=== bsg_clk_gen_pearl_freq_meter ===
$ cat src/rtl/bsg_clk_gen_pearl_freq_meter.sv
// rtl/bsg_clk_gen_pearl_freq_meter.sv - counts monitor-clock rising edges over a programmable clk_i window
// Optional build macro: BSG_CLK_GEN_PEARL_FREQ_METER_CONTINUOUS_EN (yumi_i restarts the same window)
module bsg_clk_gen_pearl_freq_meter #(
    parameter int window_width_p = 16,
    parameter int count_width_p  = 16
) (
    input  logic                      clk_i,
    input  logic                      async_reset_n_i,
    input  logic                      mon_clk_i,
    input  logic [window_width_p-1:0] window_i,
    input  logic                      start_i,
    output logic                      busy_o,
    output logic                      v_o,
    output logic [count_width_p-1:0]  count_o,
    output logic                      overflow_o,
    input  logic                      yumi_i
);

    typedef enum logic [1:0] {
        IDLE  = 2'd0,
        COUNT = 2'd1,
        DONE  = 2'd2
    } state_e;

    localparam logic [count_width_p-1:0] cnt_max_lp = '1;

    state_e                    state_r;
    logic                      sync1_r;
    logic                      sync2_r;
    logic                      hist_r;
    logic [window_width_p-1:0] win_r;
    logic [window_width_p-1:0] elapsed_r;
    logic [count_width_p-1:0]  cnt_r;
    logic                      ovf_r;
    logic                      edge_det;

    // An edge is a synchronized high whose previous sample was low.
    assign edge_det = sync2_r & ~hist_r;

    // Bring mon_clk_i into the clk_i domain and keep one cycle of history.
    always_ff @(posedge clk_i or negedge async_reset_n_i) begin
        if (!async_reset_n_i) begin
            sync1_r <= 1'b0;
            sync2_r <= 1'b0;
            hist_r  <= 1'b0;
        end else begin
            sync1_r <= mon_clk_i;
            sync2_r <= sync1_r;
            hist_r  <= sync2_r;
        end
    end

    // Measurement FSM: window timing, saturating edge counter, result hand-off.
    always_ff @(posedge clk_i or negedge async_reset_n_i) begin
        if (!async_reset_n_i) begin
            state_r   <= IDLE;
            win_r     <= '0;
            elapsed_r <= '0;
            cnt_r     <= '0;
            ovf_r     <= 1'b0;
        end else begin
            case (state_r)
                IDLE: begin
                    if (start_i) begin
                        win_r     <= window_i;
                        elapsed_r <= {{(window_width_p-1){1'b0}}, 1'b1};
                        cnt_r     <= '0;
                        ovf_r     <= 1'b0;
                        state_r   <= (window_i == '0) ? DONE : COUNT;
                    end
                end
                COUNT: begin
                    if (edge_det) begin
                        if (cnt_r == cnt_max_lp) begin
                            ovf_r <= 1'b1;
                        end else begin
                            cnt_r <= cnt_r + 1'b1;
                        end
                    end
                    // elapsed_r numbers the current window cycle, starting at 1
                    if (elapsed_r == win_r) begin
                        state_r <= DONE;
                    end else begin
                        elapsed_r <= elapsed_r + 1'b1;
                    end
                end
                DONE: begin
                    if (yumi_i) begin
`ifdef BSG_CLK_GEN_PEARL_FREQ_METER_CONTINUOUS_EN
                        elapsed_r <= {{(window_width_p-1){1'b0}}, 1'b1};
                        cnt_r     <= '0;
                        ovf_r     <= 1'b0;
                        // a zero window has nothing to count and reports again at once
                        state_r   <= (win_r == '0) ? DONE : COUNT;
`else
                        state_r   <= IDLE;
`endif
                    end
                end
                default: begin
                    state_r <= IDLE;
                end
            endcase
        end
    end

    // Results are only presented while valid; otherwise they read as zero.
    always_comb begin
        busy_o     = (state_r != IDLE);
        v_o        = (state_r == DONE);
        count_o    = v_o ? cnt_r : '0;
        overflow_o = v_o ? ovf_r : 1'b0;
    end

endmodule

$ cat config.mk
export PLATFORM = sky130hd
export DESIGN_NAME = bsg_clk_gen_pearl_freq_meter
export DESIGN_NICKNAME = d
export VERILOG_FILES = /design/src/rtl/bsg_clk_gen_pearl_freq_meter.sv
export SDC_FILE = /design/constraint.sdc
export NUM_CORES = 1
export LEC_CHECK = 0
export CORE_MARGIN = 1
export CORE_UTILIZATION = 50
export DETAILED_ROUTE_END_ITERATION = 10
export GPL_TIMING_DRIVEN = 0
export HOLD_SLACK_MARGIN = 0.08
export PLACE_DENSITY = 0.8
export SLEW_MARGIN = 0
export SYNTH_ARGS = -nofsm -noshare
export SYNTH_HDL_FRONTEND = slang
export SYNTH_SLANG_ARGS = --single-unit
$ cat constraint.sdc
create_clock -name clk_i -period 2 [get_ports clk_i]
set_input_delay 0.3 -clock clk_i [delete_from_list [all_inputs] [get_ports clk_i]]
set_output_delay 0.3 -clock clk_i [all_outputs]
set_load 0.01 [all_outputs]
==> run summary <==
run metrics: status finished with violations, failing checks setup timing, largest net degree at the start of global routing 32, PwrDens 1030 nW/um^2, Top non-seq family simple AND/OR/NAND/NOR gates, Hold Slack 0.369 ns, R2R setup slack -0.04 ns, DR vias 2,764, area share, top type 45.5%, f_max 491 MHz, dominant class by area combinational gates, switching share of power 40.0%, Final period util 102%, crit path to cnt_r[5], crit path cell chain ha_2 -> nand3_4 -> or4_4 -> o31ai_4 -> or2_4 -> buf_8 -> o31ai_1, Fillers 466, Clock transition at path regs 0.09 ns, kind of cell adding the most delay to the critical path simple AND/OR/NAND/NOR gates, drt pass-1 iters 5, Worst EP arrival 2.23 ns, fa+ha+maj area frac 0.843%, Area Growth Syn to Fin 27.4%, logic area 1600 um^2, Detail Route Antenna Nets 0, Final TNS setup -0.247 ns, grt total ovfl 0, buffer share of cell area 16.4%, relative slew slack 58.2%, CP Launch Type flop, DIE HEIGHT 79.0 um, Slew Limit Fails 0, worst-path fanout max 10, clock buffers 7, area reported by Yosys stat 2970 um^2, ys async rst share 100%, Seq/Total Area, Yosys 45.5%, post-route cell area 3780 um^2, setup ws final -0.0367 ns, Leakage 0.00179 uW, flop count 54, Num CTS Buffers 5, per-cell routed wire length 16.1 um, internal cell power 2330 uW, Finish-stage setup viols 11, DP Cell Count 444, clk root buf clkbuf_8, clk tree area frac 2.42%, crit path launch cnt_r[0], Hold Startpoint sync1_r
-- layer usage --
metal	routed length, um	vias to the layer above	track usage [%]
met1	3440	1349	35.8
li1	-	1313	-
met3	331	7	3.33
met5	0	-	0
met2	3720	95	38.0
met4	61	0	8.00
-- placed cells by master, fill, tap and decap left out, types with 8 or more instances in the layout --
| cell type | instances |
|---|---|
| o31ai_1 | 8 |
| dlygate4sd2_1 | 17 |
| and3_1 | 8 |
| dfrtp_1 | 45 |
| xor2_1 | 16 |
| clkdlybuf4s50_1 | 21 |
| nor2_1 | 18 |
| o21ai_0 | 13 |
| and2_1 | 19 |
| nor4_1 | 8 |
| buf_4 | 17 |
| nand2_1 | 67 |
| dfrtp_2 | 9 |
| nand4_1 | 9 |
-- power groups by stage --
stage               combinational, uW  clock (uW)  sequential, uW
finish                           1570         629            1690
global route                     1720         675            1730
CTS                              1420         629            1680
detailed placement               1270           0            1700
global placement                 1220           0            1680
floorplan                         939           0            1610
-- repair_timing --
action | in CTS | in global routing
buffers inserted | 9 | 8
pin swaps | 4 | 7
endpoints found under the hold margin | 23 | 0
setup endpoints to repair | 51 | 30
resized | 34 | 19
hold buffers | 1 | 0
Figure 1. Routing congestion map (bsg_clk_gen_pearl_freq_meter).
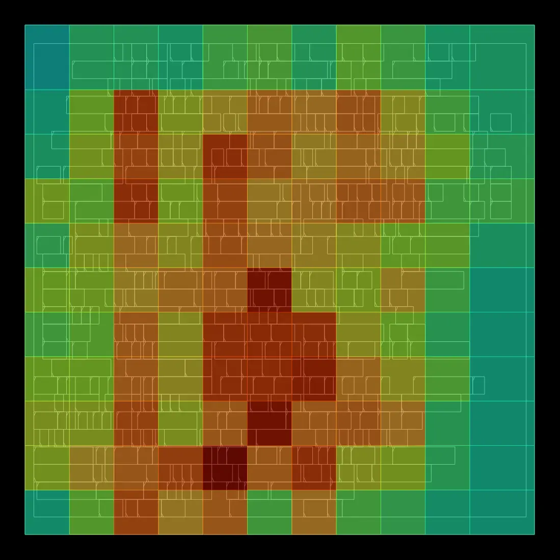
GRT met1 Usage: 35.8%
utilization after layout: 67.4%
gr usage total: 24.6%

Figure 2. Clock wires, drivers and flops (bsg_clk_gen_pearl_freq_meter).
(4 px per um)
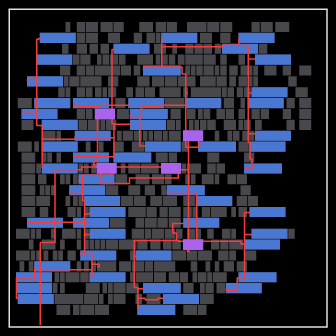
[red] clock wires | length: 604 um
[purple] clock-net drivers | count: 5
[blue] flip-flops | count: 54
flops lie	widely spread
routed clock nets	6
Clk. pwr: 629 uW
Late-Pin Clk Latency: 0.31 ns
Setup Skew: 0.0123 ns
Clk pwr share: 16.2%

Figure 3. Local utilization (bsg_clk_gen_pearl_freq_meter).
(4 px per um) The die is cut into 8 by 8 equal tiles; dark blue is low, red is high, 0 to 100% covered.
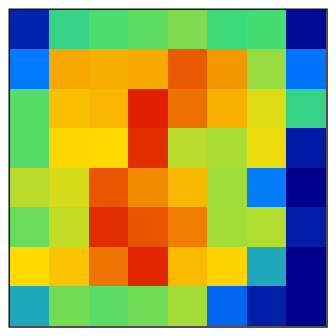
densest ninth of the die	center
tiles over 75% full	39%
nearly empty tiles	4.7%
fullest tile	96%
emptiest ninth of the die	lower right
mean over tiles	59%
Core Density at Floorplan: 52.9%
core footprint: 5610 um^2


=== sim_dev_arbiter ===
<file path="src/rtl/sim_dev_pkg.sv">
// rtl/sim_dev_pkg.sv - shared types and encodings for the SimDev request port
package sim_dev_pkg;

  localparam logic [1:0] LEN_1B = 2'd0;
  localparam logic [1:0] LEN_2B = 2'd1;
  localparam logic [1:0] LEN_4B = 2'd2;

  localparam logic FUNC_READ  = 1'b0;
  localparam logic FUNC_WRITE = 1'b1;

  typedef struct packed {
    logic        is_cached;
    logic [31:0] addr;
    logic [1:0]  len;
    logic [31:0] data;
    logic        func;
    logic [3:0]  strb;
  } dev_req_t;

  typedef enum logic [1:0] {
    IDLE  = 2'd0,
    ISSUE = 2'd1,
    WAIT  = 2'd2
  } arb_state_e;

endpackage

</file>
<file path="src/rtl/sim_dev_arbiter_rr_pick2.sv">
// rtl/sim_dev_arbiter_rr_pick2.sv - combinational 2-way round-robin / fixed-priority picker
module rr_pick2 #(
  parameter int FIXED_PRIO = 0
) (
  input  logic [1:0] i_valid,
  input  logic       i_last,
  output logic       o_grant,
  output logic       o_any
);

  assign o_any = |i_valid;

  // On a tie, round-robin hands the grant to whoever did not win last time.
  always_comb begin
    o_grant = i_valid[1];
    if (&i_valid) begin
      o_grant = (FIXED_PRIO != 0) ? 1'b1 : ~i_last;
    end
  end

endmodule

</file>
<file path="src/rtl/sim_dev_arbiter.sv">
// rtl/sim_dev_arbiter.sv - 2:1 arbiter sharing the SimDev port between fetch (in0) and data (in1)
module sim_dev_arbiter #(
  parameter int FIXED_PRIO = 0
) (
  input  logic        clock,
  input  logic        reset,

  output logic        in0_req_ready,
  input  logic        in0_req_valid,
  input  logic        in0_req_bits_is_cached,
  input  logic [31:0] in0_req_bits_addr,
  input  logic [1:0]  in0_req_bits_len,
  input  logic [31:0] in0_req_bits_data,
  input  logic        in0_req_bits_func,
  input  logic [3:0]  in0_req_bits_strb,
  input  logic        in0_resp_ready,
  output logic        in0_resp_valid,
  output logic [31:0] in0_resp_bits_data,

  output logic        in1_req_ready,
  input  logic        in1_req_valid,
  input  logic        in1_req_bits_is_cached,
  input  logic [31:0] in1_req_bits_addr,
  input  logic [1:0]  in1_req_bits_len,
  input  logic [31:0] in1_req_bits_data,
  input  logic        in1_req_bits_func,
  input  logic [3:0]  in1_req_bits_strb,
  input  logic        in1_resp_ready,
  output logic        in1_resp_valid,
  output logic [31:0] in1_resp_bits_data,

  input  logic        out_req_ready,
  output logic        out_req_valid,
  output logic        out_req_bits_is_cached,
  output logic [31:0] out_req_bits_addr,
  output logic [1:0]  out_req_bits_len,
  output logic [31:0] out_req_bits_data,
  output logic        out_req_bits_func,
  output logic [3:0]  out_req_bits_strb,
  output logic        out_resp_ready,
  input  logic        out_resp_valid,
  input  logic [31:0] out_resp_bits_data
);

  import sim_dev_pkg::*;

  arb_state_e r_state;
  logic       r_owner;
  logic       r_last;
  dev_req_t   r_payload;

  logic       w_grant;
  logic       w_any;
  logic       w_idle;
  logic       w_issue;
  logic       w_wait;
  logic       w_owner_resp_ready;
  logic       w_resp_fire;
  dev_req_t   w_in0_req;
  dev_req_t   w_in1_req;
  dev_req_t   w_out_req;

  assign w_in0_req = '{is_cached: in0_req_bits_is_cached, addr: in0_req_bits_addr,
                       len: in0_req_bits_len, data: in0_req_bits_data,
                       func: in0_req_bits_func, strb: in0_req_bits_strb};
  assign w_in1_req = '{is_cached: in1_req_bits_is_cached, addr: in1_req_bits_addr,
                       len: in1_req_bits_len, data: in1_req_bits_data,
                       func: in1_req_bits_func, strb: in1_req_bits_strb};

  rr_pick2 #(.FIXED_PRIO(FIXED_PRIO)) u_pick (
    .i_valid ({in1_req_valid, in0_req_valid}),
    .i_last  (r_last),
    .o_grant (w_grant),
    .o_any   (w_any)
  );

  // Every output is forced low while reset is held, even in the reset cycle itself.
  assign w_idle  = !reset && (r_state == IDLE);
  assign w_issue = !reset && (r_state == ISSUE);
  assign w_wait  = !reset && (r_state == WAIT);

  assign w_owner_resp_ready = r_owner ? in1_resp_ready : in0_resp_ready;
  assign w_resp_fire        = out_resp_valid && out_resp_ready;

  assign in0_req_ready = w_idle && w_any && !w_grant;
  assign in1_req_ready = w_idle && w_any &&  w_grant;

  assign out_req_valid          = w_issue;
  assign w_out_req              = reset ? '0 : r_payload;
  assign out_req_bits_is_cached = w_out_req.is_cached;
  assign out_req_bits_addr      = w_out_req.addr;
  assign out_req_bits_len       = w_out_req.len;
  assign out_req_bits_data      = w_out_req.data;
  assign out_req_bits_func      = w_out_req.func;
  assign out_req_bits_strb      = w_out_req.strb;

  assign out_resp_ready     = w_wait && w_owner_resp_ready;
  assign in0_resp_valid     = w_wait && !r_owner && out_resp_valid;
  assign in1_resp_valid     = w_wait &&  r_owner && out_resp_valid;
  assign in0_resp_bits_data = (w_wait && !r_owner) ? out_resp_bits_data : 32'd0;
  assign in1_resp_bits_data = (w_wait &&  r_owner) ? out_resp_bits_data : 32'd0;

  always_ff @(posedge clock) begin
    if (reset) begin
      r_state   <= IDLE;
      r_owner   <= 1'b0;
      r_last    <= 1'b1;
      r_payload <= '0;
    end else begin
      case (r_state)
        IDLE: if (w_any) begin
          r_payload <= w_grant ? w_in1_req : w_in0_req;
          r_owner   <= w_grant;
          r_last    <= w_grant;
          r_state   <= ISSUE;
        end
        ISSUE: if (out_req_ready) r_state <= WAIT;
        WAIT:  if (w_resp_fire)   r_state <= IDLE;
        default: r_state <= IDLE;
      endcase
    end
  end

  // A device response with no transaction waiting for it is a protocol violation.
  always_ff @(posedge clock) begin
    if (!reset && r_state != WAIT) assert (!out_resp_valid);
  end

endmodule

</file>
<file path="config.mk">
export PLATFORM = sky130hd
export DESIGN_NAME = sim_dev_arbiter
export DESIGN_NICKNAME = d
export VERILOG_FILES = /design/src/rtl/sim_dev_pkg.sv /design/src/rtl/sim_dev_arbiter_rr_pick2.sv /design/src/rtl/sim_dev_arbiter.sv
export SDC_FILE = /design/constraint.sdc
export NUM_CORES = 1
export LEC_CHECK = 0
export CAP_MARGIN = 20
export CORE_AREA = 4 4 123 125
export DETAILED_ROUTE_END_ITERATION = 8
export DIE_AREA = 0 0 127 129
export GPL_TIMING_DRIVEN = 0
export PLACE_DENSITY = 0.73
export SLEW_MARGIN = 0
export SYNTH_ARGS = -nofsm -noshare
export SYNTH_HDL_FRONTEND = slang
export SYNTH_SLANG_ARGS = --single-unit
export TNS_END_PERCENT = 5
</file>
<file path="constraint.sdc">
create_clock -name clock -period 2.1 [get_ports clock]
set_input_delay 0.42 -clock clock [delete_from_list [all_inputs] [get_ports clock]]
set_output_delay 0.42 -clock clock [all_outputs]
set_load 0.02 [all_outputs]
</file>
Figure 4. Port wiring (sim_dev_arbiter).
(2 px per um)
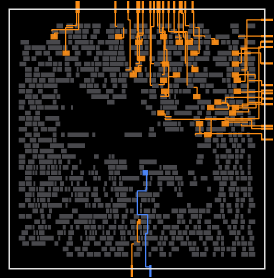
color	port	bits	direction	edge	end cells	wire
orange	`in1_req_bits_data`	32	input	18 top, 13 right, 1 bottom	32	1,060 um
blue	`out_req_valid`	1	output	bottom	1	62.3 um
Port Buffers: 324
I/O pins: 326

Figure 5. Clock wires, drivers and flops (sim_dev_arbiter).
(3 px per um)
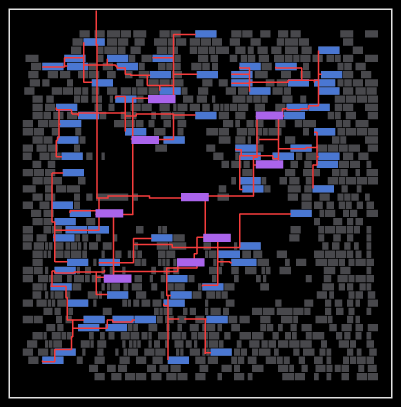
[blue] flip-flops | count: 76
[red] clock wires | length: 1,060 um
[purple] clock-net drivers | count: 9
flops lie	widely spread
Setup Skew: 0.00548 ns
Clk pwr share: 32.6%
Late-Pin Clk Latency: 0.33 ns
Clk. pwr: 1510 uW

==> run summary <==
run metrics: P_comb 1430 uW, failing checks setup timing, Finish-stage setup viols 31, status finished with violations, Dominant flop cell dfxtp_1, Final period util 102%, logic area 2430 um^2, R2R setup slack 0.19 ns, setup ws final -0.0499 ns, maximum clock path buffer count 2, Hold Startpoint r_payload[54], Commonest Layout Cell clkdlybuf4s50_1, Leakage 0.00372 uW, largest net degree at the start of global routing 13, Flop area 1530 um^2, NetSw 1340 uW, initial antenna violation count 2, dominant class by area non-clock buffers, nets 1,004, grt total ovfl 0, clock buffers 11, Placer Congestion 0.898, Synth Area in Compound Gates 29.3%, crit path to in0_resp_bits_data[30], Slew Limit Fails 0, Main power group registers, grt met2 use 39.5%, clk root buf clkbuf_16
Figure 6. Local utilization (sim_dev_arbiter).
(3 px per um) The die is cut into 13 by 13 equal tiles; dark blue is low, red is high, 0 to 100% covered.
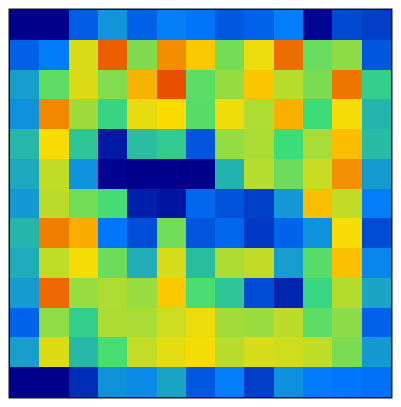
emptiest ninth of the die	center
tiles over 75% full	11%
fullest tile	91%
core footprint: 13,900 um^2
utilization after layout: 56.5%

-- Yosys cell counts, types with 3 or more instances --
| cell | n | share of area (%) |
|---|---|---|
| a21boi_0 | 50 | 9.0 |
| a21oi_1 | 23 | 2.8 |
| a221o_1 | 49 | 12 |
| a311oi_1 | 22 | 4.6 |
| and2_1 | 65 | 9.7 |
| buf_2 | 13 | 1.6 |
| buf_6 | 5 | 1.3 |
| clkbuf_1 | 28 | 2.5 |
| dfxtp_1 | 76 | 36 |
| inv_1 | 3 | 0.27 |
| nand2_1 | 48 | 4.3 |
| nor2_1 | 5 | 0.45 |
| nor2b_1 | 74 | 11 |
-- state kept, by name, summed over array words and instances, names as in the netlist --
name       flops
r_last         1
r_owner        1
r_payload     72
r_state        2
-- repair_timing --
| item | 4_1_cts | 5_1_grt |
|---|---|---|
| gates resized | 310 | 111 |
| hold buffers | 0 | 0 |
| setup endpoints to repair | 136 | 92 |
| buffers inserted | 2 | 0 |
| pin swaps | 2 | 1 |
-- worst max-delay path: stages (launching register included) --
cell and delay (ns):
dfxtp_4 0.38, or3b_4 0.41, nor2_4 0.17, buf_6 0.15
and2_1 0.16, buf_6 0.13

=== zero_scan_ctrl ===
--- config.mk ---
export PLATFORM = sky130hd
export DESIGN_NAME = zero_scan_ctrl
export DESIGN_NICKNAME = d
export VERILOG_FILES = /design/src/rtl/zero_scan_ctrl.sv
export SDC_FILE = /design/constraint.sdc
export NUM_CORES = 1
export LEC_CHECK = 0
export ABC_AREA = 1
export ABC_CLOCK_PERIOD_IN_PS = 3800
export CORE_ASPECT_RATIO = 0.75
export CORE_MARGIN = 8
export CORE_UTILIZATION = 45
export DETAILED_ROUTE_END_ITERATION = 10
export DONT_BUFFER_PORTS = 1
export SETUP_SLACK_MARGIN = 0.05
export SLEW_MARGIN = 5
export SYNTH_ARGS = -nofsm -noshare
export SYNTH_HDL_FRONTEND = slang
export SYNTH_SLANG_ARGS = --single-unit
--- constraint.sdc ---
create_clock -name clk -period 3.8 [get_ports clk]
set_input_delay 0.76 -clock clk [delete_from_list [all_inputs] [get_ports clk]]
set_output_delay 0.76 -clock clk [all_outputs]
set_load 0.02 [all_outputs]
--- src/rtl/zero_scan_ctrl.sv ---
// rtl/zero_scan_ctrl.sv - frame controller classifying bytes as all-zero, all-one or mixed with zero-run tracking
module zero_scan_ctrl #(
    parameter int RUN_TH = 4,
    parameter int CNT_W  = 8
) (
    input  logic             clk,
    input  logic             rst_n,
    input  logic             start,
    input  logic [CNT_W-1:0] len,
    input  logic [7:0]       in_data,
    input  logic             in_valid,
    output logic             in_ready,
    output logic             busy,
    output logic             done,
    output logic [CNT_W-1:0] zero_cnt,
    output logic [CNT_W-1:0] ones_cnt,
    output logic [CNT_W-1:0] max_zrun,
    output logic             run_alarm
);

    typedef enum logic [1:0] {
        IDLE   = 2'd0,
        SCAN   = 2'd1,
        REPORT = 2'd2
    } state_t;

    localparam logic [CNT_W-1:0] ONE      = {{(CNT_W-1){1'b0}}, 1'b1};
    localparam logic [CNT_W-1:0] CNT_MAX  = {CNT_W{1'b1}};
    localparam logic [CNT_W-1:0] RUN_TH_C = CNT_W'(RUN_TH);

    state_t           state;
    state_t           state_nxt;

    logic [CNT_W-1:0] len_q;
    logic [CNT_W-1:0] byte_cnt;
    logic [CNT_W-1:0] run_cnt;

    logic             start_acc;
    logic             accept;
    logic             last_byte;
    logic             is_zero;
    logic             is_ones;
    logic [CNT_W-1:0] byte_cnt_inc;
    logic [CNT_W-1:0] run_inc;

    // Start is only honoured from IDLE; bytes are only sampled in SCAN.
    assign start_acc    = (state == IDLE) && start;
    assign accept       = (state == SCAN) && in_valid;
    assign is_zero      = (in_data == 8'h00);
    assign is_ones      = (in_data == 8'hFF);
    assign byte_cnt_inc = byte_cnt + ONE;
    // Run counter saturates rather than wrapping back to zero.
    assign run_inc      = (run_cnt == CNT_MAX) ? CNT_MAX : run_cnt + ONE;
    assign last_byte    = accept && (byte_cnt_inc == len_q);

    assign in_ready = (state == SCAN);
    assign busy     = (state != IDLE);
    assign done     = (state == REPORT);

    // State register.
    always_ff @(posedge clk or negedge rst_n) begin
        if (!rst_n) begin
            state <= IDLE;
        end else begin
            state <= state_nxt;
        end
    end

    // Next-state decode; a zero-length frame skips SCAN entirely.
    always_comb begin
        state_nxt = state;
        case (state)
            IDLE: begin
                if (start) begin
                    state_nxt = (len == '0) ? REPORT : SCAN;
                end
            end
            SCAN: begin
                if (last_byte) begin
                    state_nxt = REPORT;
                end
            end
            REPORT: begin
                state_nxt = IDLE;
            end
            default: begin
                state_nxt = IDLE;
            end
        endcase
    end

    // Frame length latch, byte/run counters and per-frame statistics.
    always_ff @(posedge clk or negedge rst_n) begin
        if (!rst_n) begin
            len_q     <= '0;
            byte_cnt  <= '0;
            run_cnt   <= '0;
            zero_cnt  <= '0;
            ones_cnt  <= '0;
            max_zrun  <= '0;
            run_alarm <= 1'b0;
        end else if (start_acc) begin
            len_q     <= len;
            byte_cnt  <= '0;
            run_cnt   <= '0;
            zero_cnt  <= '0;
            ones_cnt  <= '0;
            max_zrun  <= '0;
            run_alarm <= 1'b0;
        end else if (accept) begin
            byte_cnt <= byte_cnt_inc;
            if (is_zero) begin
                zero_cnt <= zero_cnt + ONE;
                run_cnt  <= run_inc;
                if (run_inc > max_zrun) begin
                    max_zrun <= run_inc;
                end
                if (run_inc == RUN_TH_C) begin
                    run_alarm <= 1'b1;
                end
            end else if (is_ones) begin
                ones_cnt <= ones_cnt + ONE;
                run_cnt  <= '0;
            end else begin
                run_cnt  <= '0;
            end
        end
    end

endmodule

==> run summary <==
run metrics: status completed, flops out of synthesis 51, Post-Synth XOR/XNOR Area 2.88%, Slew Limit Fails 0, Via density 5.24, R2R depth 17, Syn Nets 427, crit path launch run_cnt[0], clk root buf clkbuf_8, Max-cap violations 0, Synth mux share 0%, I/O pins 48, worst flop-to-flop path startpoint run_cnt[0], met3 Use GR 4.96%, pre-CTS setup slack 1.10 ns, CTS-repair resized insts 0, Num CTS Buffers 5, setup ws final 1.06 ns, Main power group registers, worst-path fanout max 12, Mapped Area 3050 um^2, GRT met1 Usage 19.2%, logic area 1480 um^2, DIE WIDTH 111 um, Buf/Inv on CP 3, Critical Path RT 4.03 ns, synth unique cells 35, Top non-seq family simple AND/OR/NAND/NOR gates, Fillers 642, clk tree area frac 3.11%, multi-input gates 270, crit path time final 2.74 ns, drt pass-1 iters 4, Finish-stage setup viols 0, Seq pwr share 48.9%, Initial DRC Count 112, synthesized instance count 395, largest net degree at the start of global routing 52, maximum clock path buffer count 2, busiest grt layer met2, VDD IR-drop max 0.257 mV, switching share of power 39.7%, grt total ovfl 0, DIE HEIGHT 87.2 um, Port Buffers 0, NetSw 627 uW, Hold WC Path Type input pin to asynchronous set/reset pin, relative slew slack 55.2%, f_max 365 MHz, Flop area 1280 um^2, Commonest Layout Cell nand2_1, setup repair bufs after CTS 0, area reported by Yosys stat 3050 um^2, Seq/Total Area, Yosys 41.9%
[through the flow]
step           cells  utilization, %  total power (uW)
5_1_grt          480            48.2              1700
4_1_cts          480            48.2              1600
3_5_place_dp     472            46.7              1250
3_3_place_gp     472            46.7              1240
6_report         480            48.2              1580
2_1_floorplan    395               -              1140
[Yosys cell counts, drive strengths merged]
library cell | n | share of area, %
dfrtp | 51 | 42
clkbuf | 4 | 0.49
nand4 | 9 | 1.8
nor4 | 2 | 0.41
o211ai | 1 | 0.25
nor3b | 1 | 0.25
xor2 | 7 | 2.0
ha | 12 | 4.9
nand2 | 83 | 11
a31oi | 3 | 0.62
inv | 66 | 8.1
o21ai | 39 | 7.0
a22o | 1 | 0.29
o22ai | 9 | 1.8
xnor2 | 3 | 0.86
or2 | 1 | 0.21
a21oi | 8 | 1.3
o31ai | 1 | 0.25
nand3b | 1 | 0.25
nor2 | 39 | 6.1
nand3 | 43 | 7.9
nor3 | 7 | 1.3
buf | 4 | 0.95
[registers in the layout, summed over array words and instances, names as in the netlist]
| register | flops |
|---|---|
| byte_cnt | 8 |
| len_q | 8 |
| max_zrun | 8 |
| ones_cnt | 8 |
| run_cnt | 8 |
| zero_cnt | 8 |
| state | 2 |
| run_alarm | 1 |
Figure 7. Local utilization (zero_scan_ctrl).
(3 px per um) The die is cut into 11 by 9 equal tiles; dark blue is low, red is high, 0 to 100% covered.
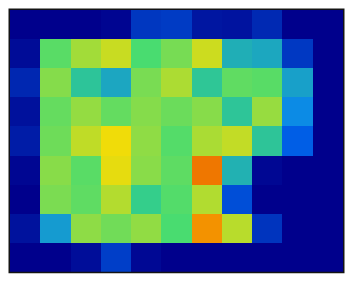
nearly empty tiles	29%
fullest tile	86%
emptiest ninth of the die	lower right
mean over tiles	32%
core footprint: 6670 um^2
Core Density at Floorplan: 45.7%
utilization after layout: 48.2%

Figure 8. Clock wires, drivers and flops (zero_scan_ctrl).
(3 px per um)
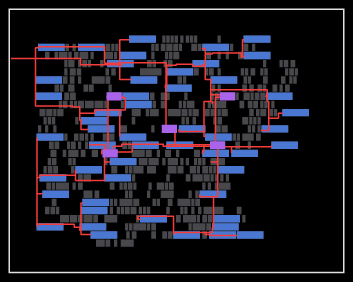
[blue] flip-flops | count: 51
[purple] clock-net drivers | count: 5
[red] clock wires | length: 677 um
flops lie	widely spread
Late-Pin Clk Latency: 0.30 ns
Clk pwr share: 21.8%
Clk. pwr: 345 uW
Setup Skew: 0.00739 ns


=== dem_bcd_1hz_sw ===
## config.mk

```make
export PLATFORM = sky130hd
export DESIGN_NAME = dem_bcd_1hz_sw
export DESIGN_NICKNAME = d
export VERILOG_FILES = /design/src/rtl/dem_bcd_1hz_sw.sv
export SDC_FILE = /design/constraint.sdc
export NUM_CORES = 1
export LEC_CHECK = 0
export CELL_PAD_IN_SITES_DETAIL_PLACEMENT = 2
export CELL_PAD_IN_SITES_GLOBAL_PLACEMENT = 2
export CORE_AREA = 2 2 69 71
export DETAILED_ROUTE_END_ITERATION = 8
export DIE_AREA = 0 0 71 73
export PLACE_DENSITY = 0.8
export SETUP_SLACK_MARGIN = 0.3
export SYNTH_ARGS = -nofsm -noshare
export SYNTH_HDL_FRONTEND = slang
export SYNTH_SLANG_ARGS = --single-unit
```

## constraint.sdc

```tcl
create_clock -name clk -period 3.65 [get_ports clk]
set_input_delay 0.73 -clock clk [delete_from_list [all_inputs] [get_ports clk]]
set_output_delay 0.73 -clock clk [all_outputs]
set_load 0.02 [all_outputs]
```

## src/rtl/dem_bcd_1hz_sw.sv

```systemverilog
// 1 Hz tick consumer: edge-detects f and runs a 2-digit BCD up/down counter under switch control.
// Optional switch debouncing is enabled by defining DEBOUNCE_EN.
module dem_bcd_1hz_sw #(
    parameter int MAX_TENS = 5,
    parameter int MAX_ONES = 9,
    parameter int DB_N     = 20,
    parameter int DB_MAX   = 1000000
) (
    input  logic       clk,
    input  logic       reset,
    input  logic       f,
    input  logic       sw_run,
    input  logic       sw_dir,
    input  logic       sw_clr,
    output logic [3:0] tens,
    output logic [3:0] ones,
    output logic       tick_o,
    output logic [1:0] state
);

    typedef enum logic [1:0] {
        ST_IDLE = 2'b00,
        ST_UP   = 2'b01,
        ST_DOWN = 2'b10,
        ST_HOLD = 2'b11
    } state_t;

    localparam logic [3:0] MAX_T = 4'(MAX_TENS);
    localparam logic [3:0] MAX_O = 4'(MAX_ONES);

    state_t     state_q, state_d;
    logic [3:0] tens_q, tens_d;
    logic [3:0] ones_q, ones_d;
    logic       tick_o_q, tick_o_d;
    logic       f_d_q;
    logic       tick;

    logic [2:0] sw_raw;
    logic [2:0] sync1_q, sync2_q;
    logic [2:0] stable;
    logic       run_s, dir_s, clr_s;

    // ------------------------------------------------------------------
    // Tick: f is already in the clk domain, so a single delay flop suffices.
    // ------------------------------------------------------------------
    always_ff @(posedge clk or posedge reset) begin
        if (reset) f_d_q <= 1'b0;
        else       f_d_q <= f;
    end

    assign tick = f & ~f_d_q;

    // ------------------------------------------------------------------
    // Switch synchronisers, bit order {clr, dir, run}
    // ------------------------------------------------------------------
    assign sw_raw = {sw_clr, sw_dir, sw_run};

    always_ff @(posedge clk or posedge reset) begin
        if (reset) begin
            sync1_q <= '0;
            sync2_q <= '0;
        end else begin
            sync1_q <= sw_raw;
            sync2_q <= sync1_q;
        end
    end

    genvar gi;
`ifdef DEBOUNCE_EN
    generate
        for (gi = 0; gi < 3; gi++) begin : g_db
            logic [DB_N-1:0] cnt_q, cnt_d;
            logic            stab_q, stab_d;

            // Counter only advances while the synchronised level disagrees with the stable one.
            always_comb begin
                cnt_d  = '0;
                stab_d = stab_q;
                if (sync2_q[gi] != stab_q) begin
                    if (cnt_q == DB_N'(DB_MAX - 1)) begin
                        stab_d = sync2_q[gi];
                    end else begin
                        cnt_d = cnt_q + 1'b1;
                    end
                end
            end

            always_ff @(posedge clk or posedge reset) begin
                if (reset) begin
                    cnt_q  <= '0;
                    stab_q <= 1'b0;
                end else begin
                    cnt_q  <= cnt_d;
                    stab_q <= stab_d;
                end
            end

            assign stable[gi] = stab_q;
        end
    endgenerate
`else
    generate
        for (gi = 0; gi < 3; gi++) begin : g_nodb
            assign stable[gi] = sync2_q[gi];
        end
    endgenerate
`endif

    // Elaboration-time sanity hook on the debounce sizing; intentionally empty.
    generate
        if (DB_MAX < 1 || DB_N < 1) begin : g_db_param_bad
        end
    endgenerate

    assign run_s = stable[0];
    assign dir_s = stable[1];
    assign clr_s = stable[2];

    // ------------------------------------------------------------------
    // BCD step candidates
    // ------------------------------------------------------------------
    logic [3:0] up_tens, up_ones, dn_tens, dn_ones;

    always_comb begin
        up_tens = tens_q;
        up_ones = ones_q;
        if (tens_q == MAX_T && ones_q == MAX_O) begin
            up_tens = 4'd0;
            up_ones = 4'd0;
        end else if (ones_q == 4'd9) begin
            up_ones = 4'd0;
            up_tens = tens_q + 4'd1;
        end else begin
            up_ones = ones_q + 4'd1;
        end
    end

    always_comb begin
        dn_tens = tens_q;
        dn_ones = ones_q;
        if (tens_q == 4'd0 && ones_q == 4'd0) begin
            dn_tens = MAX_T;
            dn_ones = MAX_O;
        end else if (ones_q == 4'd0) begin
            dn_ones = 4'd9;
            dn_tens = tens_q - 4'd1;
        end else begin
            dn_ones = ones_q - 4'd1;
        end
    end

    // ------------------------------------------------------------------
    // FSM: the tick is applied according to the current state; a state
    // change decided in the same cycle only takes effect next cycle.
    // ------------------------------------------------------------------
    always_comb begin
        state_d  = state_q;
        tens_d   = tens_q;
        ones_d   = ones_q;
        tick_o_d = 1'b0;

        if (clr_s) begin
            state_d = ST_IDLE;
            tens_d  = 4'd0;
            ones_d  = 4'd0;
        end else begin
            case (state_q)
                ST_IDLE: begin
                    tens_d = 4'd0;
                    ones_d = 4'd0;
                    if (run_s) state_d = dir_s ? ST_UP : ST_DOWN;
                end
                ST_UP: begin
                    if (tick) begin
                        tens_d = up_tens;
                        ones_d = up_ones;
                    end
                    if (!run_s)      state_d = ST_HOLD;
                    else if (!dir_s) state_d = ST_DOWN;
                end
                ST_DOWN: begin
                    if (tick) begin
                        tens_d = dn_tens;
                        ones_d = dn_ones;
                    end
                    if (!run_s)     state_d = ST_HOLD;
                    else if (dir_s) state_d = ST_UP;
                end
                ST_HOLD: begin
                    if (run_s) state_d = dir_s ? ST_UP : ST_DOWN;
                end
                default: state_d = ST_IDLE;
            endcase

            tick_o_d = tick && (state_q == ST_UP || state_q == ST_DOWN) &&
                       ({tens_d, ones_d} != {tens_q, ones_q});
        end
    end

    always_ff @(posedge clk or posedge reset) begin
        if (reset) begin
            state_q  <= ST_IDLE;
            tens_q   <= 4'd0;
            ones_q   <= 4'd0;
            tick_o_q <= 1'b0;
        end else begin
            state_q  <= state_d;
            tens_q   <= tens_d;
            ones_q   <= ones_d;
            tick_o_q <= tick_o_d;
        end
    end

    assign tens   = tens_q;
    assign ones   = ones_q;
    assign tick_o = tick_o_q;
    assign state  = state_q;

endmodule

```

Figure 9. Signal wires on met3 (dem_bcd_1hz_sw).
(6 px per um)
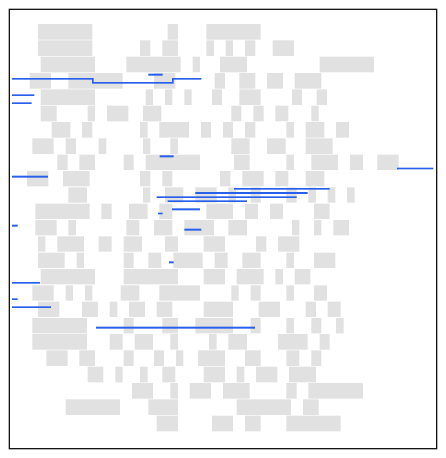
longest straight run	26.2 um
nets with wire on the layer	16
main direction	horizontal
share of all routed wire	3.5%
wire length on this layer	170 um
DR vias: 1,459
met3 Use GR: 2.07%
DRT Wirelength: 4.91 mm

Figure 10. Port wiring (dem_bcd_1hz_sw).
(4 px per um)
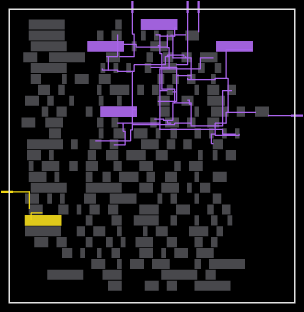
color	port	bits	direction	edge	end cells	wire
purple	`tens`	4	output	3 top, 1 right	4	390 um
yellow	`sw_clr`	1	input	left	1	13.1 um
Port Buffers: 16
I/O pins: 17

Figure 11. Routing congestion map (dem_bcd_1hz_sw).
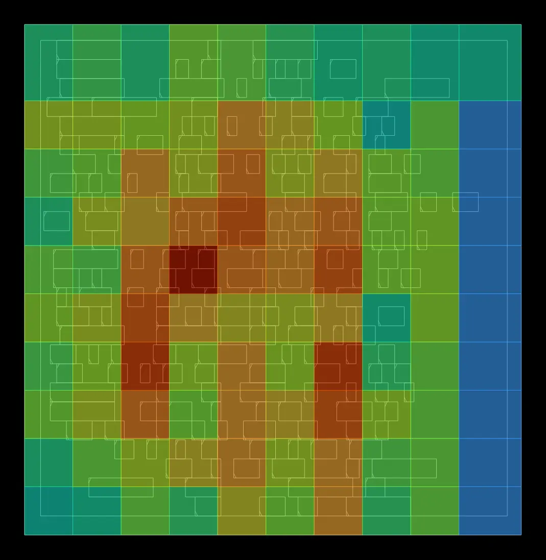
per-cell routed wire length: 20.3 um
busiest grt layer: met2

==> run summary <==
run metrics: status completed, nets 205, clk root buf clkbuf_8, Main power group combinational cells, Late-Pin Clk Latency 0.26 ns, Final HPWL DP 3.59 mm, Num CTS Buffers 3, internal cell power 521 uW, crit path launch state[0], vias in the first global route 1,531, Hold Slack 0.361 ns, crit path cell chain ha_1 -> inv_1 -> nand3_1 -> o32ai_1 -> a311o_1 -> nor4_1 -> a31oi_1, VDD IR-drop max 0.455 mV, P_comb 516 uW, GRT met1 Usage 27.2%, R2R depth 7, synthesized instance count 180, Final period util 73.6%, count leader, synth dfrtp_1, Hold-fix buffers, CTS 0, post-placement cell area 1680 um^2, flip-flops with a built-in enable 0, Finish-stage setup viols 0, tool warning count 33, grt total ovfl 0, reg2reg end tick_o, maximum clock path buffer count 2, die area 5180 um^2, CP Launch Type flop, Hold WC Path Type flop to flop, pre-CTS setup slack 0.740 ns, Detail Route Antenna Nets 0, f_max 372 MHz, DIE HEIGHT 73 um, crit path time final 2.69 ns, global-route wire length before repair 8.16 mm, DRC viols 0, Setup CP Type flop to flop, core footprint 4540 um^2, RSZ-0062 raised after global routing false, met2 wire len 2.42 mm, Comb pwr share 53.1%, Worst EP arrival 2.81 ns, Max-cap violations 0, cell type with the largest total area dfrtp_1, NetSw 452 uW, Hold Startpoint sync1_q[1], number of cells in Yosys stat 180, top cells by count dfrtp_1, inv_1, nor2_1, o21ai_0, nand2_1, htree depth 1, kind of cell adding the most delay to the critical path adder cells, Critical Path RT 3.78 ns, Clock transition at path regs 0.08 ns, worst flop-to-flop path startpoint state[0], CP max stage cell ha_1, Hold EP stable[1], Via density 6.03, gr usage total 20.1%, CTS tree built, wire length on met1 2.25 mm, Leakage 0.000653 uW, Buf/Inv on CP 1, setup repair bufs after CTS 0, synth warn 0, PwrDens 559 nW/um^2, utilization after layout 38.3%, endpoints failing hold 0, hold path depth 0, final cell count without fillers 242, Mapped Area 1530 um^2
[cell usage in the layout (no fill, tap or decap), drive strengths merged, types with 5 or more instances in the layout]
| master | n |
|---|---|
| nand3 | 8 |
| nor3b | 5 |
| clkdlybuf4s50 | 16 |
| nor2 | 14 |
| ha | 10 |
| mux2i | 5 |
| inv | 15 |
| nor2b | 5 |
| nand2 | 12 |
| a21oi | 10 |
| dfrtp | 18 |
| o21ai | 13 |
[logic make-up (layout without fill, tap and decap cells)]
| logic type | count (synthesis) | in the layout | synth area share, % |
|---|---|---|---|
| xor+xnor | 1 | 1 | 0.573 |
| fa+ha+maj | 10 | 10 | 8.18 |
| buf+inv | 27 | 35 | 8.43 |
| flops | 18 | 18 | 29.5 |
| compound gates | 55 | 55 | 24.4 |
| simple gates | 64 | 64 | 25.7 |
| mux | 5 | 5 | 3.27 |
[cell type report]
| class | count | area, um^2 |
|---|---|---|
| Multi-Input combinational cell | 135 | 950 |
| Timing Repair Buffer | 16 | 160 |
| Inverter | 15 | 56.3 |
| Clock buffer | 4 | 55.1 |
| Sequential cell | 18 | 450 |
| Fill cell | 508 | 2800 |
| Tap cell | 54 | 67.6 |

=== fifo_uart_tx_flat ===
<file path="config.mk">
export PLATFORM = sky130hd
export DESIGN_NAME = fifo_uart_tx_flat
export DESIGN_NICKNAME = d
export VERILOG_FILES = /design/src/rtl/uart_pkg.sv /design/src/rtl/fifo_uart_tx_if.sv /design/src/rtl/baud_tick.sv /design/src/rtl/fifo_uart_tx.sv /design/src/flat_wrapper.sv
export SDC_FILE = /design/constraint.sdc
export NUM_CORES = 1
export LEC_CHECK = 0
export CAP_MARGIN = 20
export CORE_UTILIZATION = 48
export DETAILED_ROUTE_END_ITERATION = 6
export PLACE_DENSITY = 0.74
export SETUP_SLACK_MARGIN = 0.3
export SYNTH_ARGS = -nofsm -noshare
export SYNTH_HDL_FRONTEND = slang
export SYNTH_SLANG_ARGS = --single-unit
</file>
<file path="constraint.sdc">
create_clock -name r_clk -period 1.7 [get_ports r_clk]
set_input_delay 0.34 -clock r_clk [delete_from_list [all_inputs] [get_ports r_clk]]
set_output_delay 0.34 -clock r_clk [all_outputs]
set_load 0.02 [all_outputs]
</file>
<file path="src/rtl/uart_pkg.sv">
// Shared definitions for the FIFO-fed UART transmitter: frame states and line levels.
package uart_pkg;

    localparam int   DATA_BITS   = 8;
    localparam logic IDLE_LEVEL  = 1'b1;
    localparam logic START_LEVEL = 1'b0;

    typedef enum logic [2:0] {
        IDLE   = 3'd0,
        REQ    = 3'd1,
        LOAD   = 3'd2,
        START  = 3'd3,
        DATA   = 3'd4,
        PARITY = 3'd5,
        STOP   = 3'd6
    } state_t;

endpackage

</file>
<file path="src/rtl/fifo_uart_tx_if.sv">
// Read port of the asynchronous FIFO as seen from the read clock domain.
interface fifo_uart_tx_if;
    import uart_pkg::*;

    logic                 fifo_empty;
    logic [DATA_BITS-1:0] fifo_data;
    logic                 fifo_rd_en;

    modport master (output fifo_rd_en, input fifo_empty, input fifo_data);
    modport slave  (input fifo_rd_en, output fifo_empty, output fifo_data);

endinterface

</file>
<file path="src/rtl/baud_tick.sv">
// Bit-period counter: tick marks the last cycle of each bit, pre_tick the cycle before it.
module baud_tick #(
    parameter int CLKS_PER_BIT = 16
) (
    input  logic r_clk,
    input  logic rst,
    input  logic clear,
    input  logic enable,
    output logic tick,
    output logic pre_tick
);

    localparam int             W    = (CLKS_PER_BIT > 1) ? $clog2(CLKS_PER_BIT) : 1;
    localparam logic [W-1:0]   LAST = W'(CLKS_PER_BIT - 1);
    localparam logic [W-1:0]   PRE  = W'(CLKS_PER_BIT - 2);

    logic [W-1:0] cnt;

    // NOTE: non-blocking assignments for registered state, so every flop sees pre-edge values.
    always_ff @(posedge r_clk or posedge rst) begin
        if (rst) begin
            cnt <= '0;
        end else if (clear) begin
            cnt <= '0;
        end else if (enable) begin
            cnt <= (cnt == LAST) ? '0 : cnt + 1'b1;
        end
    end

    assign tick     = enable && (cnt == LAST);
    assign pre_tick = enable && (cnt == PRE);

endmodule

</file>
<file path="src/rtl/fifo_uart_tx.sv">
// Pops bytes from the FIFO read port and serializes them as UART frames; all outputs registered.
module fifo_uart_tx
    import uart_pkg::*;
#(
    parameter int CLKS_PER_BIT = 16,
    parameter int PARITY_EN    = 0,
    parameter int STOP_BITS    = 1
) (
    input  logic           r_clk,
    input  logic           rst,
    input  logic           tx_en,
    fifo_uart_tx_if.master fifo,
    output logic           tx,
    output logic           busy,
    output logic           frame_done
);

    localparam logic [2:0] LAST_BIT  = 3'(DATA_BITS - 1);
    localparam logic       STOP_LAST = 1'(STOP_BITS - 1);

    state_t               state, state_next;
    logic [DATA_BITS-1:0] shift_reg, shift_next;
    logic [2:0]           bit_idx, bit_next;
    logic                 stop_cnt, stop_next;
    logic                 parity, parity_next;
    logic                 tx_next, rd_next, busy_next, done_next;
    logic                 in_frame, tick, pre_tick;

    assign in_frame = state inside {START, DATA, PARITY, STOP};

    baud_tick #(.CLKS_PER_BIT(CLKS_PER_BIT)) u_baud (
        .r_clk    (r_clk),
        .rst      (rst),
        .clear    (!in_frame),
        .enable   (in_frame),
        .tick     (tick),
        .pre_tick (pre_tick)
    );

    always_ff @(posedge r_clk or posedge rst) begin
        if (rst) begin
            state           <= IDLE;
            shift_reg       <= '0;
            bit_idx         <= '0;
            stop_cnt        <= 1'b0;
            parity          <= 1'b0;
            tx              <= IDLE_LEVEL;
            fifo.fifo_rd_en <= 1'b0;
            busy            <= 1'b0;
            frame_done      <= 1'b0;
        end else begin
            state           <= state_next;
            shift_reg       <= shift_next;
            bit_idx         <= bit_next;
            stop_cnt        <= stop_next;
            parity          <= parity_next;
            tx              <= tx_next;
            fifo.fifo_rd_en <= rd_next;
            busy            <= busy_next;
            frame_done      <= done_next;
        end
    end

    // Outputs are computed for the state being entered, so each register holds its level for that state.
    always_comb begin
        // NOTE: every signal written here gets a default first, so no latch is inferred.
        state_next  = state;
        shift_next  = shift_reg;
        bit_next    = bit_idx;
        stop_next   = stop_cnt;
        parity_next = parity;
        tx_next     = tx;

        case (state)
            IDLE: begin
                tx_next = IDLE_LEVEL;
                if (tx_en && !fifo.fifo_empty) state_next = REQ;
            end
            REQ: state_next = LOAD;
            LOAD: begin
                shift_next  = fifo.fifo_data;
                parity_next = ^fifo.fifo_data;
                bit_next    = '0;
                stop_next   = 1'b0;
                tx_next     = START_LEVEL;
                state_next  = START;
            end
            START: if (tick) begin
                tx_next    = shift_reg[0];
                state_next = DATA;
            end
            DATA: if (tick) begin
                shift_next = shift_reg >> 1;
                if (bit_idx == LAST_BIT) begin
                    if (PARITY_EN != 0) begin
                        tx_next    = parity;
                        state_next = PARITY;
                    end else begin
                        tx_next    = IDLE_LEVEL;
                        state_next = STOP;
                    end
                end else begin
                    bit_next = bit_idx + 1'b1;
                    tx_next  = shift_reg[1];
                end
            end
            PARITY: if (tick) begin
                tx_next    = IDLE_LEVEL;
                state_next = STOP;
            end
            STOP: if (tick) begin
                if (stop_cnt == STOP_LAST) state_next = IDLE;
                else                       stop_next  = 1'b1;
            end
            default: state_next = IDLE;
        endcase

        rd_next   = (state_next == REQ);
        busy_next = (state_next != IDLE);
        done_next = (state == STOP) && (stop_cnt == STOP_LAST) && pre_tick;
    end

endmodule

</file>
<file path="src/flat_wrapper.sv">
// flat-port wrapper written by rule: the top's interface ports become plain ports
module fifo_uart_tx_flat import uart_pkg::*;
#(
    parameter int CLKS_PER_BIT = 16,
    parameter int PARITY_EN    = 0,
    parameter int STOP_BITS    = 1
)
  (r_clk, rst, tx_en, tx, busy, frame_done, fifo_fifo_rd_en, fifo_fifo_empty, fifo_fifo_data);
  fifo_uart_tx_if fifo_i ();
  input  logic r_clk;
  input  logic rst;
  input  logic tx_en;
  output logic tx;
  output logic busy;
  output logic frame_done;
  output wire logic [$bits(fifo_i.fifo_rd_en)-1:0] fifo_fifo_rd_en;
  input wire logic [$bits(fifo_i.fifo_empty)-1:0] fifo_fifo_empty;
  input wire logic [$bits(fifo_i.fifo_data)-1:0] fifo_fifo_data;
  assign fifo_fifo_rd_en = fifo_i.fifo_rd_en;
  assign fifo_i.fifo_empty = fifo_fifo_empty;
  assign fifo_i.fifo_data = fifo_fifo_data;
  fifo_uart_tx #(.CLKS_PER_BIT(CLKS_PER_BIT), .PARITY_EN(PARITY_EN), .STOP_BITS(STOP_BITS)) u_core (.r_clk(r_clk), .rst(rst), .tx_en(tx_en), .fifo(fifo_i), .tx(tx), .busy(busy), .frame_done(frame_done));
endmodule
</file>
==> run summary <==
run metrics: status completed, DRC viols 0, Seq/Total Area, Yosys 46.7%, count leader, synth dfrtp_1, setup ws final 0.0863 ns, Worst-Margin Slew 0.459 ns, logic share of the area 42.7%, synth unique cells 39, Worst EP arrival 1.87 ns, slowest stage delay, CP 0.44 ns, crit path time final 1.61 ns, Clk. pwr 261 uW, htree depth 1, Seq pwr share 62.7%, initial antenna violation count 0, RSZ-0062 raised after global routing true, dominant class by area combinational gates, DIE WIDTH 52.7 um, CP max stage cell dfrtp_1, flops out of synthesis 23, Comb pwr share 8.2%, Flop area 578 um^2, Clk pwr share 29.1%, P_comb 74.1 uW, Area Growth Syn to Fin 37.9%, Total Power 899 uW, Buf/Inv on CP 0, # Taps 30, Top non-seq family simple AND/OR/NAND/NOR gates, met2 wire len 1.32 mm, Synth Area in Compound Gates 14.4%, area reported by Yosys stat 1230 um^2, die area 2780 um^2, cell type with the largest total area dfrtp_1, tool warning count 30, Slew Limit Fails 0
-- layout by cell type, fill, tap and decap left out, types with 2 or more instances in the layout --
cell type	netlist	layout
nor3b_4	1	2
nor3_1	4	4
nand2_1	7	6
dlygate4sd2_1	0	3
mux2_4	0	15
nor2_1	8	7
nand2b_1	3	2
a22oi_1	2	2
a21o_1	2	2
ha_4	0	2
o2bb2ai_1	3	3
inv_1	3	3
buf_4	2	17
clkbuf_4	0	3
buf_6	0	2
o221ai_1	2	2
o21ai_0	3	3
clkdlybuf4s50_1	0	11
dfrtp_1	22	21
a21oi_1	5	4
-- logic make-up (layout without fill, tap and decap cells) --
kind of cell	Yosys count	in the layout
DFF	23	23
and+or+nand+nor	33	33
muxes	16	16
AOI/OAI and AO/OA	24	24
xor gates and xnor gates	2	2
adders and majority gates	4	4
buffers and inverters	10	42
-- repair_timing --
| action | 4_1_cts | 5_1_grt |
|---|---|---|
| gates resized | 16 | 20 |
| setup buffers | 8 | 5 |
| pin swaps | 8 | 7 |
| endpoints found under the setup margin | 18 | 16 |
| gates cloned | 0 | 0 |
Figure 12. Local utilization (fifo_uart_tx_flat).
(8 px per um) The die is cut into 11 by 11 equal tiles; dark blue is low, red is high, 0 to 100% covered.
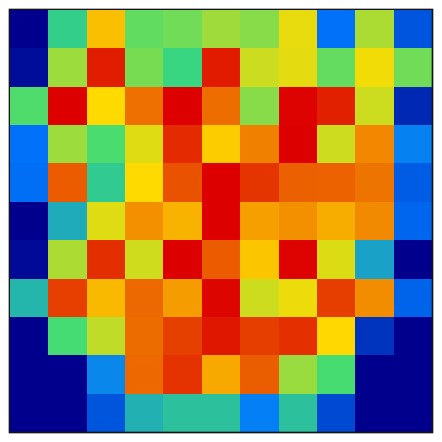
fullest tile	100%
tiles over 75% full	43%
densest ninth of the die	center
Core Density at Floorplan: 50.3%
core footprint: 2450 um^2
utilization after layout: 69.4%

Figure 13. Signal wires on met3 (fifo_uart_tx_flat).
(10 px per um)
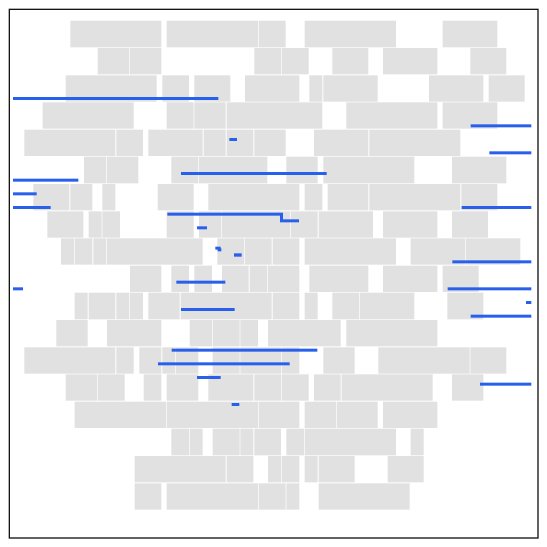
wire length on this layer	144 um
longest straight run	20.2 um
met3 Use GR: 2.61%
DR vias: 976

Figure 14. Routing congestion map (fifo_uart_tx_flat).
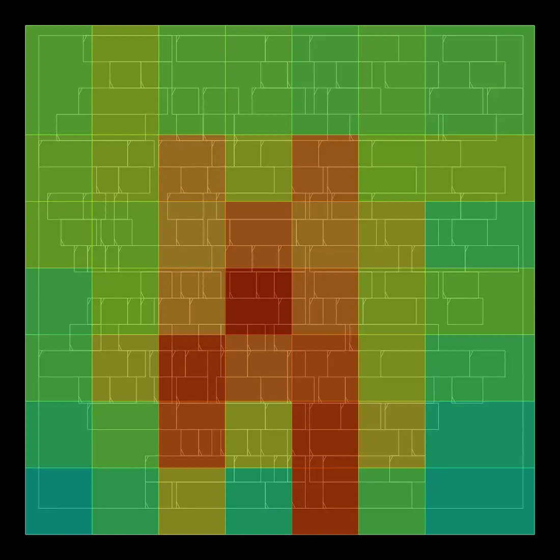
per-cell routed wire length: 16.0 um
busiest grt layer: met2
grt met2 use: 35.0%


=== pipe_datapath ===
Figure 15. Clock wires, drivers and flops (pipe_datapath).
(1 px per um)
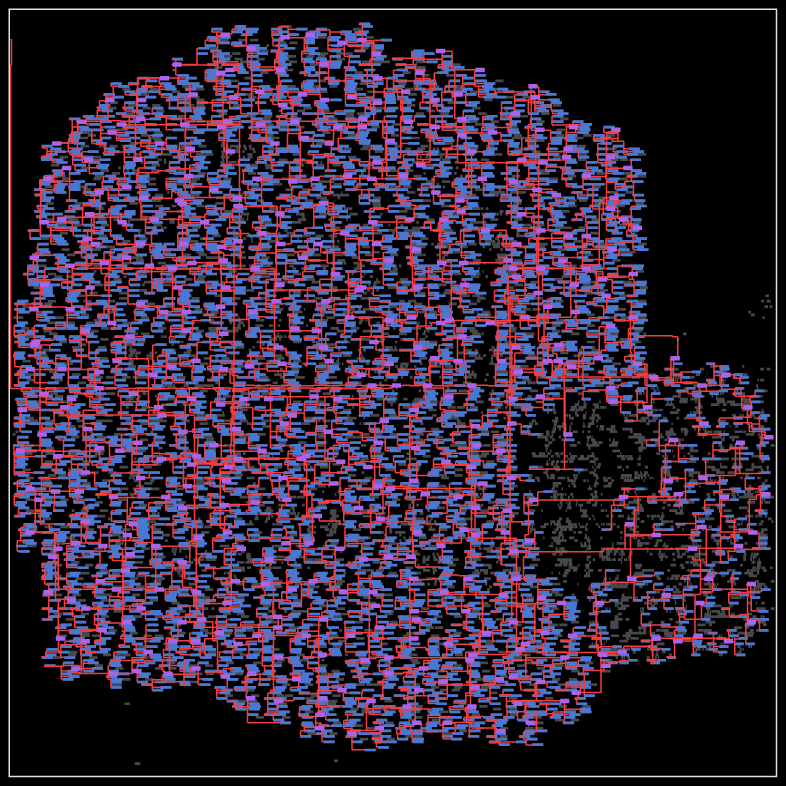
Figure 16. Routing congestion map (pipe_datapath).
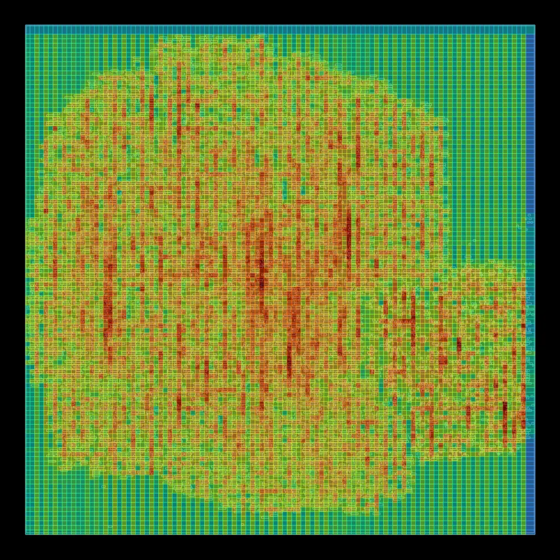
===== config.mk =====
export PLATFORM = sky130hd
export DESIGN_NAME = pipe_datapath
export DESIGN_NICKNAME = d
export VERILOG_FILES = /design/src/rtl/datapath_pkg.sv /design/src/rtl/datapath_alu.sv /design/src/rtl/pipe_datapath.sv
export SDC_FILE = /design/constraint.sdc
export NUM_CORES = 2
export LEC_CHECK = 0
export CAP_MARGIN = 15
export CELL_PAD_IN_SITES_DETAIL_PLACEMENT = 0
export CELL_PAD_IN_SITES_GLOBAL_PLACEMENT = 2
export CORE_MARGIN = 1
export CORE_UTILIZATION = 30
export DETAILED_ROUTE_END_ITERATION = 10
export HOLD_SLACK_MARGIN = 0.03
export PLACE_DENSITY_LB_ADDON = 0.2
export SYNTH_ARGS = -nofsm -noshare
export SYNTH_HDL_FRONTEND = slang
export SYNTH_SLANG_ARGS = --single-unit

===== constraint.sdc =====
create_clock -name clk -period 18.4 [get_ports clk]
set_input_delay 4.6 -clock clk [delete_from_list [all_inputs] [get_ports clk]]
set_output_delay 4.6 -clock clk [all_outputs]
set_load 0.005 [all_outputs]

===== src/rtl/datapath_pkg.sv =====
// Shared definitions for the two-stage register/ALU/memory datapath.
// Latency: n/a (types and constants only).
// Backpressure: n/a.
// Contents: alu_op_e opcode enum, default width/depth constants, carry-op helper.
package datapath_pkg;

  localparam int DEF_DATA_W    = 16;
  localparam int DEF_REG_N     = 16;
  localparam int DEF_MEM_DEPTH = 256;

  // Codes 10..15 are deliberately unnamed; the ALU returns 0 for them.
  typedef enum logic [3:0] {
    ALU_ADD   = 4'd0,
    ALU_SUB   = 4'd1,
    ALU_AND   = 4'd2,
    ALU_OR    = 4'd3,
    ALU_XOR   = 4'd4,
    ALU_NOT   = 4'd5,
    ALU_SHL1  = 4'd6,
    ALU_SHR1  = 4'd7,
    ALU_PASSA = 4'd8,
    ALU_PASSB = 4'd9
  } alu_op_e;

  // Only ADD and SUB produce a meaningful carry/borrow.
  function automatic logic alu_sets_carry(input logic [3:0] op);
    return (op == ALU_ADD) || (op == ALU_SUB);
  endfunction

endpackage


===== src/rtl/datapath_alu.sv =====
// Combinational ALU for the datapath: arithmetic, logic, shifts and passes.
// Latency: 0 cycles (pure combinational).
// Backpressure: none; output follows inputs every cycle.
// Ports: a, b operands; op 4-bit opcode (alu_op_e codes); q result; carry
// (ADD carry-out, SUB borrow, 0 otherwise).
module datapath_alu
  import datapath_pkg::*;
#(
  parameter int DATA_W = DEF_DATA_W
) (
  input  logic [DATA_W-1:0] a,
  input  logic [DATA_W-1:0] b,
  input  logic [3:0]        op,
  output logic [DATA_W-1:0] q,
  output logic              carry
);

  logic [DATA_W:0] sum;

  always_comb begin
    sum   = '0;
    q     = '0;
    carry = 1'b0;
    case (op)
      ALU_ADD: begin
        sum   = {1'b0, a} + {1'b0, b};
        q     = sum[DATA_W-1:0];
        carry = sum[DATA_W];
      end
      ALU_SUB: begin
        // Zero-extended subtract: the top bit is set exactly when a < b.
        sum   = {1'b0, a} - {1'b0, b};
        q     = sum[DATA_W-1:0];
        carry = sum[DATA_W];
      end
      ALU_AND:   q = a & b;
      ALU_OR:    q = a | b;
      ALU_XOR:   q = a ^ b;
      ALU_NOT:   q = ~a;
      ALU_SHL1:  q = {a[DATA_W-2:0], 1'b0};
      ALU_SHR1:  q = {1'b0, a[DATA_W-1:1]};
      ALU_PASSA: q = a;
      ALU_PASSB: q = b;
      default:   q = '0;
    endcase
  end

endmodule


===== src/rtl/pipe_datapath.sv =====
// Two-stage datapath: EX (reg read, ALU, sync memory) then WB (mux, reg write).
// Latency: 1 cycle from issue to wb_valid/wb_data; flags valid 1 cycle after issue.
// Backpressure: none; one instruction accepted per cycle whenever issue is high.
// Ports: clk/rst_n (async active-low); issue + D_Addr/D_wr/RF_s/RF_W_addr/
// RF_W_en/RF_Ra_addr/RF_Rb_addr/Alu_s0 instruction fields; wb_valid/wb_data
// write-back view; flag_z/flag_c registered ALU flags.
// Option: define DATAPATH_FWD_EN to bypass the WB value into EX operands;
// without it dependent instructions need one idle cycle between them.
module pipe_datapath
  import datapath_pkg::*;
#(
  parameter int  DATA_W    = DEF_DATA_W,
  parameter int  REG_N     = DEF_REG_N,
  parameter int  MEM_DEPTH = DEF_MEM_DEPTH,
  localparam int RA_W      = $clog2(REG_N),
  localparam int MA_W      = $clog2(MEM_DEPTH)
) (
  input  logic              clk,
  input  logic              rst_n,
  input  logic              issue,
  input  logic [MA_W-1:0]   D_Addr,
  input  logic              D_wr,
  input  logic              RF_s,
  input  logic [RA_W-1:0]   RF_W_addr,
  input  logic              RF_W_en,
  input  logic [RA_W-1:0]   RF_Ra_addr,
  input  logic [RA_W-1:0]   RF_Rb_addr,
  input  logic [3:0]        Alu_s0,
  output logic              wb_valid,
  output logic [DATA_W-1:0] wb_data,
  output logic              flag_z,
  output logic              flag_c
);

  logic [DATA_W-1:0] rf  [REG_N];
  logic [DATA_W-1:0] mem [MEM_DEPTH];
  logic [DATA_W-1:0] mem_q;

  logic [DATA_W-1:0] wb_alu;
  logic              wb_sel;
  logic [RA_W-1:0]   wb_addr;
  logic              wb_we;

  logic [DATA_W-1:0] a_op;
  logic [DATA_W-1:0] b_op;
  logic [DATA_W-1:0] alu_q;
  logic              alu_c;

  // ---------------- EX: operand read ----------------
`ifdef DATAPATH_FWD_EN
  logic fwd_a;
  logic fwd_b;
  assign fwd_a = wb_valid && wb_we && (wb_addr == RF_Ra_addr);
  assign fwd_b = wb_valid && wb_we && (wb_addr == RF_Rb_addr);
  assign a_op  = fwd_a ? wb_data : rf[RF_Ra_addr];
  assign b_op  = fwd_b ? wb_data : rf[RF_Rb_addr];
`else
  assign a_op  = rf[RF_Ra_addr];
  assign b_op  = rf[RF_Rb_addr];
`endif

  datapath_alu #(.DATA_W(DATA_W)) u_alu (
    .a     (a_op),
    .b     (b_op),
    .op    (Alu_s0),
    .q     (alu_q),
    .carry (alu_c)
  );

  // Data memory: not reset. Non-blocking read and write on the same edge
  // give read-first behaviour for a same-address read/write.
  always_ff @(posedge clk) begin
    if (issue) begin
      if (D_wr) begin
        mem[D_Addr] <= a_op;
      end
      mem_q <= mem[D_Addr];
    end
  end

  // ---------------- EX/WB pipeline register ----------------
  always_ff @(posedge clk or negedge rst_n) begin
    if (!rst_n) begin
      wb_valid <= 1'b0;
      wb_alu   <= '0;
      wb_sel   <= 1'b0;
      wb_addr  <= '0;
      wb_we    <= 1'b0;
    end else begin
      wb_valid <= issue;
      if (issue) begin
        wb_alu  <= alu_q;
        wb_sel  <= RF_s;
        wb_addr <= RF_W_addr;
        wb_we   <= RF_W_en;
      end
    end
  end

  // Gated by wb_valid so idle cycles and reset both present zero.
  assign wb_data = wb_valid ? (wb_sel ? mem_q : wb_alu) : '0;

  // ---------------- WB: register file write ----------------
  always_ff @(posedge clk or negedge rst_n) begin
    if (!rst_n) begin
      for (int i = 0; i < REG_N; i++) begin
        rf[i] <= '0;
      end
    end else if (wb_valid && wb_we) begin
      rf[wb_addr] <= wb_data;
    end
  end

  // ---------------- Flags ----------------
  always_ff @(posedge clk or negedge rst_n) begin
    if (!rst_n) begin
      flag_z <= 1'b0;
      flag_c <= 1'b0;
    end else if (issue) begin
      flag_z <= (alu_q == '0);
      if (alu_sets_carry(Alu_s0)) begin
        flag_c <= alu_c;
      end
    end
  end

endmodule


==> run summary <==
run metrics: Seq pwr share 51.0%, worst flop-to-flop path startpoint rf[65], CP max stage cell buf_4, Placer Congestion 0.801, Area Growth Syn to Fin 15.4%, fa+ha+maj area frac 0.387%, nets 8,550, f_max 100 MHz, Non-Clock Buffer Count 444, area reported by Yosys stat 175,000 um^2, crit path to flag_z, antenna cells 27, status completed, Slew Limit Fails 0, CP Launch Type input pin, Post-Synth XOR/XNOR Area 0.0250%, Synth mux share 19.5%, Max-cap violations 0, crit path time final 9.96 ns, Syn Nets 8,133, initial antenna violation count 53, VDD IR-drop max 0.0899 mV, Commonest Layout Cell edfxtp_1, logic area 43,200 um^2, dominant class by area flip-flops and latches, WL met3 28.6 mm, Leakage 0.0637 uW, Mapped Area 175,000 um^2, Detail Route Antenna Nets 0, R2R depth 17, internal cell power 17,200 uW
Notes on Figure 15 above:
[red] clock wires | length: 56.8 mm
[purple] clock-net drivers | count: 467
[blue] flip-flops | count: 4,393
flops lie	widely spread
Clk pwr share: 39.3%
Clk. pwr: 9020 uW

Notes on Figure 16 above:
met3 Use GR: 2.66%
grt met2 use: 31.5%
GRT met1 Usage: 25.6%
per-cell routed wire length: 33.4 um

## worst max-delay path, delay by kind of cell
family	cells	cell delay, ns
adders and majority gates	1	0.37
and+or+nand+nor	6	1.44
AOI/OAI and AO/OA	7	1.98
buffers and inverters	5	2.34
## Yosys cell counts, types with 10 or more instances
| cell | n | area [um^2] |
|---|---|---|
| edfxtp_1 | 4112 | 123000 |
| mux4_2 | 1422 | 32000 |
| nor2_1 | 345 | 1290 |
| nand2_1 | 335 | 1260 |
| clkbuf_1 | 291 | 1090 |
| dfrtp_1 | 281 | 7030 |
| o21ai_0 | 237 | 1190 |
| buf_2 | 123 | 616 |
| mux2_2 | 111 | 1250 |
| inv_1 | 72 | 270 |
| mux2i_1 | 72 | 721 |
| nand3_1 | 68 | 340 |
| buf_1 | 67 | 251 |
| a21oi_1 | 56 | 280 |
| ha_1 | 51 | 638 |
| a22oi_1 | 40 | 300 |
| nor2b_1 | 31 | 194 |
| nor3_1 | 28 | 140 |
| a32oi_1 | 22 | 193 |
| a211oi_1 | 16 | 120 |
| nand4_1 | 15 | 93.8 |
| a221oi_1 | 13 | 114 |
| a22o_1 | 12 | 105 |
| o211ai_1 | 12 | 90.1 |
| a31oi_1 | 10 | 62.6 |

=== config_frame_writer_flat ===
Figure 17. Local utilization (config_frame_writer_flat).
(4 px per um) The die is cut into 9 by 9 equal tiles; dark blue is low, red is high, 0 to 100% covered.
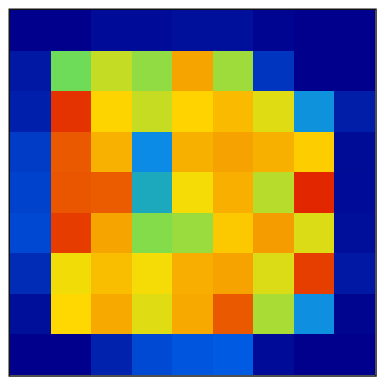
Figure 18. Signal wires on met3 (config_frame_writer_flat).
(4 px per um)
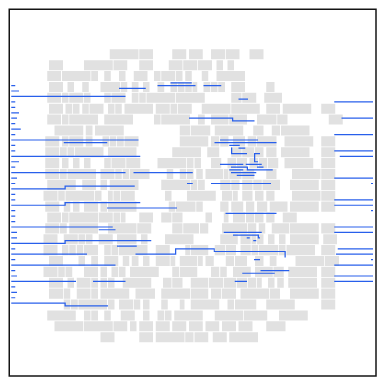
Figure 19. Port wiring (config_frame_writer_flat).
(3 px per um)
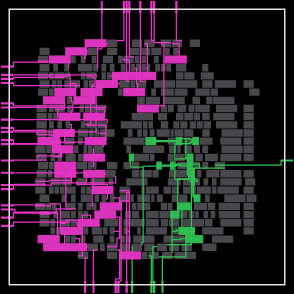
[config.mk]
export PLATFORM = sky130hd
export DESIGN_NAME = config_frame_writer_flat
export DESIGN_NICKNAME = d
export VERILOG_FILES = /design/src/rtl/config_frame_writer_pkg.sv /design/src/rtl/config_frame_writer_if.sv /design/src/rtl/config_frame_writer.sv /design/src/flat_wrapper.sv
export SDC_FILE = /design/constraint.sdc
export NUM_CORES = 1
export LEC_CHECK = 0
export CAP_MARGIN = 15
export CORE_MARGIN = 8
export CORE_UTILIZATION = 48
export CTS_CLUSTER_DIAMETER = 80
export CTS_CLUSTER_SIZE = 28
export DETAILED_ROUTE_END_ITERATION = 10
export MAX_ROUTING_LAYER = met4
export PLACE_DENSITY = 0.89
export SETUP_SLACK_MARGIN = 0.05
export SLEW_MARGIN = 20
export SYNTH_ARGS = -nofsm -noshare
export SYNTH_HDL_FRONTEND = slang
export SYNTH_SLANG_ARGS = --single-unit
export TNS_END_PERCENT = 30
[constraint.sdc]
create_clock -name CLK -period 2.4 [get_ports CLK]
set_input_delay 0.24 -clock CLK [delete_from_list [all_inputs] [get_ports CLK]]
set_output_delay 0.24 -clock CLK [all_outputs]
set_load 0.005 [all_outputs]
[src/rtl/config_frame_writer_pkg.sv]
// Shared types and elaboration helpers for the configuration frame writer.
// Encodings are fixed so readback logic and benches can decode the state directly.
package config_frame_writer_pkg;

    typedef enum logic [1:0] {
        StIdle  = 2'd0,
        StSetup = 2'd1,
        StPulse = 2'd2,
        StHold  = 2'd3
    } state_e;

    // Width of a frame index; a single-frame column still needs a 1-bit field.
    function automatic int unsigned idx_width(input int unsigned n);
        return (n > 1) ? $clog2(n) : 1;
    endfunction

    // Width of the phase counter: wide enough for the largest phase length.
    function automatic int unsigned cnt_width(input int unsigned a, input int unsigned b,
                                              input int unsigned c);
        int unsigned m;
        m = a;
        if (b > m) m = b;
        if (c > m) m = c;
        return (m > 0) ? $clog2(m + 1) : 1;
    endfunction

endpackage

[src/rtl/config_frame_writer_if.sv]
// Frame write request channel between the bitstream loader and the frame writer.
// The loader drives the request side; the writer returns ready.
interface config_frame_writer_if
    import config_frame_writer_pkg::*;
#(
    parameter int unsigned FRAME_BITS = 32,
    parameter int unsigned MAX_FRAMES = 20
) ();

    localparam int unsigned IdxW = idx_width(MAX_FRAMES);

    logic                  wr_valid;
    logic                  wr_ready;
    logic [IdxW-1:0]       wr_frame;
    logic [FRAME_BITS-1:0] wr_data;

    modport master (
        output wr_valid,
        output wr_frame,
        output wr_data,
        input  wr_ready
    );

    modport slave (
        input  wr_valid,
        input  wr_frame,
        input  wr_data,
        output wr_ready
    );

endinterface

[src/rtl/config_frame_writer.sv]
// Writer side of the fabric configuration-latch interface: one frame per request,
// driven through a fixed setup / pulse / hold sequence with fully registered outputs.
module config_frame_writer
    import config_frame_writer_pkg::*;
#(
    parameter int unsigned FRAME_BITS   = 32,
    parameter int unsigned MAX_FRAMES   = 20,
    parameter int unsigned SETUP_CYCLES = 1,
    parameter int unsigned PULSE_CYCLES = 1,
    parameter int unsigned HOLD_CYCLES  = 1
) (
    input  logic                    CLK,
    input  logic                    RST,
    config_frame_writer_if.slave    wr,
    output logic [FRAME_BITS-1:0]   FrameData,
    output logic [MAX_FRAMES-1:0]   FrameStrobe,
    output logic                    busy,
    output logic                    done,
    output logic                    err
);

    localparam int unsigned IdxW = idx_width(MAX_FRAMES);
    localparam int unsigned CntW = cnt_width(SETUP_CYCLES, PULSE_CYCLES, HOLD_CYCLES);

    localparam logic [CntW-1:0] SetupLoad  = CntW'(SETUP_CYCLES - 1);
    localparam logic [CntW-1:0] PulseLoad  = CntW'(PULSE_CYCLES - 1);
    localparam logic [CntW-1:0] HoldLoad   = CntW'(HOLD_CYCLES - 1);
    localparam logic [IdxW:0]   FrameLimit = (IdxW + 1)'(MAX_FRAMES);

    if (SETUP_CYCLES < 1 || PULSE_CYCLES < 1 || HOLD_CYCLES < 1) begin : g_bad_timing
        $error("config_frame_writer: SETUP/PULSE/HOLD_CYCLES must all be >= 1");
    end

    if (MAX_FRAMES < 1 || FRAME_BITS < 1) begin : g_bad_geometry
        $error("config_frame_writer: MAX_FRAMES and FRAME_BITS must be >= 1");
    end

    state_e                state_q, state_d;
    logic [CntW-1:0]       cnt_q, cnt_d;
    logic [IdxW-1:0]       frame_q, frame_d;
    logic [FRAME_BITS-1:0] frame_data_q, frame_data_d;
    logic [MAX_FRAMES-1:0] frame_strobe_q, frame_strobe_d;
    logic                  wr_ready_q, wr_ready_d;
    logic                  busy_q, busy_d;
    logic                  done_q, done_d;
    logic                  err_q, err_d;

    logic accept;
    logic in_range;

    assign accept   = wr.wr_valid & wr_ready_q;
    assign in_range = ({1'b0, wr.wr_frame} < FrameLimit);

    always_comb begin
        state_d      = state_q;
        cnt_d        = cnt_q;
        frame_d      = frame_q;
        frame_data_d = frame_data_q;
        done_d       = 1'b0;
        err_d        = 1'b0;

        unique case (state_q)
            StIdle: begin
                if (accept) begin
                    if (in_range) begin
                        frame_d      = wr.wr_frame;
                        frame_data_d = wr.wr_data;
                        cnt_d        = SetupLoad;
                        state_d      = StSetup;
                    end else begin
                        // Bad index is consumed so the loader never stalls on it.
                        err_d = 1'b1;
                    end
                end
            end
            StSetup: begin
                if (cnt_q == '0) begin
                    cnt_d   = PulseLoad;
                    state_d = StPulse;
                end else begin
                    cnt_d = cnt_q - CntW'(1);
                end
            end
            StPulse: begin
                if (cnt_q == '0) begin
                    cnt_d   = HoldLoad;
                    state_d = StHold;
                end else begin
                    cnt_d = cnt_q - CntW'(1);
                end
            end
            StHold: begin
                if (cnt_q == '0) begin
                    done_d  = 1'b1;
                    state_d = StIdle;
                end else begin
                    cnt_d = cnt_q - CntW'(1);
                end
            end
            default: state_d = StIdle;
        endcase

        // Outputs are decoded from the next state so every port comes from a flop.
        frame_strobe_d = (state_d == StPulse) ? (MAX_FRAMES'(1) << frame_d) : '0;
        wr_ready_d     = (state_d == StIdle);
        busy_d         = (state_d != StIdle);
    end

    always_ff @(posedge CLK) begin
        if (RST) begin
            state_q        <= StIdle;
            cnt_q          <= '0;
            frame_q        <= '0;
            frame_data_q   <= '0;
            frame_strobe_q <= '0;
            wr_ready_q     <= 1'b0;
            busy_q         <= 1'b0;
            done_q         <= 1'b0;
            err_q          <= 1'b0;
        end else begin
            state_q        <= state_d;
            cnt_q          <= cnt_d;
            frame_q        <= frame_d;
            frame_data_q   <= frame_data_d;
            frame_strobe_q <= frame_strobe_d;
            wr_ready_q     <= wr_ready_d;
            busy_q         <= busy_d;
            done_q         <= done_d;
            err_q          <= err_d;
        end
    end

    assign wr.wr_ready = wr_ready_q;
    assign FrameData   = frame_data_q;
    assign FrameStrobe = frame_strobe_q;
    assign busy        = busy_q;
    assign done        = done_q;
    assign err         = err_q;

    strobe_onehot0_a: assert property (@(posedge CLK) disable iff (RST)
        $onehot0(FrameStrobe));

    strobe_only_when_busy_a: assert property (@(posedge CLK) disable iff (RST)
        (|FrameStrobe) |-> busy);

    data_stable_while_busy_a: assert property (@(posedge CLK) disable iff (RST)
        busy |=> $stable(FrameData));

endmodule

[src/flat_wrapper.sv]
// flat-port wrapper written by rule: the top's interface ports become plain ports
module config_frame_writer_flat import config_frame_writer_pkg::*;
#(
    parameter int unsigned FRAME_BITS   = 32,
    parameter int unsigned MAX_FRAMES   = 20,
    parameter int unsigned SETUP_CYCLES = 1,
    parameter int unsigned PULSE_CYCLES = 1,
    parameter int unsigned HOLD_CYCLES  = 1
)
  (CLK, RST, FrameData, FrameStrobe, busy, done, err, wr_wr_valid, wr_wr_frame, wr_wr_data, wr_wr_ready);
  config_frame_writer_if #(.FRAME_BITS(FRAME_BITS), .MAX_FRAMES(MAX_FRAMES)) wr_i ();
  input  logic CLK;
  input  logic RST;
  output logic [FRAME_BITS-1:0] FrameData;
  output logic [MAX_FRAMES-1:0] FrameStrobe;
  output logic busy;
  output logic done;
  output logic err;
  input wire logic [$bits(wr_i.wr_valid)-1:0] wr_wr_valid;
  input wire logic [$bits(wr_i.wr_frame)-1:0] wr_wr_frame;
  input wire logic [$bits(wr_i.wr_data)-1:0] wr_wr_data;
  output wire logic [$bits(wr_i.wr_ready)-1:0] wr_wr_ready;
  assign wr_i.wr_valid = wr_wr_valid;
  assign wr_i.wr_frame = wr_wr_frame;
  assign wr_i.wr_data = wr_wr_data;
  assign wr_wr_ready = wr_i.wr_ready;
  config_frame_writer #(.FRAME_BITS(FRAME_BITS), .MAX_FRAMES(MAX_FRAMES), .SETUP_CYCLES(SETUP_CYCLES), .PULSE_CYCLES(PULSE_CYCLES), .HOLD_CYCLES(HOLD_CYCLES)) u_core (.CLK(CLK), .RST(RST), .wr(wr_i), .FrameData(FrameData), .FrameStrobe(FrameStrobe), .busy(busy), .done(done), .err(err));
endmodule
==> run summary <==
run metrics: fa+ha+maj area frac 2.30%, Final TNS setup 0 ns, Final period util 78.4%, grt total ovfl 0, reg2reg end u_core.FrameStrobe[12], per-cell routed wire length 16.6 um, Hold WC Path Type input pin to flop, crit path launch u_core.state_q[0], Core Density at Floorplan 49.4%, largest net degree at the start of global routing 53, Dominant flop cell dfxtp_1, relative slew slack 47.8%, crit path cell chain inv_1 -> ha_1 -> nand3_1 -> buf_4 -> o211ai_1 -> a211oi_2, Area Growth Syn to Fin 39.9%, status completed, antenna cells 0, Worst EP arrival 2.13 ns
## Picture notes: Figure 17
nearly empty tiles	15%
fullest tile	96%
tiles over 75% full	33%
mean over tiles	45%
emptiest ninth of the die	upper right
core footprint: 5510 um^2
utilization after layout: 69.2%

## Picture notes: Figure 18
nets with wire on the layer	80
longest straight run	32.0 um
share of all routed wire	10%
main direction	horizontal
DRT Wirelength: 7.58 mm
DR vias: 2,601
met3 Use GR: 8.89%

## Picture notes: Figure 19
color	port	bits	direction	edge	end cells	wire
magenta	`FrameData`	32	output	19 left, 8 top, 5 bottom	32	1,100 um
green	`wr_wr_frame`	5	input	4 bottom, 1 right	16	351 um
I/O pins: 96
Port Buffers: 95

==> worst min-delay path by stage <==
stage                            to  depth (start not counted)
2_1_floorplan   u_core.FrameData[0]                          2
3_3_place_gp    u_core.FrameData[9]                          2
3_5_place_dp   u_core.FrameData[10]                          2
4_1_cts         u_core.FrameData[6]                          3
5_1_grt        u_core.FrameData[22]                          3
6_report        u_core.FrameData[6]                          3
==> metal layers <==
layer	part of all wire, %	wire length [um]	global-route usage, %
met5	0	0	-
met3	10	771	8.89
met4	1.2	89	8.87
met2	47	3570	29.0
met1	41	3140	20.7
==> where the power goes <==
group	switching [uW]	internal [uW]
clock	364	397
combinational	308	263
sequential	43.6	1110
==> layout make-up <==
cell class / instances / area, um^2 / area share, %
flip-flops and latches: 63 / 1260 / 33.1
repair buffers: 102 / 1020 / 26.7
well taps: 72 / 90.1 / 2.37
multi-input cells: 202 / 1280 / 33.5
clock buffers: 14 / 153 / 4.01
inverters: 2 / 7.51 / 0.197
clock inverters: 1 / 5.00 / 0.131
==> state kept, by name, indices dropped and copies added (netlist names) <==
signal,count
u_core.FrameData,32
u_core.FrameStrobe,20
u_core.busy,1
u_core.state_q,2
u_core.err,1
u_core.done,1
u_core.wr.wr_ready,1
u_core.frame_q,5

=== mtmp_sched ===
Figure 20. Local utilization (mtmp_sched).
(4 px per um) The die is cut into 9 by 9 equal tiles; dark blue is low, red is high, 0 to 100% covered.
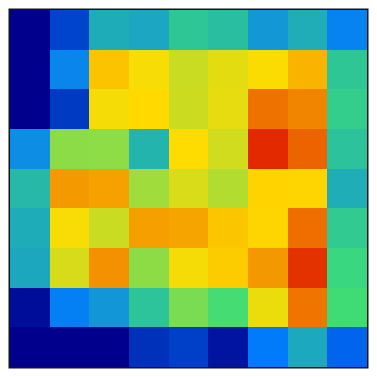
$ cat config.mk
export PLATFORM = sky130hd
export DESIGN_NAME = mtmp_sched
export DESIGN_NICKNAME = d
export VERILOG_FILES = /design/src/rtl/mtmp_sched.sv
export SDC_FILE = /design/constraint.sdc
export NUM_CORES = 1
export LEC_CHECK = 0
export ABC_CLOCK_PERIOD_IN_PS = 3900
export CORE_MARGIN = 3
export CORE_UTILIZATION = 41
export DETAILED_ROUTE_END_ITERATION = 10
export GPL_ROUTABILITY_DRIVEN = 0
export MAX_ROUTING_LAYER = met4
export PLACE_DENSITY = 0.8
export REMOVE_ABC_BUFFERS = 1
export SYNTH_ARGS = -nofsm -noshare
export SYNTH_HDL_FRONTEND = slang
export SYNTH_SLANG_ARGS = --single-unit
$ cat constraint.sdc
create_clock -name clk -period 3.9 [get_ports clk]
set_clock_uncertainty 0.1 [all_clocks]
set_input_delay 0.39 -clock clk [delete_from_list [all_inputs] [get_ports clk]]
set_output_delay 0.39 -clock clk [all_outputs]
set_load 0.005 [all_outputs]
$ cat src/rtl/mtmp_sched.sv
// Round-robin scheduler sharing one fixed-latency mtmp datapath among NREQ requesters.
// Results return in acceptance order, tagged with the originating requester id.
module mtmp_sched #(
   parameter int NREQ   = 4,
   parameter int DW_IN  = 10,
   parameter int DW_DEC = 8,
   parameter int LAT    = 6,
   parameter int IDW    = (NREQ > 1) ? $clog2(NREQ) : 1
) (
   input  logic                   clk,
   input  logic                   rst_n,
   input  logic [NREQ-1:0]        req_vld,
   output logic [NREQ-1:0]        req_rdy,
   input  logic [NREQ*DW_IN-1:0]  req_ii_jj,
   input  logic [NREQ*DW_IN-1:0]  req_i_j,
   input  logic                   halt,
   output logic [DW_IN-1:0]       dp_imoy_ii_jj,
   output logic [DW_IN-1:0]       dp_imoy_i_j,
   input  logic [DW_DEC:0]        dp_mtmp,
   output logic                   res_vld,
   output logic [IDW-1:0]         res_id,
   output logic [DW_DEC:0]        res_mtmp,
   output logic                   busy
);

   logic [IDW-1:0]   last_grant;
   logic [IDW-1:0]   grant_id;
   logic [IDW-1:0]   cand_id;
   logic [NREQ-1:0]  eligible;
   logic             found;
   logic             transfer;
   logic [DW_IN-1:0] sel_ii_jj;
   logic [DW_IN-1:0] sel_i_j;
   logic [LAT:0]     tag_vld;
   logic [IDW-1:0]   tag_id [LAT+1];
   int               cand;

   // Search starts one past the last grant; reset low also blocks grants.
   always_comb begin
      eligible = req_vld & ~{NREQ{halt}} & {NREQ{rst_n}};
      req_rdy  = '0;
      grant_id = '0;
      found    = 1'b0;
      cand     = 0;
      cand_id  = '0;
      for (int i = 1; i <= NREQ; i++) begin
         cand = int'(last_grant) + i;
         if (cand >= NREQ) begin
            cand = cand - NREQ;
         end
         cand_id = IDW'(cand);
         if (!found && eligible[cand_id]) begin
            found            = 1'b1;
            grant_id         = cand_id;
            req_rdy[cand_id] = 1'b1;
         end
      end
   end

   assign transfer = |req_rdy;

   always_comb begin
      sel_ii_jj = '0;
      sel_i_j   = '0;
      for (int k = 0; k < NREQ; k++) begin
         if (req_rdy[k]) begin
            sel_ii_jj = req_ii_jj[k*DW_IN +: DW_IN];
            sel_i_j   = req_i_j[k*DW_IN +: DW_IN];
         end
      end
   end

   // Operands and the tag enter together so the tag's last stage lines up with dp_mtmp.
   always_ff @(posedge clk) begin
      if (!rst_n) begin
         last_grant    <= IDW'(NREQ - 1);
         dp_imoy_ii_jj <= '0;
         dp_imoy_i_j   <= '0;
         tag_vld       <= '0;
         for (int k = 0; k <= LAT; k++) begin
            tag_id[k] <= '0;
         end
         res_vld  <= 1'b0;
         res_id   <= '0;
         res_mtmp <= '0;
      end else begin
         dp_imoy_ii_jj <= sel_ii_jj;
         dp_imoy_i_j   <= sel_i_j;
         tag_vld       <= {tag_vld[LAT-1:0], transfer};
         tag_id[0]     <= grant_id;
         for (int k = 1; k <= LAT; k++) begin
            tag_id[k] <= tag_id[k-1];
         end
         res_vld  <= tag_vld[LAT];
         res_id   <= tag_id[LAT];
         res_mtmp <= tag_vld[LAT] ? dp_mtmp : '0;
         if (transfer) begin
            last_grant <= grant_id;
         end
      end
   end

   // A request still counts as in flight during the cycle its result is presented.
   assign busy = (|tag_vld) | res_vld;

endmodule
==> run summary <==
run metrics: Non-CTS inverters 28, Slew Limit Fails 0, vias in the first global route 2,701, Top cell by count, worst path inv_2, flops out of synthesis 55, Top non-seq family AND-OR/OR-AND gates, clk tree area frac 2.34%, per-cell routed wire length 18.3 um, area reported by Yosys stat 2840 um^2, gr usage total 22.5%, Final TNS setup 0 ns, Dominant flop cell dfxtp_1, Detail Route Antenna Nets 0, maximum clock path buffer count 2, status completed, Total Power 2070 uW, site row count 29, Leakage 0.00176 uW, htree depth 2, fa+ha+maj area frac 2.20%, clock buffers 5, count leader, synth dfxtp_1, Initial DRC Count 250, CP Capture Type output pin, area share, top type 38.7%, synth unique cells 49, multi-input gates 192, Late-Pin Clk Latency 0.33 ns, Area Growth Syn to Fin 50.8%, Hold-fix buffers, CTS 0, Finish-stage setup viols 0, number of cells in Yosys stat 304, final cell count without fillers 500, I/O pins 133, Final HPWL DP 6.58 mm, share of cells above drive strength 1 6.86%, crit path time final 3.59 ns, ys async rst share 0%
Notes on Figure 20 above:
fullest tile	95%
nearly empty tiles	7.4%
mean over tiles	53%
tiles over 75% full	26%
utilization after layout: 65.6%
core footprint: 6530 um^2
Core Density at Floorplan: 43.5%

metal layers:
metal | part of all wire, % | wire (um) | track usage [%]
met2 | 47 | 4310 | 36.5
met1 | 41 | 3780 | 27.5
met4 | 2.5 | 228 | 8.93
met5 | 0 | 0 | -
met3 | 9.0 | 823 | 4.24
worst paths after layout:
check / startpoint / endpoint / slack [ns] / cells after the start
max: last_grant[1] / req_rdy[1] / 0.31 / 8
min reg2reg: tag_id[4][1] / tag_id[5][1] / 0.33 / 1
max reg2reg: last_grant[1] / dp_imoy_i_j[7] / 0.51 / 9
min: tag_id[4][1] / tag_id[5][1] / 0.33 / 1
power breakdown:
group	internal (uW)	switching, uW	total (uW)
sequential	666	45.2	711
clock	137	212	349
combinational	550	463	1010
total	1350	720	2070
flip-flops by register name, indices dropped and copies added, names as in the netlist:
name           flops
dp_imoy_i_j       10
dp_imoy_ii_jj     10
last_grant         2
res_id             2
res_mtmp           9
res_vld            1
tag_id            14
tag_vld            7
repair_timing:
| action | in CTS | in global routing |
|---|---|---|
| endpoints found under the hold margin | 0 | 0 |
| endpoints found under the setup margin | 0 | 1 |
| gates resized | 0 | 1 |

=== spi_adc_responder_flat ===
Figure 21. Port wiring (spi_adc_responder_flat).
(3 px per um)
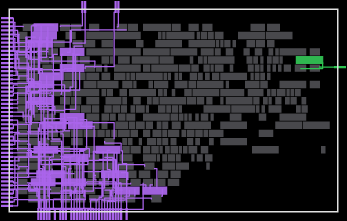
Figure 22. Clock wires, drivers and flops (spi_adc_responder_flat).
(4 px per um)
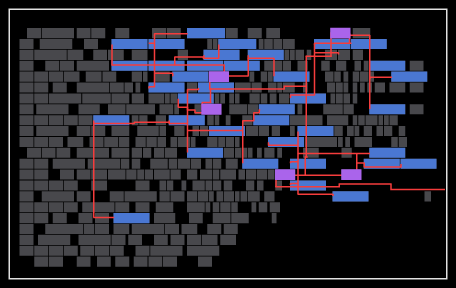
[config.mk]
export PLATFORM = sky130hd
export DESIGN_NAME = spi_adc_responder_flat
export DESIGN_NICKNAME = d
export VERILOG_FILES = /design/src/rtl/spi_adc_pkg.sv /design/src/rtl/spi_adc_responder_if.sv /design/src/rtl/spi_pin_sync.sv /design/src/rtl/spi_adc_responder.sv /design/src/flat_wrapper.sv
export SDC_FILE = /design/constraint.sdc
export NUM_CORES = 1
export LEC_CHECK = 0
export CORE_ASPECT_RATIO = 0.6
export CORE_MARGIN = 2
export CORE_UTILIZATION = 45
export DETAILED_ROUTE_END_ITERATION = 8
export PLACE_DENSITY = 0.85
export SLEW_MARGIN = 10
export SYNTH_ARGS = -nofsm -noshare
export SYNTH_HDL_FRONTEND = slang
export SYNTH_HIERARCHICAL = 1
export SYNTH_SLANG_ARGS = --single-unit
[constraint.sdc]
create_clock -name clk -period 3.4 [get_ports clk]
set_input_delay 0.51 -clock clk [delete_from_list [all_inputs] [get_ports clk]]
set_output_delay 0.51 -clock clk [all_outputs]
set_load 0.02 [all_outputs]
[src/rtl/spi_adc_pkg.sv]
// -----------------------------------------------------------------------------
// spi_adc_pkg
// Shared constants, state encoding and channel-select helper for the emulated
// MCP3008-style ADC. The ADC reader side imports the same package so both ends
// agree on command framing.
// -----------------------------------------------------------------------------
package spi_adc_pkg;

  localparam int ADC_NUM_CH = 8;
  localparam int ADC_DATA_W = 10;
  localparam int CMD_BITS   = 4;   // SGL, D2, D1, D0 after the start bit

  typedef enum logic [2:0] {
    IDLE,
    WAIT_START,
    CMD,
    NULL,
    DATA,
    TRAIL
  } adc_state_e;

  // Single-ended: value of channel ch.
  // Pseudo-differential: IN+ is always channel ch and IN- its pair partner
  // (ch with bit 0 flipped); a negative difference clamps to zero. The
  // subtraction runs one bit wider so it cannot wrap.
  function automatic logic [ADC_DATA_W-1:0] adc_select(
    input logic [ADC_NUM_CH*ADC_DATA_W-1:0] ch_data,
    input logic                             sgl,
    input logic [2:0]                       ch
  );
    logic [2:0]            neg_ch;
    logic [ADC_DATA_W:0]   pos_v;
    logic [ADC_DATA_W:0]   neg_v;
    logic [ADC_DATA_W:0]   diff_v;
    logic [ADC_DATA_W-1:0] result;
    neg_ch = {ch[2:1], ~ch[0]};
    pos_v  = {1'b0, ch_data[int'(ch)*ADC_DATA_W +: ADC_DATA_W]};
    neg_v  = {1'b0, ch_data[int'(neg_ch)*ADC_DATA_W +: ADC_DATA_W]};
    diff_v = pos_v - neg_v;
    if (sgl) begin
      result = pos_v[ADC_DATA_W-1:0];
    end else if (pos_v >= neg_v) begin
      result = diff_v[ADC_DATA_W-1:0];
    end else begin
      result = '0;
    end
    return result;
  endfunction

endpackage

[src/rtl/spi_adc_responder_if.sv]
// -----------------------------------------------------------------------------
// spi_adc_responder_if
// SPI pin bundle between an ADC reader (master) and the emulated ADC (slave).
//   spi_sck     : serial clock, mode 0 (idle low), master -> slave
//   spi_cs      : chip select, active low,         master -> slave
//   spi_mosi    : command bits,                    master -> slave
//   spi_miso    : conversion data,                 slave  -> master
//   spi_miso_oe : tristate enable for MISO pad,    slave  -> top level
// -----------------------------------------------------------------------------
interface spi_adc_responder_if;
  logic spi_sck;
  logic spi_cs;
  logic spi_mosi;
  logic spi_miso;
  logic spi_miso_oe;

  modport master (
    output spi_sck, spi_cs, spi_mosi,
    input  spi_miso, spi_miso_oe
  );

  modport slave (
    input  spi_sck, spi_cs, spi_mosi,
    output spi_miso, spi_miso_oe
  );
endinterface

[src/rtl/spi_pin_sync.sv]
// -----------------------------------------------------------------------------
// spi_pin_sync
// Brings the asynchronous SPI pins into the clk domain and derives SCK edges.
//   clk, rst_n          : system clock, async active-low reset
//   sck, cs, mosi       : raw SPI pins
//   sck_rise, sck_fall  : 1-clk pulses on synchronized SCK edges
//   cs_active           : synchronized chip select, 1 = selected
//   mosi_s              : synchronized MOSI
// -----------------------------------------------------------------------------
module spi_pin_sync #(
  parameter int SYNC_STAGES = 2
) (
  input  logic clk,
  input  logic rst_n,
  input  logic sck,
  input  logic cs,
  input  logic mosi,
  output logic sck_rise,
  output logic sck_fall,
  output logic cs_active,
  output logic mosi_s
);

  logic [SYNC_STAGES-1:0] sck_sync_q, sck_sync_d;
  logic [SYNC_STAGES-1:0] cs_sync_q, cs_sync_d;
  logic [SYNC_STAGES-1:0] mosi_sync_q, mosi_sync_d;
  logic                   sck_prev_q, sck_prev_d;

  always_comb begin
    sck_sync_d  = {sck_sync_q[SYNC_STAGES-2:0], sck};
    cs_sync_d   = {cs_sync_q[SYNC_STAGES-2:0], cs};
    mosi_sync_d = {mosi_sync_q[SYNC_STAGES-2:0], mosi};
    sck_prev_d  = sck_sync_q[SYNC_STAGES-1];
  end

  // CS chain resets to the deselected level so no frame starts out of reset.
  always_ff @(posedge clk or negedge rst_n) begin
    if (!rst_n) begin
      sck_sync_q  <= '0;
      cs_sync_q   <= '1;
      mosi_sync_q <= '0;
      sck_prev_q  <= 1'b0;
    end else begin
      sck_sync_q  <= sck_sync_d;
      cs_sync_q   <= cs_sync_d;
      mosi_sync_q <= mosi_sync_d;
      sck_prev_q  <= sck_prev_d;
    end
  end

  assign sck_rise  =  sck_sync_q[SYNC_STAGES-1] & ~sck_prev_q;
  assign sck_fall  = ~sck_sync_q[SYNC_STAGES-1] &  sck_prev_q;
  assign cs_active = ~cs_sync_q[SYNC_STAGES-1];
  assign mosi_s    =  mosi_sync_q[SYNC_STAGES-1];

endmodule

[src/rtl/spi_adc_responder.sv]
// -----------------------------------------------------------------------------
// spi_adc_responder
// SPI slave emulating an 8-channel, 10-bit MCP3008-style ADC, serving values
// from ch_data. All logic runs on clk; SPI pins are oversampled.
//   clk, rst_n  : system clock (>= 4x SCK), async active-low reset
//   spi         : SPI pin bundle (slave side)
//   ch_data     : channel values, ch n at [n*DATA_W +: DATA_W]
//   cmd_valid   : 1-clk pulse when start+SGL+D2..D0 has been decoded
//   cmd_sgl     : last decoded SGL/DIFF bit
//   cmd_ch      : last decoded D2..D0
//   frame_err   : 1-clk pulse when CS rises before the last data bit is out
// -----------------------------------------------------------------------------
module spi_adc_responder
  import spi_adc_pkg::*;
#(
  parameter int NUM_CH      = ADC_NUM_CH,
  parameter int DATA_W      = ADC_DATA_W,
  parameter int SYNC_STAGES = 2
) (
  input  logic                     clk,
  input  logic                     rst_n,
  spi_adc_responder_if.slave       spi,
  input  logic [NUM_CH*DATA_W-1:0] ch_data,
  output logic                     cmd_valid,
  output logic                     cmd_sgl,
  output logic [2:0]               cmd_ch,
  output logic                     frame_err
);

  localparam int CNT_W = $clog2(DATA_W);

  logic sck_rise, sck_fall, cs_active, mosi_s;

  spi_pin_sync #(
    .SYNC_STAGES (SYNC_STAGES)
  ) u_sync (
    .clk       (clk),
    .rst_n     (rst_n),
    .sck       (spi.spi_sck),
    .cs        (spi.spi_cs),
    .mosi      (spi.spi_mosi),
    .sck_rise  (sck_rise),
    .sck_fall  (sck_fall),
    .cs_active (cs_active),
    .mosi_s    (mosi_s)
  );

  adc_state_e        state_q, state_d;
  logic [1:0]        bit_cnt_q, bit_cnt_d;
  logic [2:0]        cmd_shift_q, cmd_shift_d;   // {SGL, D2, D1} while in CMD
  logic [CNT_W-1:0]  data_cnt_q, data_cnt_d;
  logic [DATA_W-1:0] sample_q, sample_d;
  logic              miso_q, miso_d;
  logic              oe_q, oe_d;
  logic              cmd_valid_q, cmd_valid_d;
  logic              cmd_sgl_q, cmd_sgl_d;
  logic [2:0]        cmd_ch_q, cmd_ch_d;
  logic              frame_err_q, frame_err_d;
  logic [2:0]        ch_now;

  always_comb begin
    state_d     = state_q;
    bit_cnt_d   = bit_cnt_q;
    cmd_shift_d = cmd_shift_q;
    data_cnt_d  = data_cnt_q;
    sample_d    = sample_q;
    miso_d      = miso_q;
    oe_d        = oe_q;
    cmd_valid_d = 1'b0;
    cmd_sgl_d   = cmd_sgl_q;
    cmd_ch_d    = cmd_ch_q;
    frame_err_d = 1'b0;
    ch_now      = {cmd_shift_q[1:0], mosi_s};

    // Deselect overrides any SCK edge seen in the same cycle.
    if (!cs_active) begin
      state_d = IDLE;
      oe_d    = 1'b0;
      miso_d  = 1'b0;
      if (state_q == CMD || state_q == NULL || state_q == DATA) begin
        frame_err_d = 1'b1;
      end
    end else begin
      unique case (state_q)
        IDLE: begin
          state_d = WAIT_START;
          oe_d    = 1'b1;
          miso_d  = 1'b0;
        end
        WAIT_START: begin
          if (sck_rise && mosi_s) begin
            state_d   = CMD;
            bit_cnt_d = '0;
          end
        end
        CMD: begin
          if (sck_rise) begin
            if (bit_cnt_q == 2'(CMD_BITS - 1)) begin
              sample_d    = adc_select(ch_data, cmd_shift_q[2], ch_now);
              cmd_valid_d = 1'b1;
              cmd_sgl_d   = cmd_shift_q[2];
              cmd_ch_d    = ch_now;
              state_d     = NULL;
            end else begin
              cmd_shift_d = {cmd_shift_q[1:0], mosi_s};
              bit_cnt_d   = bit_cnt_q + 2'd1;
            end
          end
        end
        NULL: begin
          if (sck_fall) begin
            miso_d     = 1'b0;
            data_cnt_d = CNT_W'(DATA_W - 1);
            state_d    = DATA;
          end
        end
        DATA: begin
          if (sck_fall) begin
            miso_d = sample_q[data_cnt_q];
            if (data_cnt_q == '0) begin
              state_d = TRAIL;
            end else begin
              data_cnt_d = data_cnt_q - 1'b1;
            end
          end
        end
        TRAIL: begin
          if (sck_fall) begin
            miso_d = 1'b0;
          end
        end
        default: begin
          state_d = IDLE;
          oe_d    = 1'b0;
          miso_d  = 1'b0;
        end
      endcase
    end
  end

  always_ff @(posedge clk or negedge rst_n) begin
    if (!rst_n) begin
      state_q     <= IDLE;
      bit_cnt_q   <= '0;
      cmd_shift_q <= '0;
      data_cnt_q  <= '0;
      sample_q    <= '0;
      miso_q      <= 1'b0;
      oe_q        <= 1'b0;
      cmd_valid_q <= 1'b0;
      cmd_sgl_q   <= 1'b0;
      cmd_ch_q    <= '0;
      frame_err_q <= 1'b0;
    end else begin
      state_q     <= state_d;
      bit_cnt_q   <= bit_cnt_d;
      cmd_shift_q <= cmd_shift_d;
      data_cnt_q  <= data_cnt_d;
      sample_q    <= sample_d;
      miso_q      <= miso_d;
      oe_q        <= oe_d;
      cmd_valid_q <= cmd_valid_d;
      cmd_sgl_q   <= cmd_sgl_d;
      cmd_ch_q    <= cmd_ch_d;
      frame_err_q <= frame_err_d;
    end
  end

  assign spi.spi_miso    = miso_q;
  assign spi.spi_miso_oe = oe_q;
  assign cmd_valid       = cmd_valid_q;
  assign cmd_sgl         = cmd_sgl_q;
  assign cmd_ch          = cmd_ch_q;
  assign frame_err       = frame_err_q;

endmodule

[src/flat_wrapper.sv]
// flat-port wrapper written by rule: the top's interface ports become plain ports
module spi_adc_responder_flat import spi_adc_pkg::*;
#(
  parameter int NUM_CH      = ADC_NUM_CH,
  parameter int DATA_W      = ADC_DATA_W,
  parameter int SYNC_STAGES = 2
)
  (clk, rst_n, ch_data, cmd_valid, cmd_sgl, cmd_ch, frame_err, spi_spi_sck, spi_spi_cs, spi_spi_mosi, spi_spi_miso, spi_spi_miso_oe);
  spi_adc_responder_if spi_i ();
  input  logic clk;
  input  logic rst_n;
  input  logic [NUM_CH*DATA_W-1:0] ch_data;
  output logic cmd_valid;
  output logic cmd_sgl;
  output logic [2:0] cmd_ch;
  output logic frame_err;
  input wire logic [$bits(spi_i.spi_sck)-1:0] spi_spi_sck;
  input wire logic [$bits(spi_i.spi_cs)-1:0] spi_spi_cs;
  input wire logic [$bits(spi_i.spi_mosi)-1:0] spi_spi_mosi;
  output wire logic [$bits(spi_i.spi_miso)-1:0] spi_spi_miso;
  output wire logic [$bits(spi_i.spi_miso_oe)-1:0] spi_spi_miso_oe;
  assign spi_i.spi_sck = spi_spi_sck;
  assign spi_i.spi_cs = spi_spi_cs;
  assign spi_i.spi_mosi = spi_spi_mosi;
  assign spi_spi_miso = spi_i.spi_miso;
  assign spi_spi_miso_oe = spi_i.spi_miso_oe;
  spi_adc_responder #(.NUM_CH(NUM_CH), .DATA_W(DATA_W), .SYNC_STAGES(SYNC_STAGES)) u_core (.clk(clk), .rst_n(rst_n), .spi(spi_i), .ch_data(ch_data), .cmd_valid(cmd_valid), .cmd_sgl(cmd_sgl), .cmd_ch(cmd_ch), .frame_err(frame_err));
endmodule
==> run summary <==
run metrics: utilization after layout 65.6%, site row count 22, DRT Wirelength 8.52 mm, NetSw 493 uW, antenna cells 0, flops out of synthesis 37, Via density 5.95, Num CTS Buffers 5, WL met3 679 um, CP Capture Type flop, number of cells in Yosys stat 280, logic share of the area 46.5%, vias in the first global route 2,734, Slew Limit Fails 0, flip-flops with a built-in enable 0, DP Cell Count 452, synth unique cells 55, Flop area 928 um^2, switching share of power 34.5%, per-cell routed wire length 18.5 um, Top reg by flops u_core/sample_q, buffer share of cell area 25.1%, status completed, Setup CP Type input pin to flop
Notes on Figure 21 above:
color	port	bits	direction	edge	end cells	wire
green	`spi_spi_miso`	1	output	right	1	14.9 um
purple	`ch_data`	80	input	47 left, 29 bottom, 4 top	20	2,160 um
I/O pins: 93
Port Buffers: 92

Notes on Figure 22 above:
[red] clock wires | length: 499 um
[blue] flip-flops | count: 37
[purple] clock-net drivers | count: 5
routed clock nets	6
Clk. pwr: 319 uW
Setup Skew: 0.0123 ns
Late-Pin Clk Latency: 0.30 ns
Clk pwr share: 22.3%

[cells in the mapped netlist (3+ instances only)]
cell type / count / area share [%]
a211o_1: 4 / 1.2
a21oi_1: 11 / 1.9
a22oi_1: 7 / 1.8
a31oi_1: 4 / 0.84
and2_1: 3 / 0.63
buf_2: 5 / 0.84
buf_6: 3 / 1.1
clkbuf_1: 6 / 0.76
dfrtp_1: 35 / 29
ha_1: 12 / 5.0
inv_1: 11 / 1.4
mux2_2: 16 / 6.1
mux2i_1: 10 / 3.4
mux4_2: 21 / 16
nand2_1: 28 / 3.5
nand2b_1: 5 / 1.1
nand3_1: 6 / 1.0
nand4_1: 3 / 0.63
nor2_1: 10 / 1.3
nor2b_1: 6 / 1.3
nor3_1: 3 / 0.50
nor3b_1: 4 / 1.0
o2111ai_1: 3 / 0.88
o211ai_1: 5 / 1.3
o21a_1: 3 / 0.76
o21ai_0: 14 / 2.4
o21ai_1: 3 / 0.50
or3_1: 3 / 0.63
[repair_timing]
item | 4_1_cts | 5_1_grt
setup endpoints to repair | 0 | 9
gates resized | 0 | 4
hold buffers | 0 | 0

=== sdc_spi_slave_flat ===
Figure 23. Routing congestion map (sdc_spi_slave_flat).
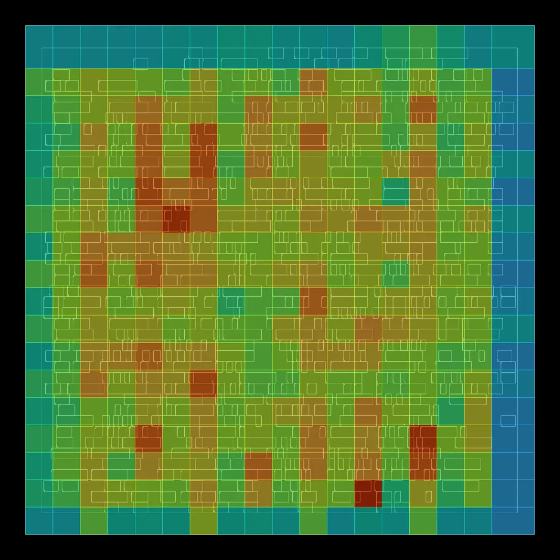
Figure 24. Clock wires, drivers and flops (sdc_spi_slave_flat).
(3 px per um)
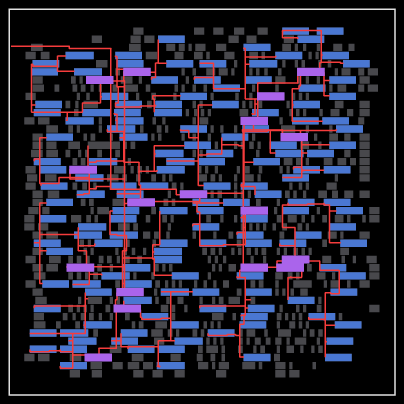
## config.mk

```make
export PLATFORM = sky130hd
export DESIGN_NAME = sdc_spi_slave_flat
export DESIGN_NICKNAME = d
export VERILOG_FILES = /design/src/rtl/sdc_spi_pkg.sv /design/src/rtl/sdc_spi_slave_if.sv /design/src/rtl/sdc_sync.sv /design/src/rtl/sdc_spi_slave.sv /design/src/flat_wrapper.sv
export SDC_FILE = /design/constraint.sdc
export NUM_CORES = 1
export LEC_CHECK = 0
export ABC_AREA = 1
export CELL_PAD_IN_SITES_DETAIL_PLACEMENT = 1
export CELL_PAD_IN_SITES_GLOBAL_PLACEMENT = 1
export CORE_MARGIN = 4
export CORE_UTILIZATION = 43
export DETAILED_ROUTE_END_ITERATION = 12
export PLACE_DENSITY_LB_ADDON = 0.1
export SETUP_SLACK_MARGIN = 0.2
export SLEW_MARGIN = 20
export SYNTH_ARGS = -nofsm -noshare
export SYNTH_HDL_FRONTEND = slang
export SYNTH_SLANG_ARGS = --single-unit
```

## constraint.sdc

```tcl
create_clock -name clk -period 7.1 [get_ports clk]
set_clock_uncertainty 0.15 [all_clocks]
set_input_delay 1.42 -clock clk [delete_from_list [all_inputs] [get_ports clk]]
set_output_delay 1.42 -clock clk [all_outputs]
set_load 0.02 [all_outputs]
```

## src/rtl/sdc_spi_pkg.sv

```systemverilog
// Shared constants, FSM states and byte-order helper for the SD-card SPI slave.
// Pure declarations: no latency, no backpressure.
package sdc_spi_pkg;

   localparam int          BITS8         = 8;
   localparam int          BITS32        = 32;
   localparam logic [31:0] IDLE_FILL_DEF = 32'hFFFF_FFFF;
   localparam int          ERR_UNDERRUN  = 0;
   localparam int          ERR_ABORT     = 1;

   typedef enum logic [1:0] {
      ST_IDLE,
      ST_SHIFT,
      ST_WAIT
   } state_e;

   // Wire order is bytes LS first, MSB first within a byte; swapping bytes
   // lets a plain MSB-first shifter produce and consume that order.
   function automatic logic [31:0] bswap(input logic [31:0] w);
      return {w[7:0], w[15:8], w[23:16], w[31:24]};
   endfunction

endpackage

```

## src/rtl/sdc_spi_slave_if.sv

```systemverilog
// Local word handshake plus SPI pins of the SD-card SPI slave; SDC_SPI_SLV_ERR_EN adds err flags.
// Wiring only: no latency, no backpressure (rx words are never held off).
interface sdc_spi_slave_if;

   logic        fast;
   logic [31:0] tx_data;
   logic        tx_wr;
   logic        tx_empty;
   logic [31:0] rx_data;
   logic        rx_valid;
   logic        busy;
   logic        cs_n;
   logic        sclk;
   logic        mosi;
   logic        miso;
   logic        miso_oe;
`ifdef SDC_SPI_SLV_ERR_EN
   logic        err_clr;
   logic [1:0]  err;

   modport slave (
      input  fast, tx_data, tx_wr, cs_n, sclk, mosi, err_clr,
      output tx_empty, rx_data, rx_valid, busy, miso, miso_oe, err
   );
   modport master (
      output fast, tx_data, tx_wr, cs_n, sclk, mosi, err_clr,
      input  tx_empty, rx_data, rx_valid, busy, miso, miso_oe, err
   );
`else
   modport slave (
      input  fast, tx_data, tx_wr, cs_n, sclk, mosi,
      output tx_empty, rx_data, rx_valid, busy, miso, miso_oe
   );
   modport master (
      output fast, tx_data, tx_wr, cs_n, sclk, mosi,
      input  tx_empty, rx_data, rx_valid, busy, miso, miso_oe
   );
`endif

endinterface

```

## src/rtl/sdc_sync.sv

```systemverilog
// STAGES-deep single-bit synchronizer with a selectable reset value.
// Latency STAGES clk; no backpressure.
module sdc_sync #(
   parameter int   STAGES  = 2,
   parameter logic RST_VAL = 1'b0
) (
   input  logic clk,
   input  logic rst,
   input  logic d_i,
   output logic q_o
);

   logic [STAGES-1:0] ff_q;

   always_ff @(posedge clk or posedge rst) begin
      if (rst) ff_q <= {STAGES{RST_VAL}};
      else     ff_q <= {ff_q[STAGES-2:0], d_i};
   end

   assign q_o = ff_q[STAGES-1];

endmodule

```

## src/rtl/sdc_spi_slave.sv

```systemverilog
// SPI mode-0 slave, oversampled in clk; 8/32-bit frames; optional SDC_SPI_SLV_ERR_EN sticky err flags.
// rx_valid one clk after the synchronized last rise; miso <= SYNC_STAGES+1 clk after sclk falls; no rx backpressure.
module sdc_spi_slave
   import sdc_spi_pkg::*;
#(
   parameter int          SYNC_STAGES = 2,
   parameter logic [31:0] IDLE_FILL   = IDLE_FILL_DEF
) (
   input logic            clk,
   input logic            rst,
   sdc_spi_slave_if.slave bus
);

   logic sclk_s, mosi_s, cs_n_s, sclk_prev_q;

   sdc_sync #(.STAGES(SYNC_STAGES), .RST_VAL(1'b0)) u_sync_sclk (.clk(clk), .rst(rst), .d_i(bus.sclk), .q_o(sclk_s));
   sdc_sync #(.STAGES(SYNC_STAGES), .RST_VAL(1'b1)) u_sync_mosi (.clk(clk), .rst(rst), .d_i(bus.mosi), .q_o(mosi_s));
   sdc_sync #(.STAGES(SYNC_STAGES), .RST_VAL(1'b1)) u_sync_cs_n (.clk(clk), .rst(rst), .d_i(bus.cs_n), .q_o(cs_n_s));

   state_e      state_q, state_d;
   logic [5:0]  bitcnt_q, bitcnt_d;
   logic        fast_q, fast_d;
   logic [31:0] hold_q, hold_d;
   logic        empty_q, empty_d;
   logic [31:0] tx_sh_q, tx_sh_d;
   logic [30:0] rx_sh_q, rx_sh_d;
   logic [31:0] rx_data_q, rx_data_d;
   logic        rx_valid_q, rx_valid_d;
   logic        miso_q, miso_d;

   logic        rise, fall, start;
   logic [31:0] rx_next, ld_sw;
   logic [5:0]  last_bit;

   always_ff @(posedge clk or posedge rst) begin
      if (rst) begin
         sclk_prev_q <= 1'b0;
         state_q     <= ST_IDLE;
         bitcnt_q    <= '0;
         fast_q      <= 1'b0;
         hold_q      <= '0;
         empty_q     <= 1'b1;
         tx_sh_q     <= IDLE_FILL;
         rx_sh_q     <= '0;
         rx_data_q   <= '0;
         rx_valid_q  <= 1'b0;
         miso_q      <= 1'b1;
      end else begin
         sclk_prev_q <= sclk_s;
         state_q     <= state_d;
         bitcnt_q    <= bitcnt_d;
         fast_q      <= fast_d;
         hold_q      <= hold_d;
         empty_q     <= empty_d;
         tx_sh_q     <= tx_sh_d;
         rx_sh_q     <= rx_sh_d;
         rx_data_q   <= rx_data_d;
         rx_valid_q  <= rx_valid_d;
         miso_q      <= miso_d;
      end
   end

   always_comb begin
      state_d    = state_q;
      bitcnt_d   = bitcnt_q;
      fast_d     = fast_q;
      hold_d     = hold_q;
      empty_d    = empty_q;
      tx_sh_d    = tx_sh_q;
      rx_sh_d    = rx_sh_q;
      rx_data_d  = rx_data_q;
      rx_valid_d = 1'b0;
      miso_d     = miso_q;
      start      = 1'b0;
      rise       = sclk_s & ~sclk_prev_q;
      fall       = ~sclk_s & sclk_prev_q;
      rx_next    = {rx_sh_q, mosi_s};
      last_bit   = fast_q ? 6'(BITS32 - 1) : 6'(BITS8 - 1);
      ld_sw      = bswap(empty_q ? IDLE_FILL : hold_q);

      if (cs_n_s) begin
         state_d  = ST_IDLE;
         bitcnt_d = '0;
         miso_d   = 1'b1;
      end else begin
         case (state_q)
            ST_IDLE:  start = 1'b1;
            ST_SHIFT: begin
               if (rise) begin
                  rx_sh_d = rx_next[30:0];
                  if (bitcnt_q == last_bit) begin
                     bitcnt_d   = '0;
                     rx_data_d  = fast_q ? bswap(rx_next) : {24'b0, rx_next[7:0]};
                     rx_valid_d = 1'b1;
                     state_d    = ST_WAIT;
                  end else begin
                     bitcnt_d = bitcnt_q + 6'd1;
                  end
               end else if (fall) begin
                  miso_d  = tx_sh_q[31];
                  tx_sh_d = {tx_sh_q[30:0], 1'b1};
               end
            end
            // The fall following the last rise opens the next frame.
            ST_WAIT:  start = fall;
            default:  state_d = ST_IDLE;
         endcase
      end

      if (start) begin
         state_d  = ST_SHIFT;
         bitcnt_d = '0;
         fast_d   = bus.fast;
         empty_d  = 1'b1;
         miso_d   = ld_sw[31];
         tx_sh_d  = {ld_sw[30:0], 1'b1};
      end

      // Applied after the frame-start load so the load takes the old word.
      if (bus.tx_wr) begin
         hold_d  = bus.tx_data;
         empty_d = 1'b0;
      end
   end

`ifdef SDC_SPI_SLV_ERR_EN
   logic [1:0] err_q, err_d;

   always_ff @(posedge clk or posedge rst) begin
      if (rst) err_q <= '0;
      else     err_q <= err_d;
   end

   always_comb begin
      err_d = err_q;
      if (start && empty_q)
         err_d[ERR_UNDERRUN] = 1'b1;
      if (cs_n_s && (state_q != ST_IDLE) && (bitcnt_q != 6'd0))
         err_d[ERR_ABORT] = 1'b1;
      if (bus.err_clr)
         err_d = '0;
   end

   assign bus.err = err_q;
`endif

   assign bus.tx_empty = empty_q;
   assign bus.rx_data  = rx_data_q;
   assign bus.rx_valid = rx_valid_q;
   assign bus.busy     = ~cs_n_s & (bitcnt_q != 6'd0);
   assign bus.miso     = cs_n_s | miso_q;
   assign bus.miso_oe  = ~cs_n_s;

endmodule

```

## src/flat_wrapper.sv

```systemverilog
// flat-port wrapper written by rule: the top's interface ports become plain ports
module sdc_spi_slave_flat import sdc_spi_pkg::*;
#(
   parameter int          SYNC_STAGES = 2,
   parameter logic [31:0] IDLE_FILL   = IDLE_FILL_DEF
)
  (clk, rst, bus_fast, bus_tx_data, bus_tx_wr, bus_cs_n, bus_sclk, bus_mosi, bus_tx_empty, bus_rx_data, bus_rx_valid, bus_busy, bus_miso, bus_miso_oe);
  sdc_spi_slave_if bus_i ();
  input logic clk;
  input logic rst;
  input wire logic [$bits(bus_i.fast)-1:0] bus_fast;
  input wire logic [$bits(bus_i.tx_data)-1:0] bus_tx_data;
  input wire logic [$bits(bus_i.tx_wr)-1:0] bus_tx_wr;
  input wire logic [$bits(bus_i.cs_n)-1:0] bus_cs_n;
  input wire logic [$bits(bus_i.sclk)-1:0] bus_sclk;
  input wire logic [$bits(bus_i.mosi)-1:0] bus_mosi;
  output wire logic [$bits(bus_i.tx_empty)-1:0] bus_tx_empty;
  output wire logic [$bits(bus_i.rx_data)-1:0] bus_rx_data;
  output wire logic [$bits(bus_i.rx_valid)-1:0] bus_rx_valid;
  output wire logic [$bits(bus_i.busy)-1:0] bus_busy;
  output wire logic [$bits(bus_i.miso)-1:0] bus_miso;
  output wire logic [$bits(bus_i.miso_oe)-1:0] bus_miso_oe;
  assign bus_i.fast = bus_fast;
  assign bus_i.tx_data = bus_tx_data;
  assign bus_i.tx_wr = bus_tx_wr;
  assign bus_i.cs_n = bus_cs_n;
  assign bus_i.sclk = bus_sclk;
  assign bus_i.mosi = bus_mosi;
  assign bus_tx_empty = bus_i.tx_empty;
  assign bus_rx_data = bus_i.rx_data;
  assign bus_rx_valid = bus_i.rx_valid;
  assign bus_busy = bus_i.busy;
  assign bus_miso = bus_i.miso;
  assign bus_miso_oe = bus_i.miso_oe;
  sdc_spi_slave #(.SYNC_STAGES(SYNC_STAGES), .IDLE_FILL(IDLE_FILL)) u_core (.clk(clk), .rst(rst), .bus(bus_i));
endmodule
```

==> run summary <==
run metrics: die area 16,400 um^2, R2R depth 8, CTS-repair resized insts 0, Placer Congestion 0.739, clk tree area frac 7.37%, flop count 145, CTS tree built, setup ws final 3.56 ns, vias in the first global route 4,586, Final TNS setup 0 ns, busiest grt layer met2, crit path cell chain clkdlybuf4s50_1, maximum clock path buffer count 2, P_comb 325 uW, crit path time final 3.54 ns, Sink Count 145, Non-CTS inverters 33, Non-Clock Buffer Count 79, clock buffers 26, synth unique cells 31, CP Launch Type flop, worst flop-to-flop path startpoint u_core.bitcnt_q[1], endpoints failing hold 0, Seq pwr share 48.9%, logic share of the area 28.6%, Post-Syn Area per Cell 10.1 um^2, f_max 282 MHz, setup repair bufs after CTS 0, Comb pwr share 14.4%, Hold Startpoint u_core.u_sync_cs_n.ff_q[0], Critical Path RT 5.53 ns, global-route wire length before repair 22.3 mm, Via density 5.00, reg2reg end u_core.bus.rx_data[13], multi-input gates 403, synth warn 0, Final period util 49.9%, worst-path fanout max 32, relative slew slack 38.1%, number of cells in Yosys stat 614, Main power group registers, Syn Nets 655, slowest stage delay, CP 0.85 ns, clk root buf clkbuf_16, Mapped Area 6200 um^2, Leakage 0.00335 uW, Seq/total area 48.9%, DR vias 4,360, DRC viols 0, status completed, Finish-stage setup viols 0, hold path depth 0, Fillers 1,558, logic area 2150 um^2
## Picture notes: Figure 23
gr usage total: 16.9%
grt met2 use: 27.3%
utilization after layout: 53.7%
GRT met1 Usage: 22.4%

## Picture notes: Figure 24
[blue] flip-flops | count: 145
[red] clock wires | length: 1,730 um
[purple] clock-net drivers | count: 17
flops lie	widely spread
routed clock nets	18
Late-Pin Clk Latency: 0.41 ns
Clk pwr share: 36.8%

## cell families after synthesis
logic type,count (synthesis),synth area share (%)
and+or+nand+nor,273,18.7
AOI/OAI and AO/OA,95,9.63
adders and majority gates,2,0.404
xor gates and xnor gates,1,0.141
muxes,32,5.81
DFF,145,59.3
buffers and inverters,66,6.04
## placed cells by master (no fill, tap or decap), types with 2 or more instances in the layout
cell type	count
nor2_4	3
nor2_1	12
a21oi_1	6
dfstp_2	37
mux2_2	32
inv_2	3
inv_1	29
dfrtp_1	108
clkbuf_8	4
nand2_2	13
nand3_1	35
ha_1	2
buf_4	4
o21ai_0	53
nand4_1	2
nand2_1	203
clkinv_2	5
clkdlybuf4s50_1	75
clkbuf_16	17
o21ai_1	2
o21ai_2	30
clkbuf_1	5
## worst max-delay path by stage
stage                               endpoint  slack [ns]  cells past startpoint
after floorplan           u_core.bitcnt_q[0]        1.70                      1
after global placement      u_core.hold_q[0]        3.68                      3
after detailed placement    u_core.hold_q[4]        3.66                      3
after CTS                       bus_tx_empty        3.52                      1
after global routing            bus_tx_empty        3.44                      1
final                           bus_tx_empty        3.56                      1


==> screenshots <==
Port wiring.
shot_01.png
(1 px per um)
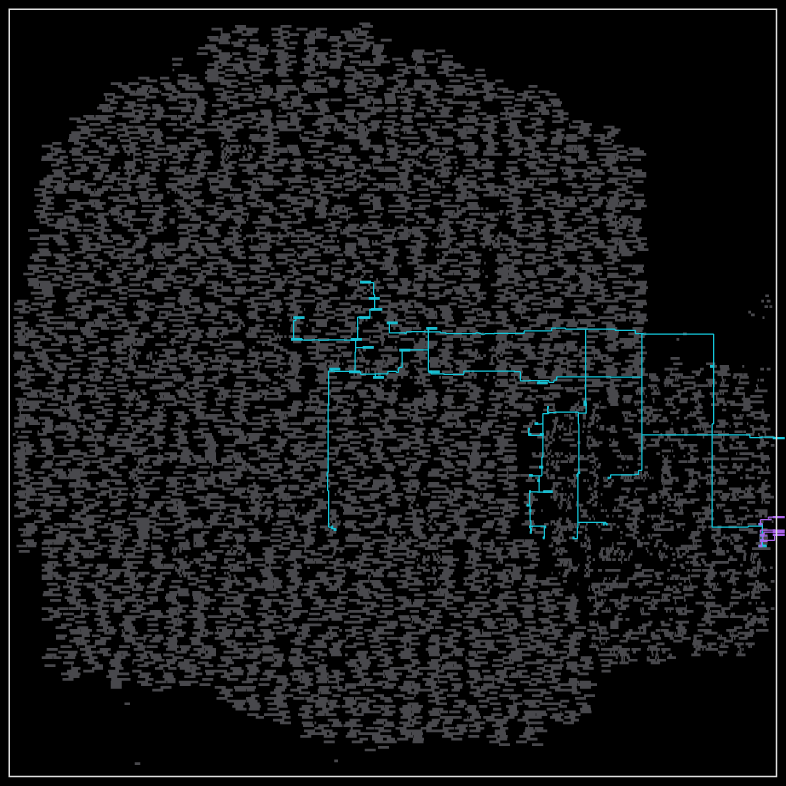
shot_02.png
(4 px per um)
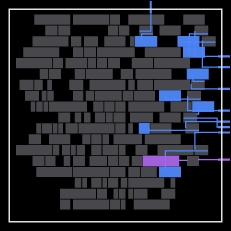
shot_03.png
(3 px per um)
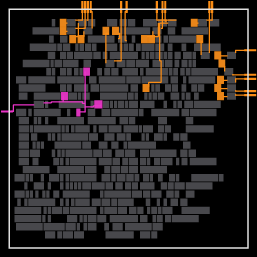
shot_04.png
(2 px per um)
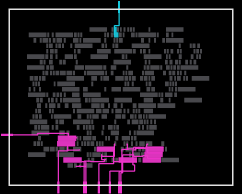
shot_05.png
(2 px per um)
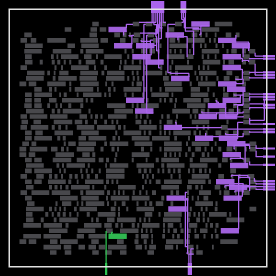
shot_06.png
(3 px per um)
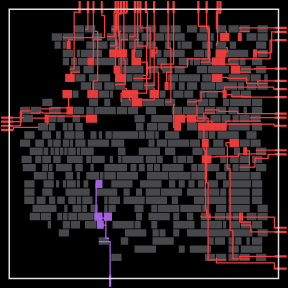
shot_01.png is pipe_datapath.
shot_05.png is sdc_spi_slave_flat.
shot_04.png is zero_scan_ctrl.
shot_06.png is mtmp_sched.
shot_02.png is fifo_uart_tx_flat.
shot_03.png is bsg_clk_gen_pearl_freq_meter.
- smallest die: shot_02.png
- most cells: shot_01.png


==> screenshots <==
Clock wires, drivers and flops.
panel A
(8 px per um)
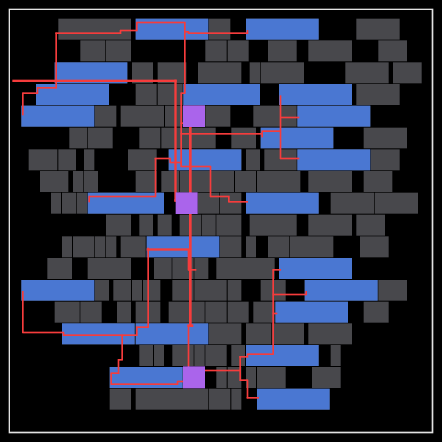
panel B
(4 px per um)
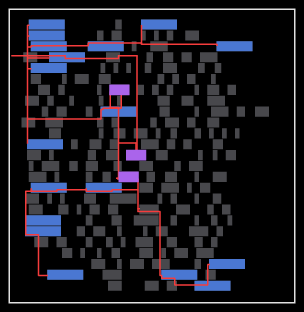
panel C
(4 px per um)
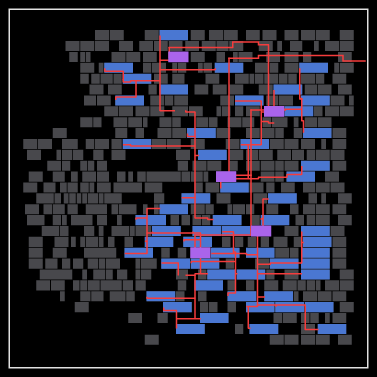
panel D
(4 px per um)
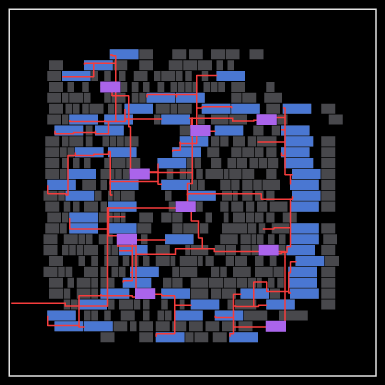
| picture | from |
|---|---|
| panel A | fifo_uart_tx_flat |
| panel D | config_frame_writer_flat |
| panel B | dem_bcd_1hz_sw |
| panel C | mtmp_sched |
Of these, smallest die: panel A

Power is estimated from default activity; no workload was simulated.
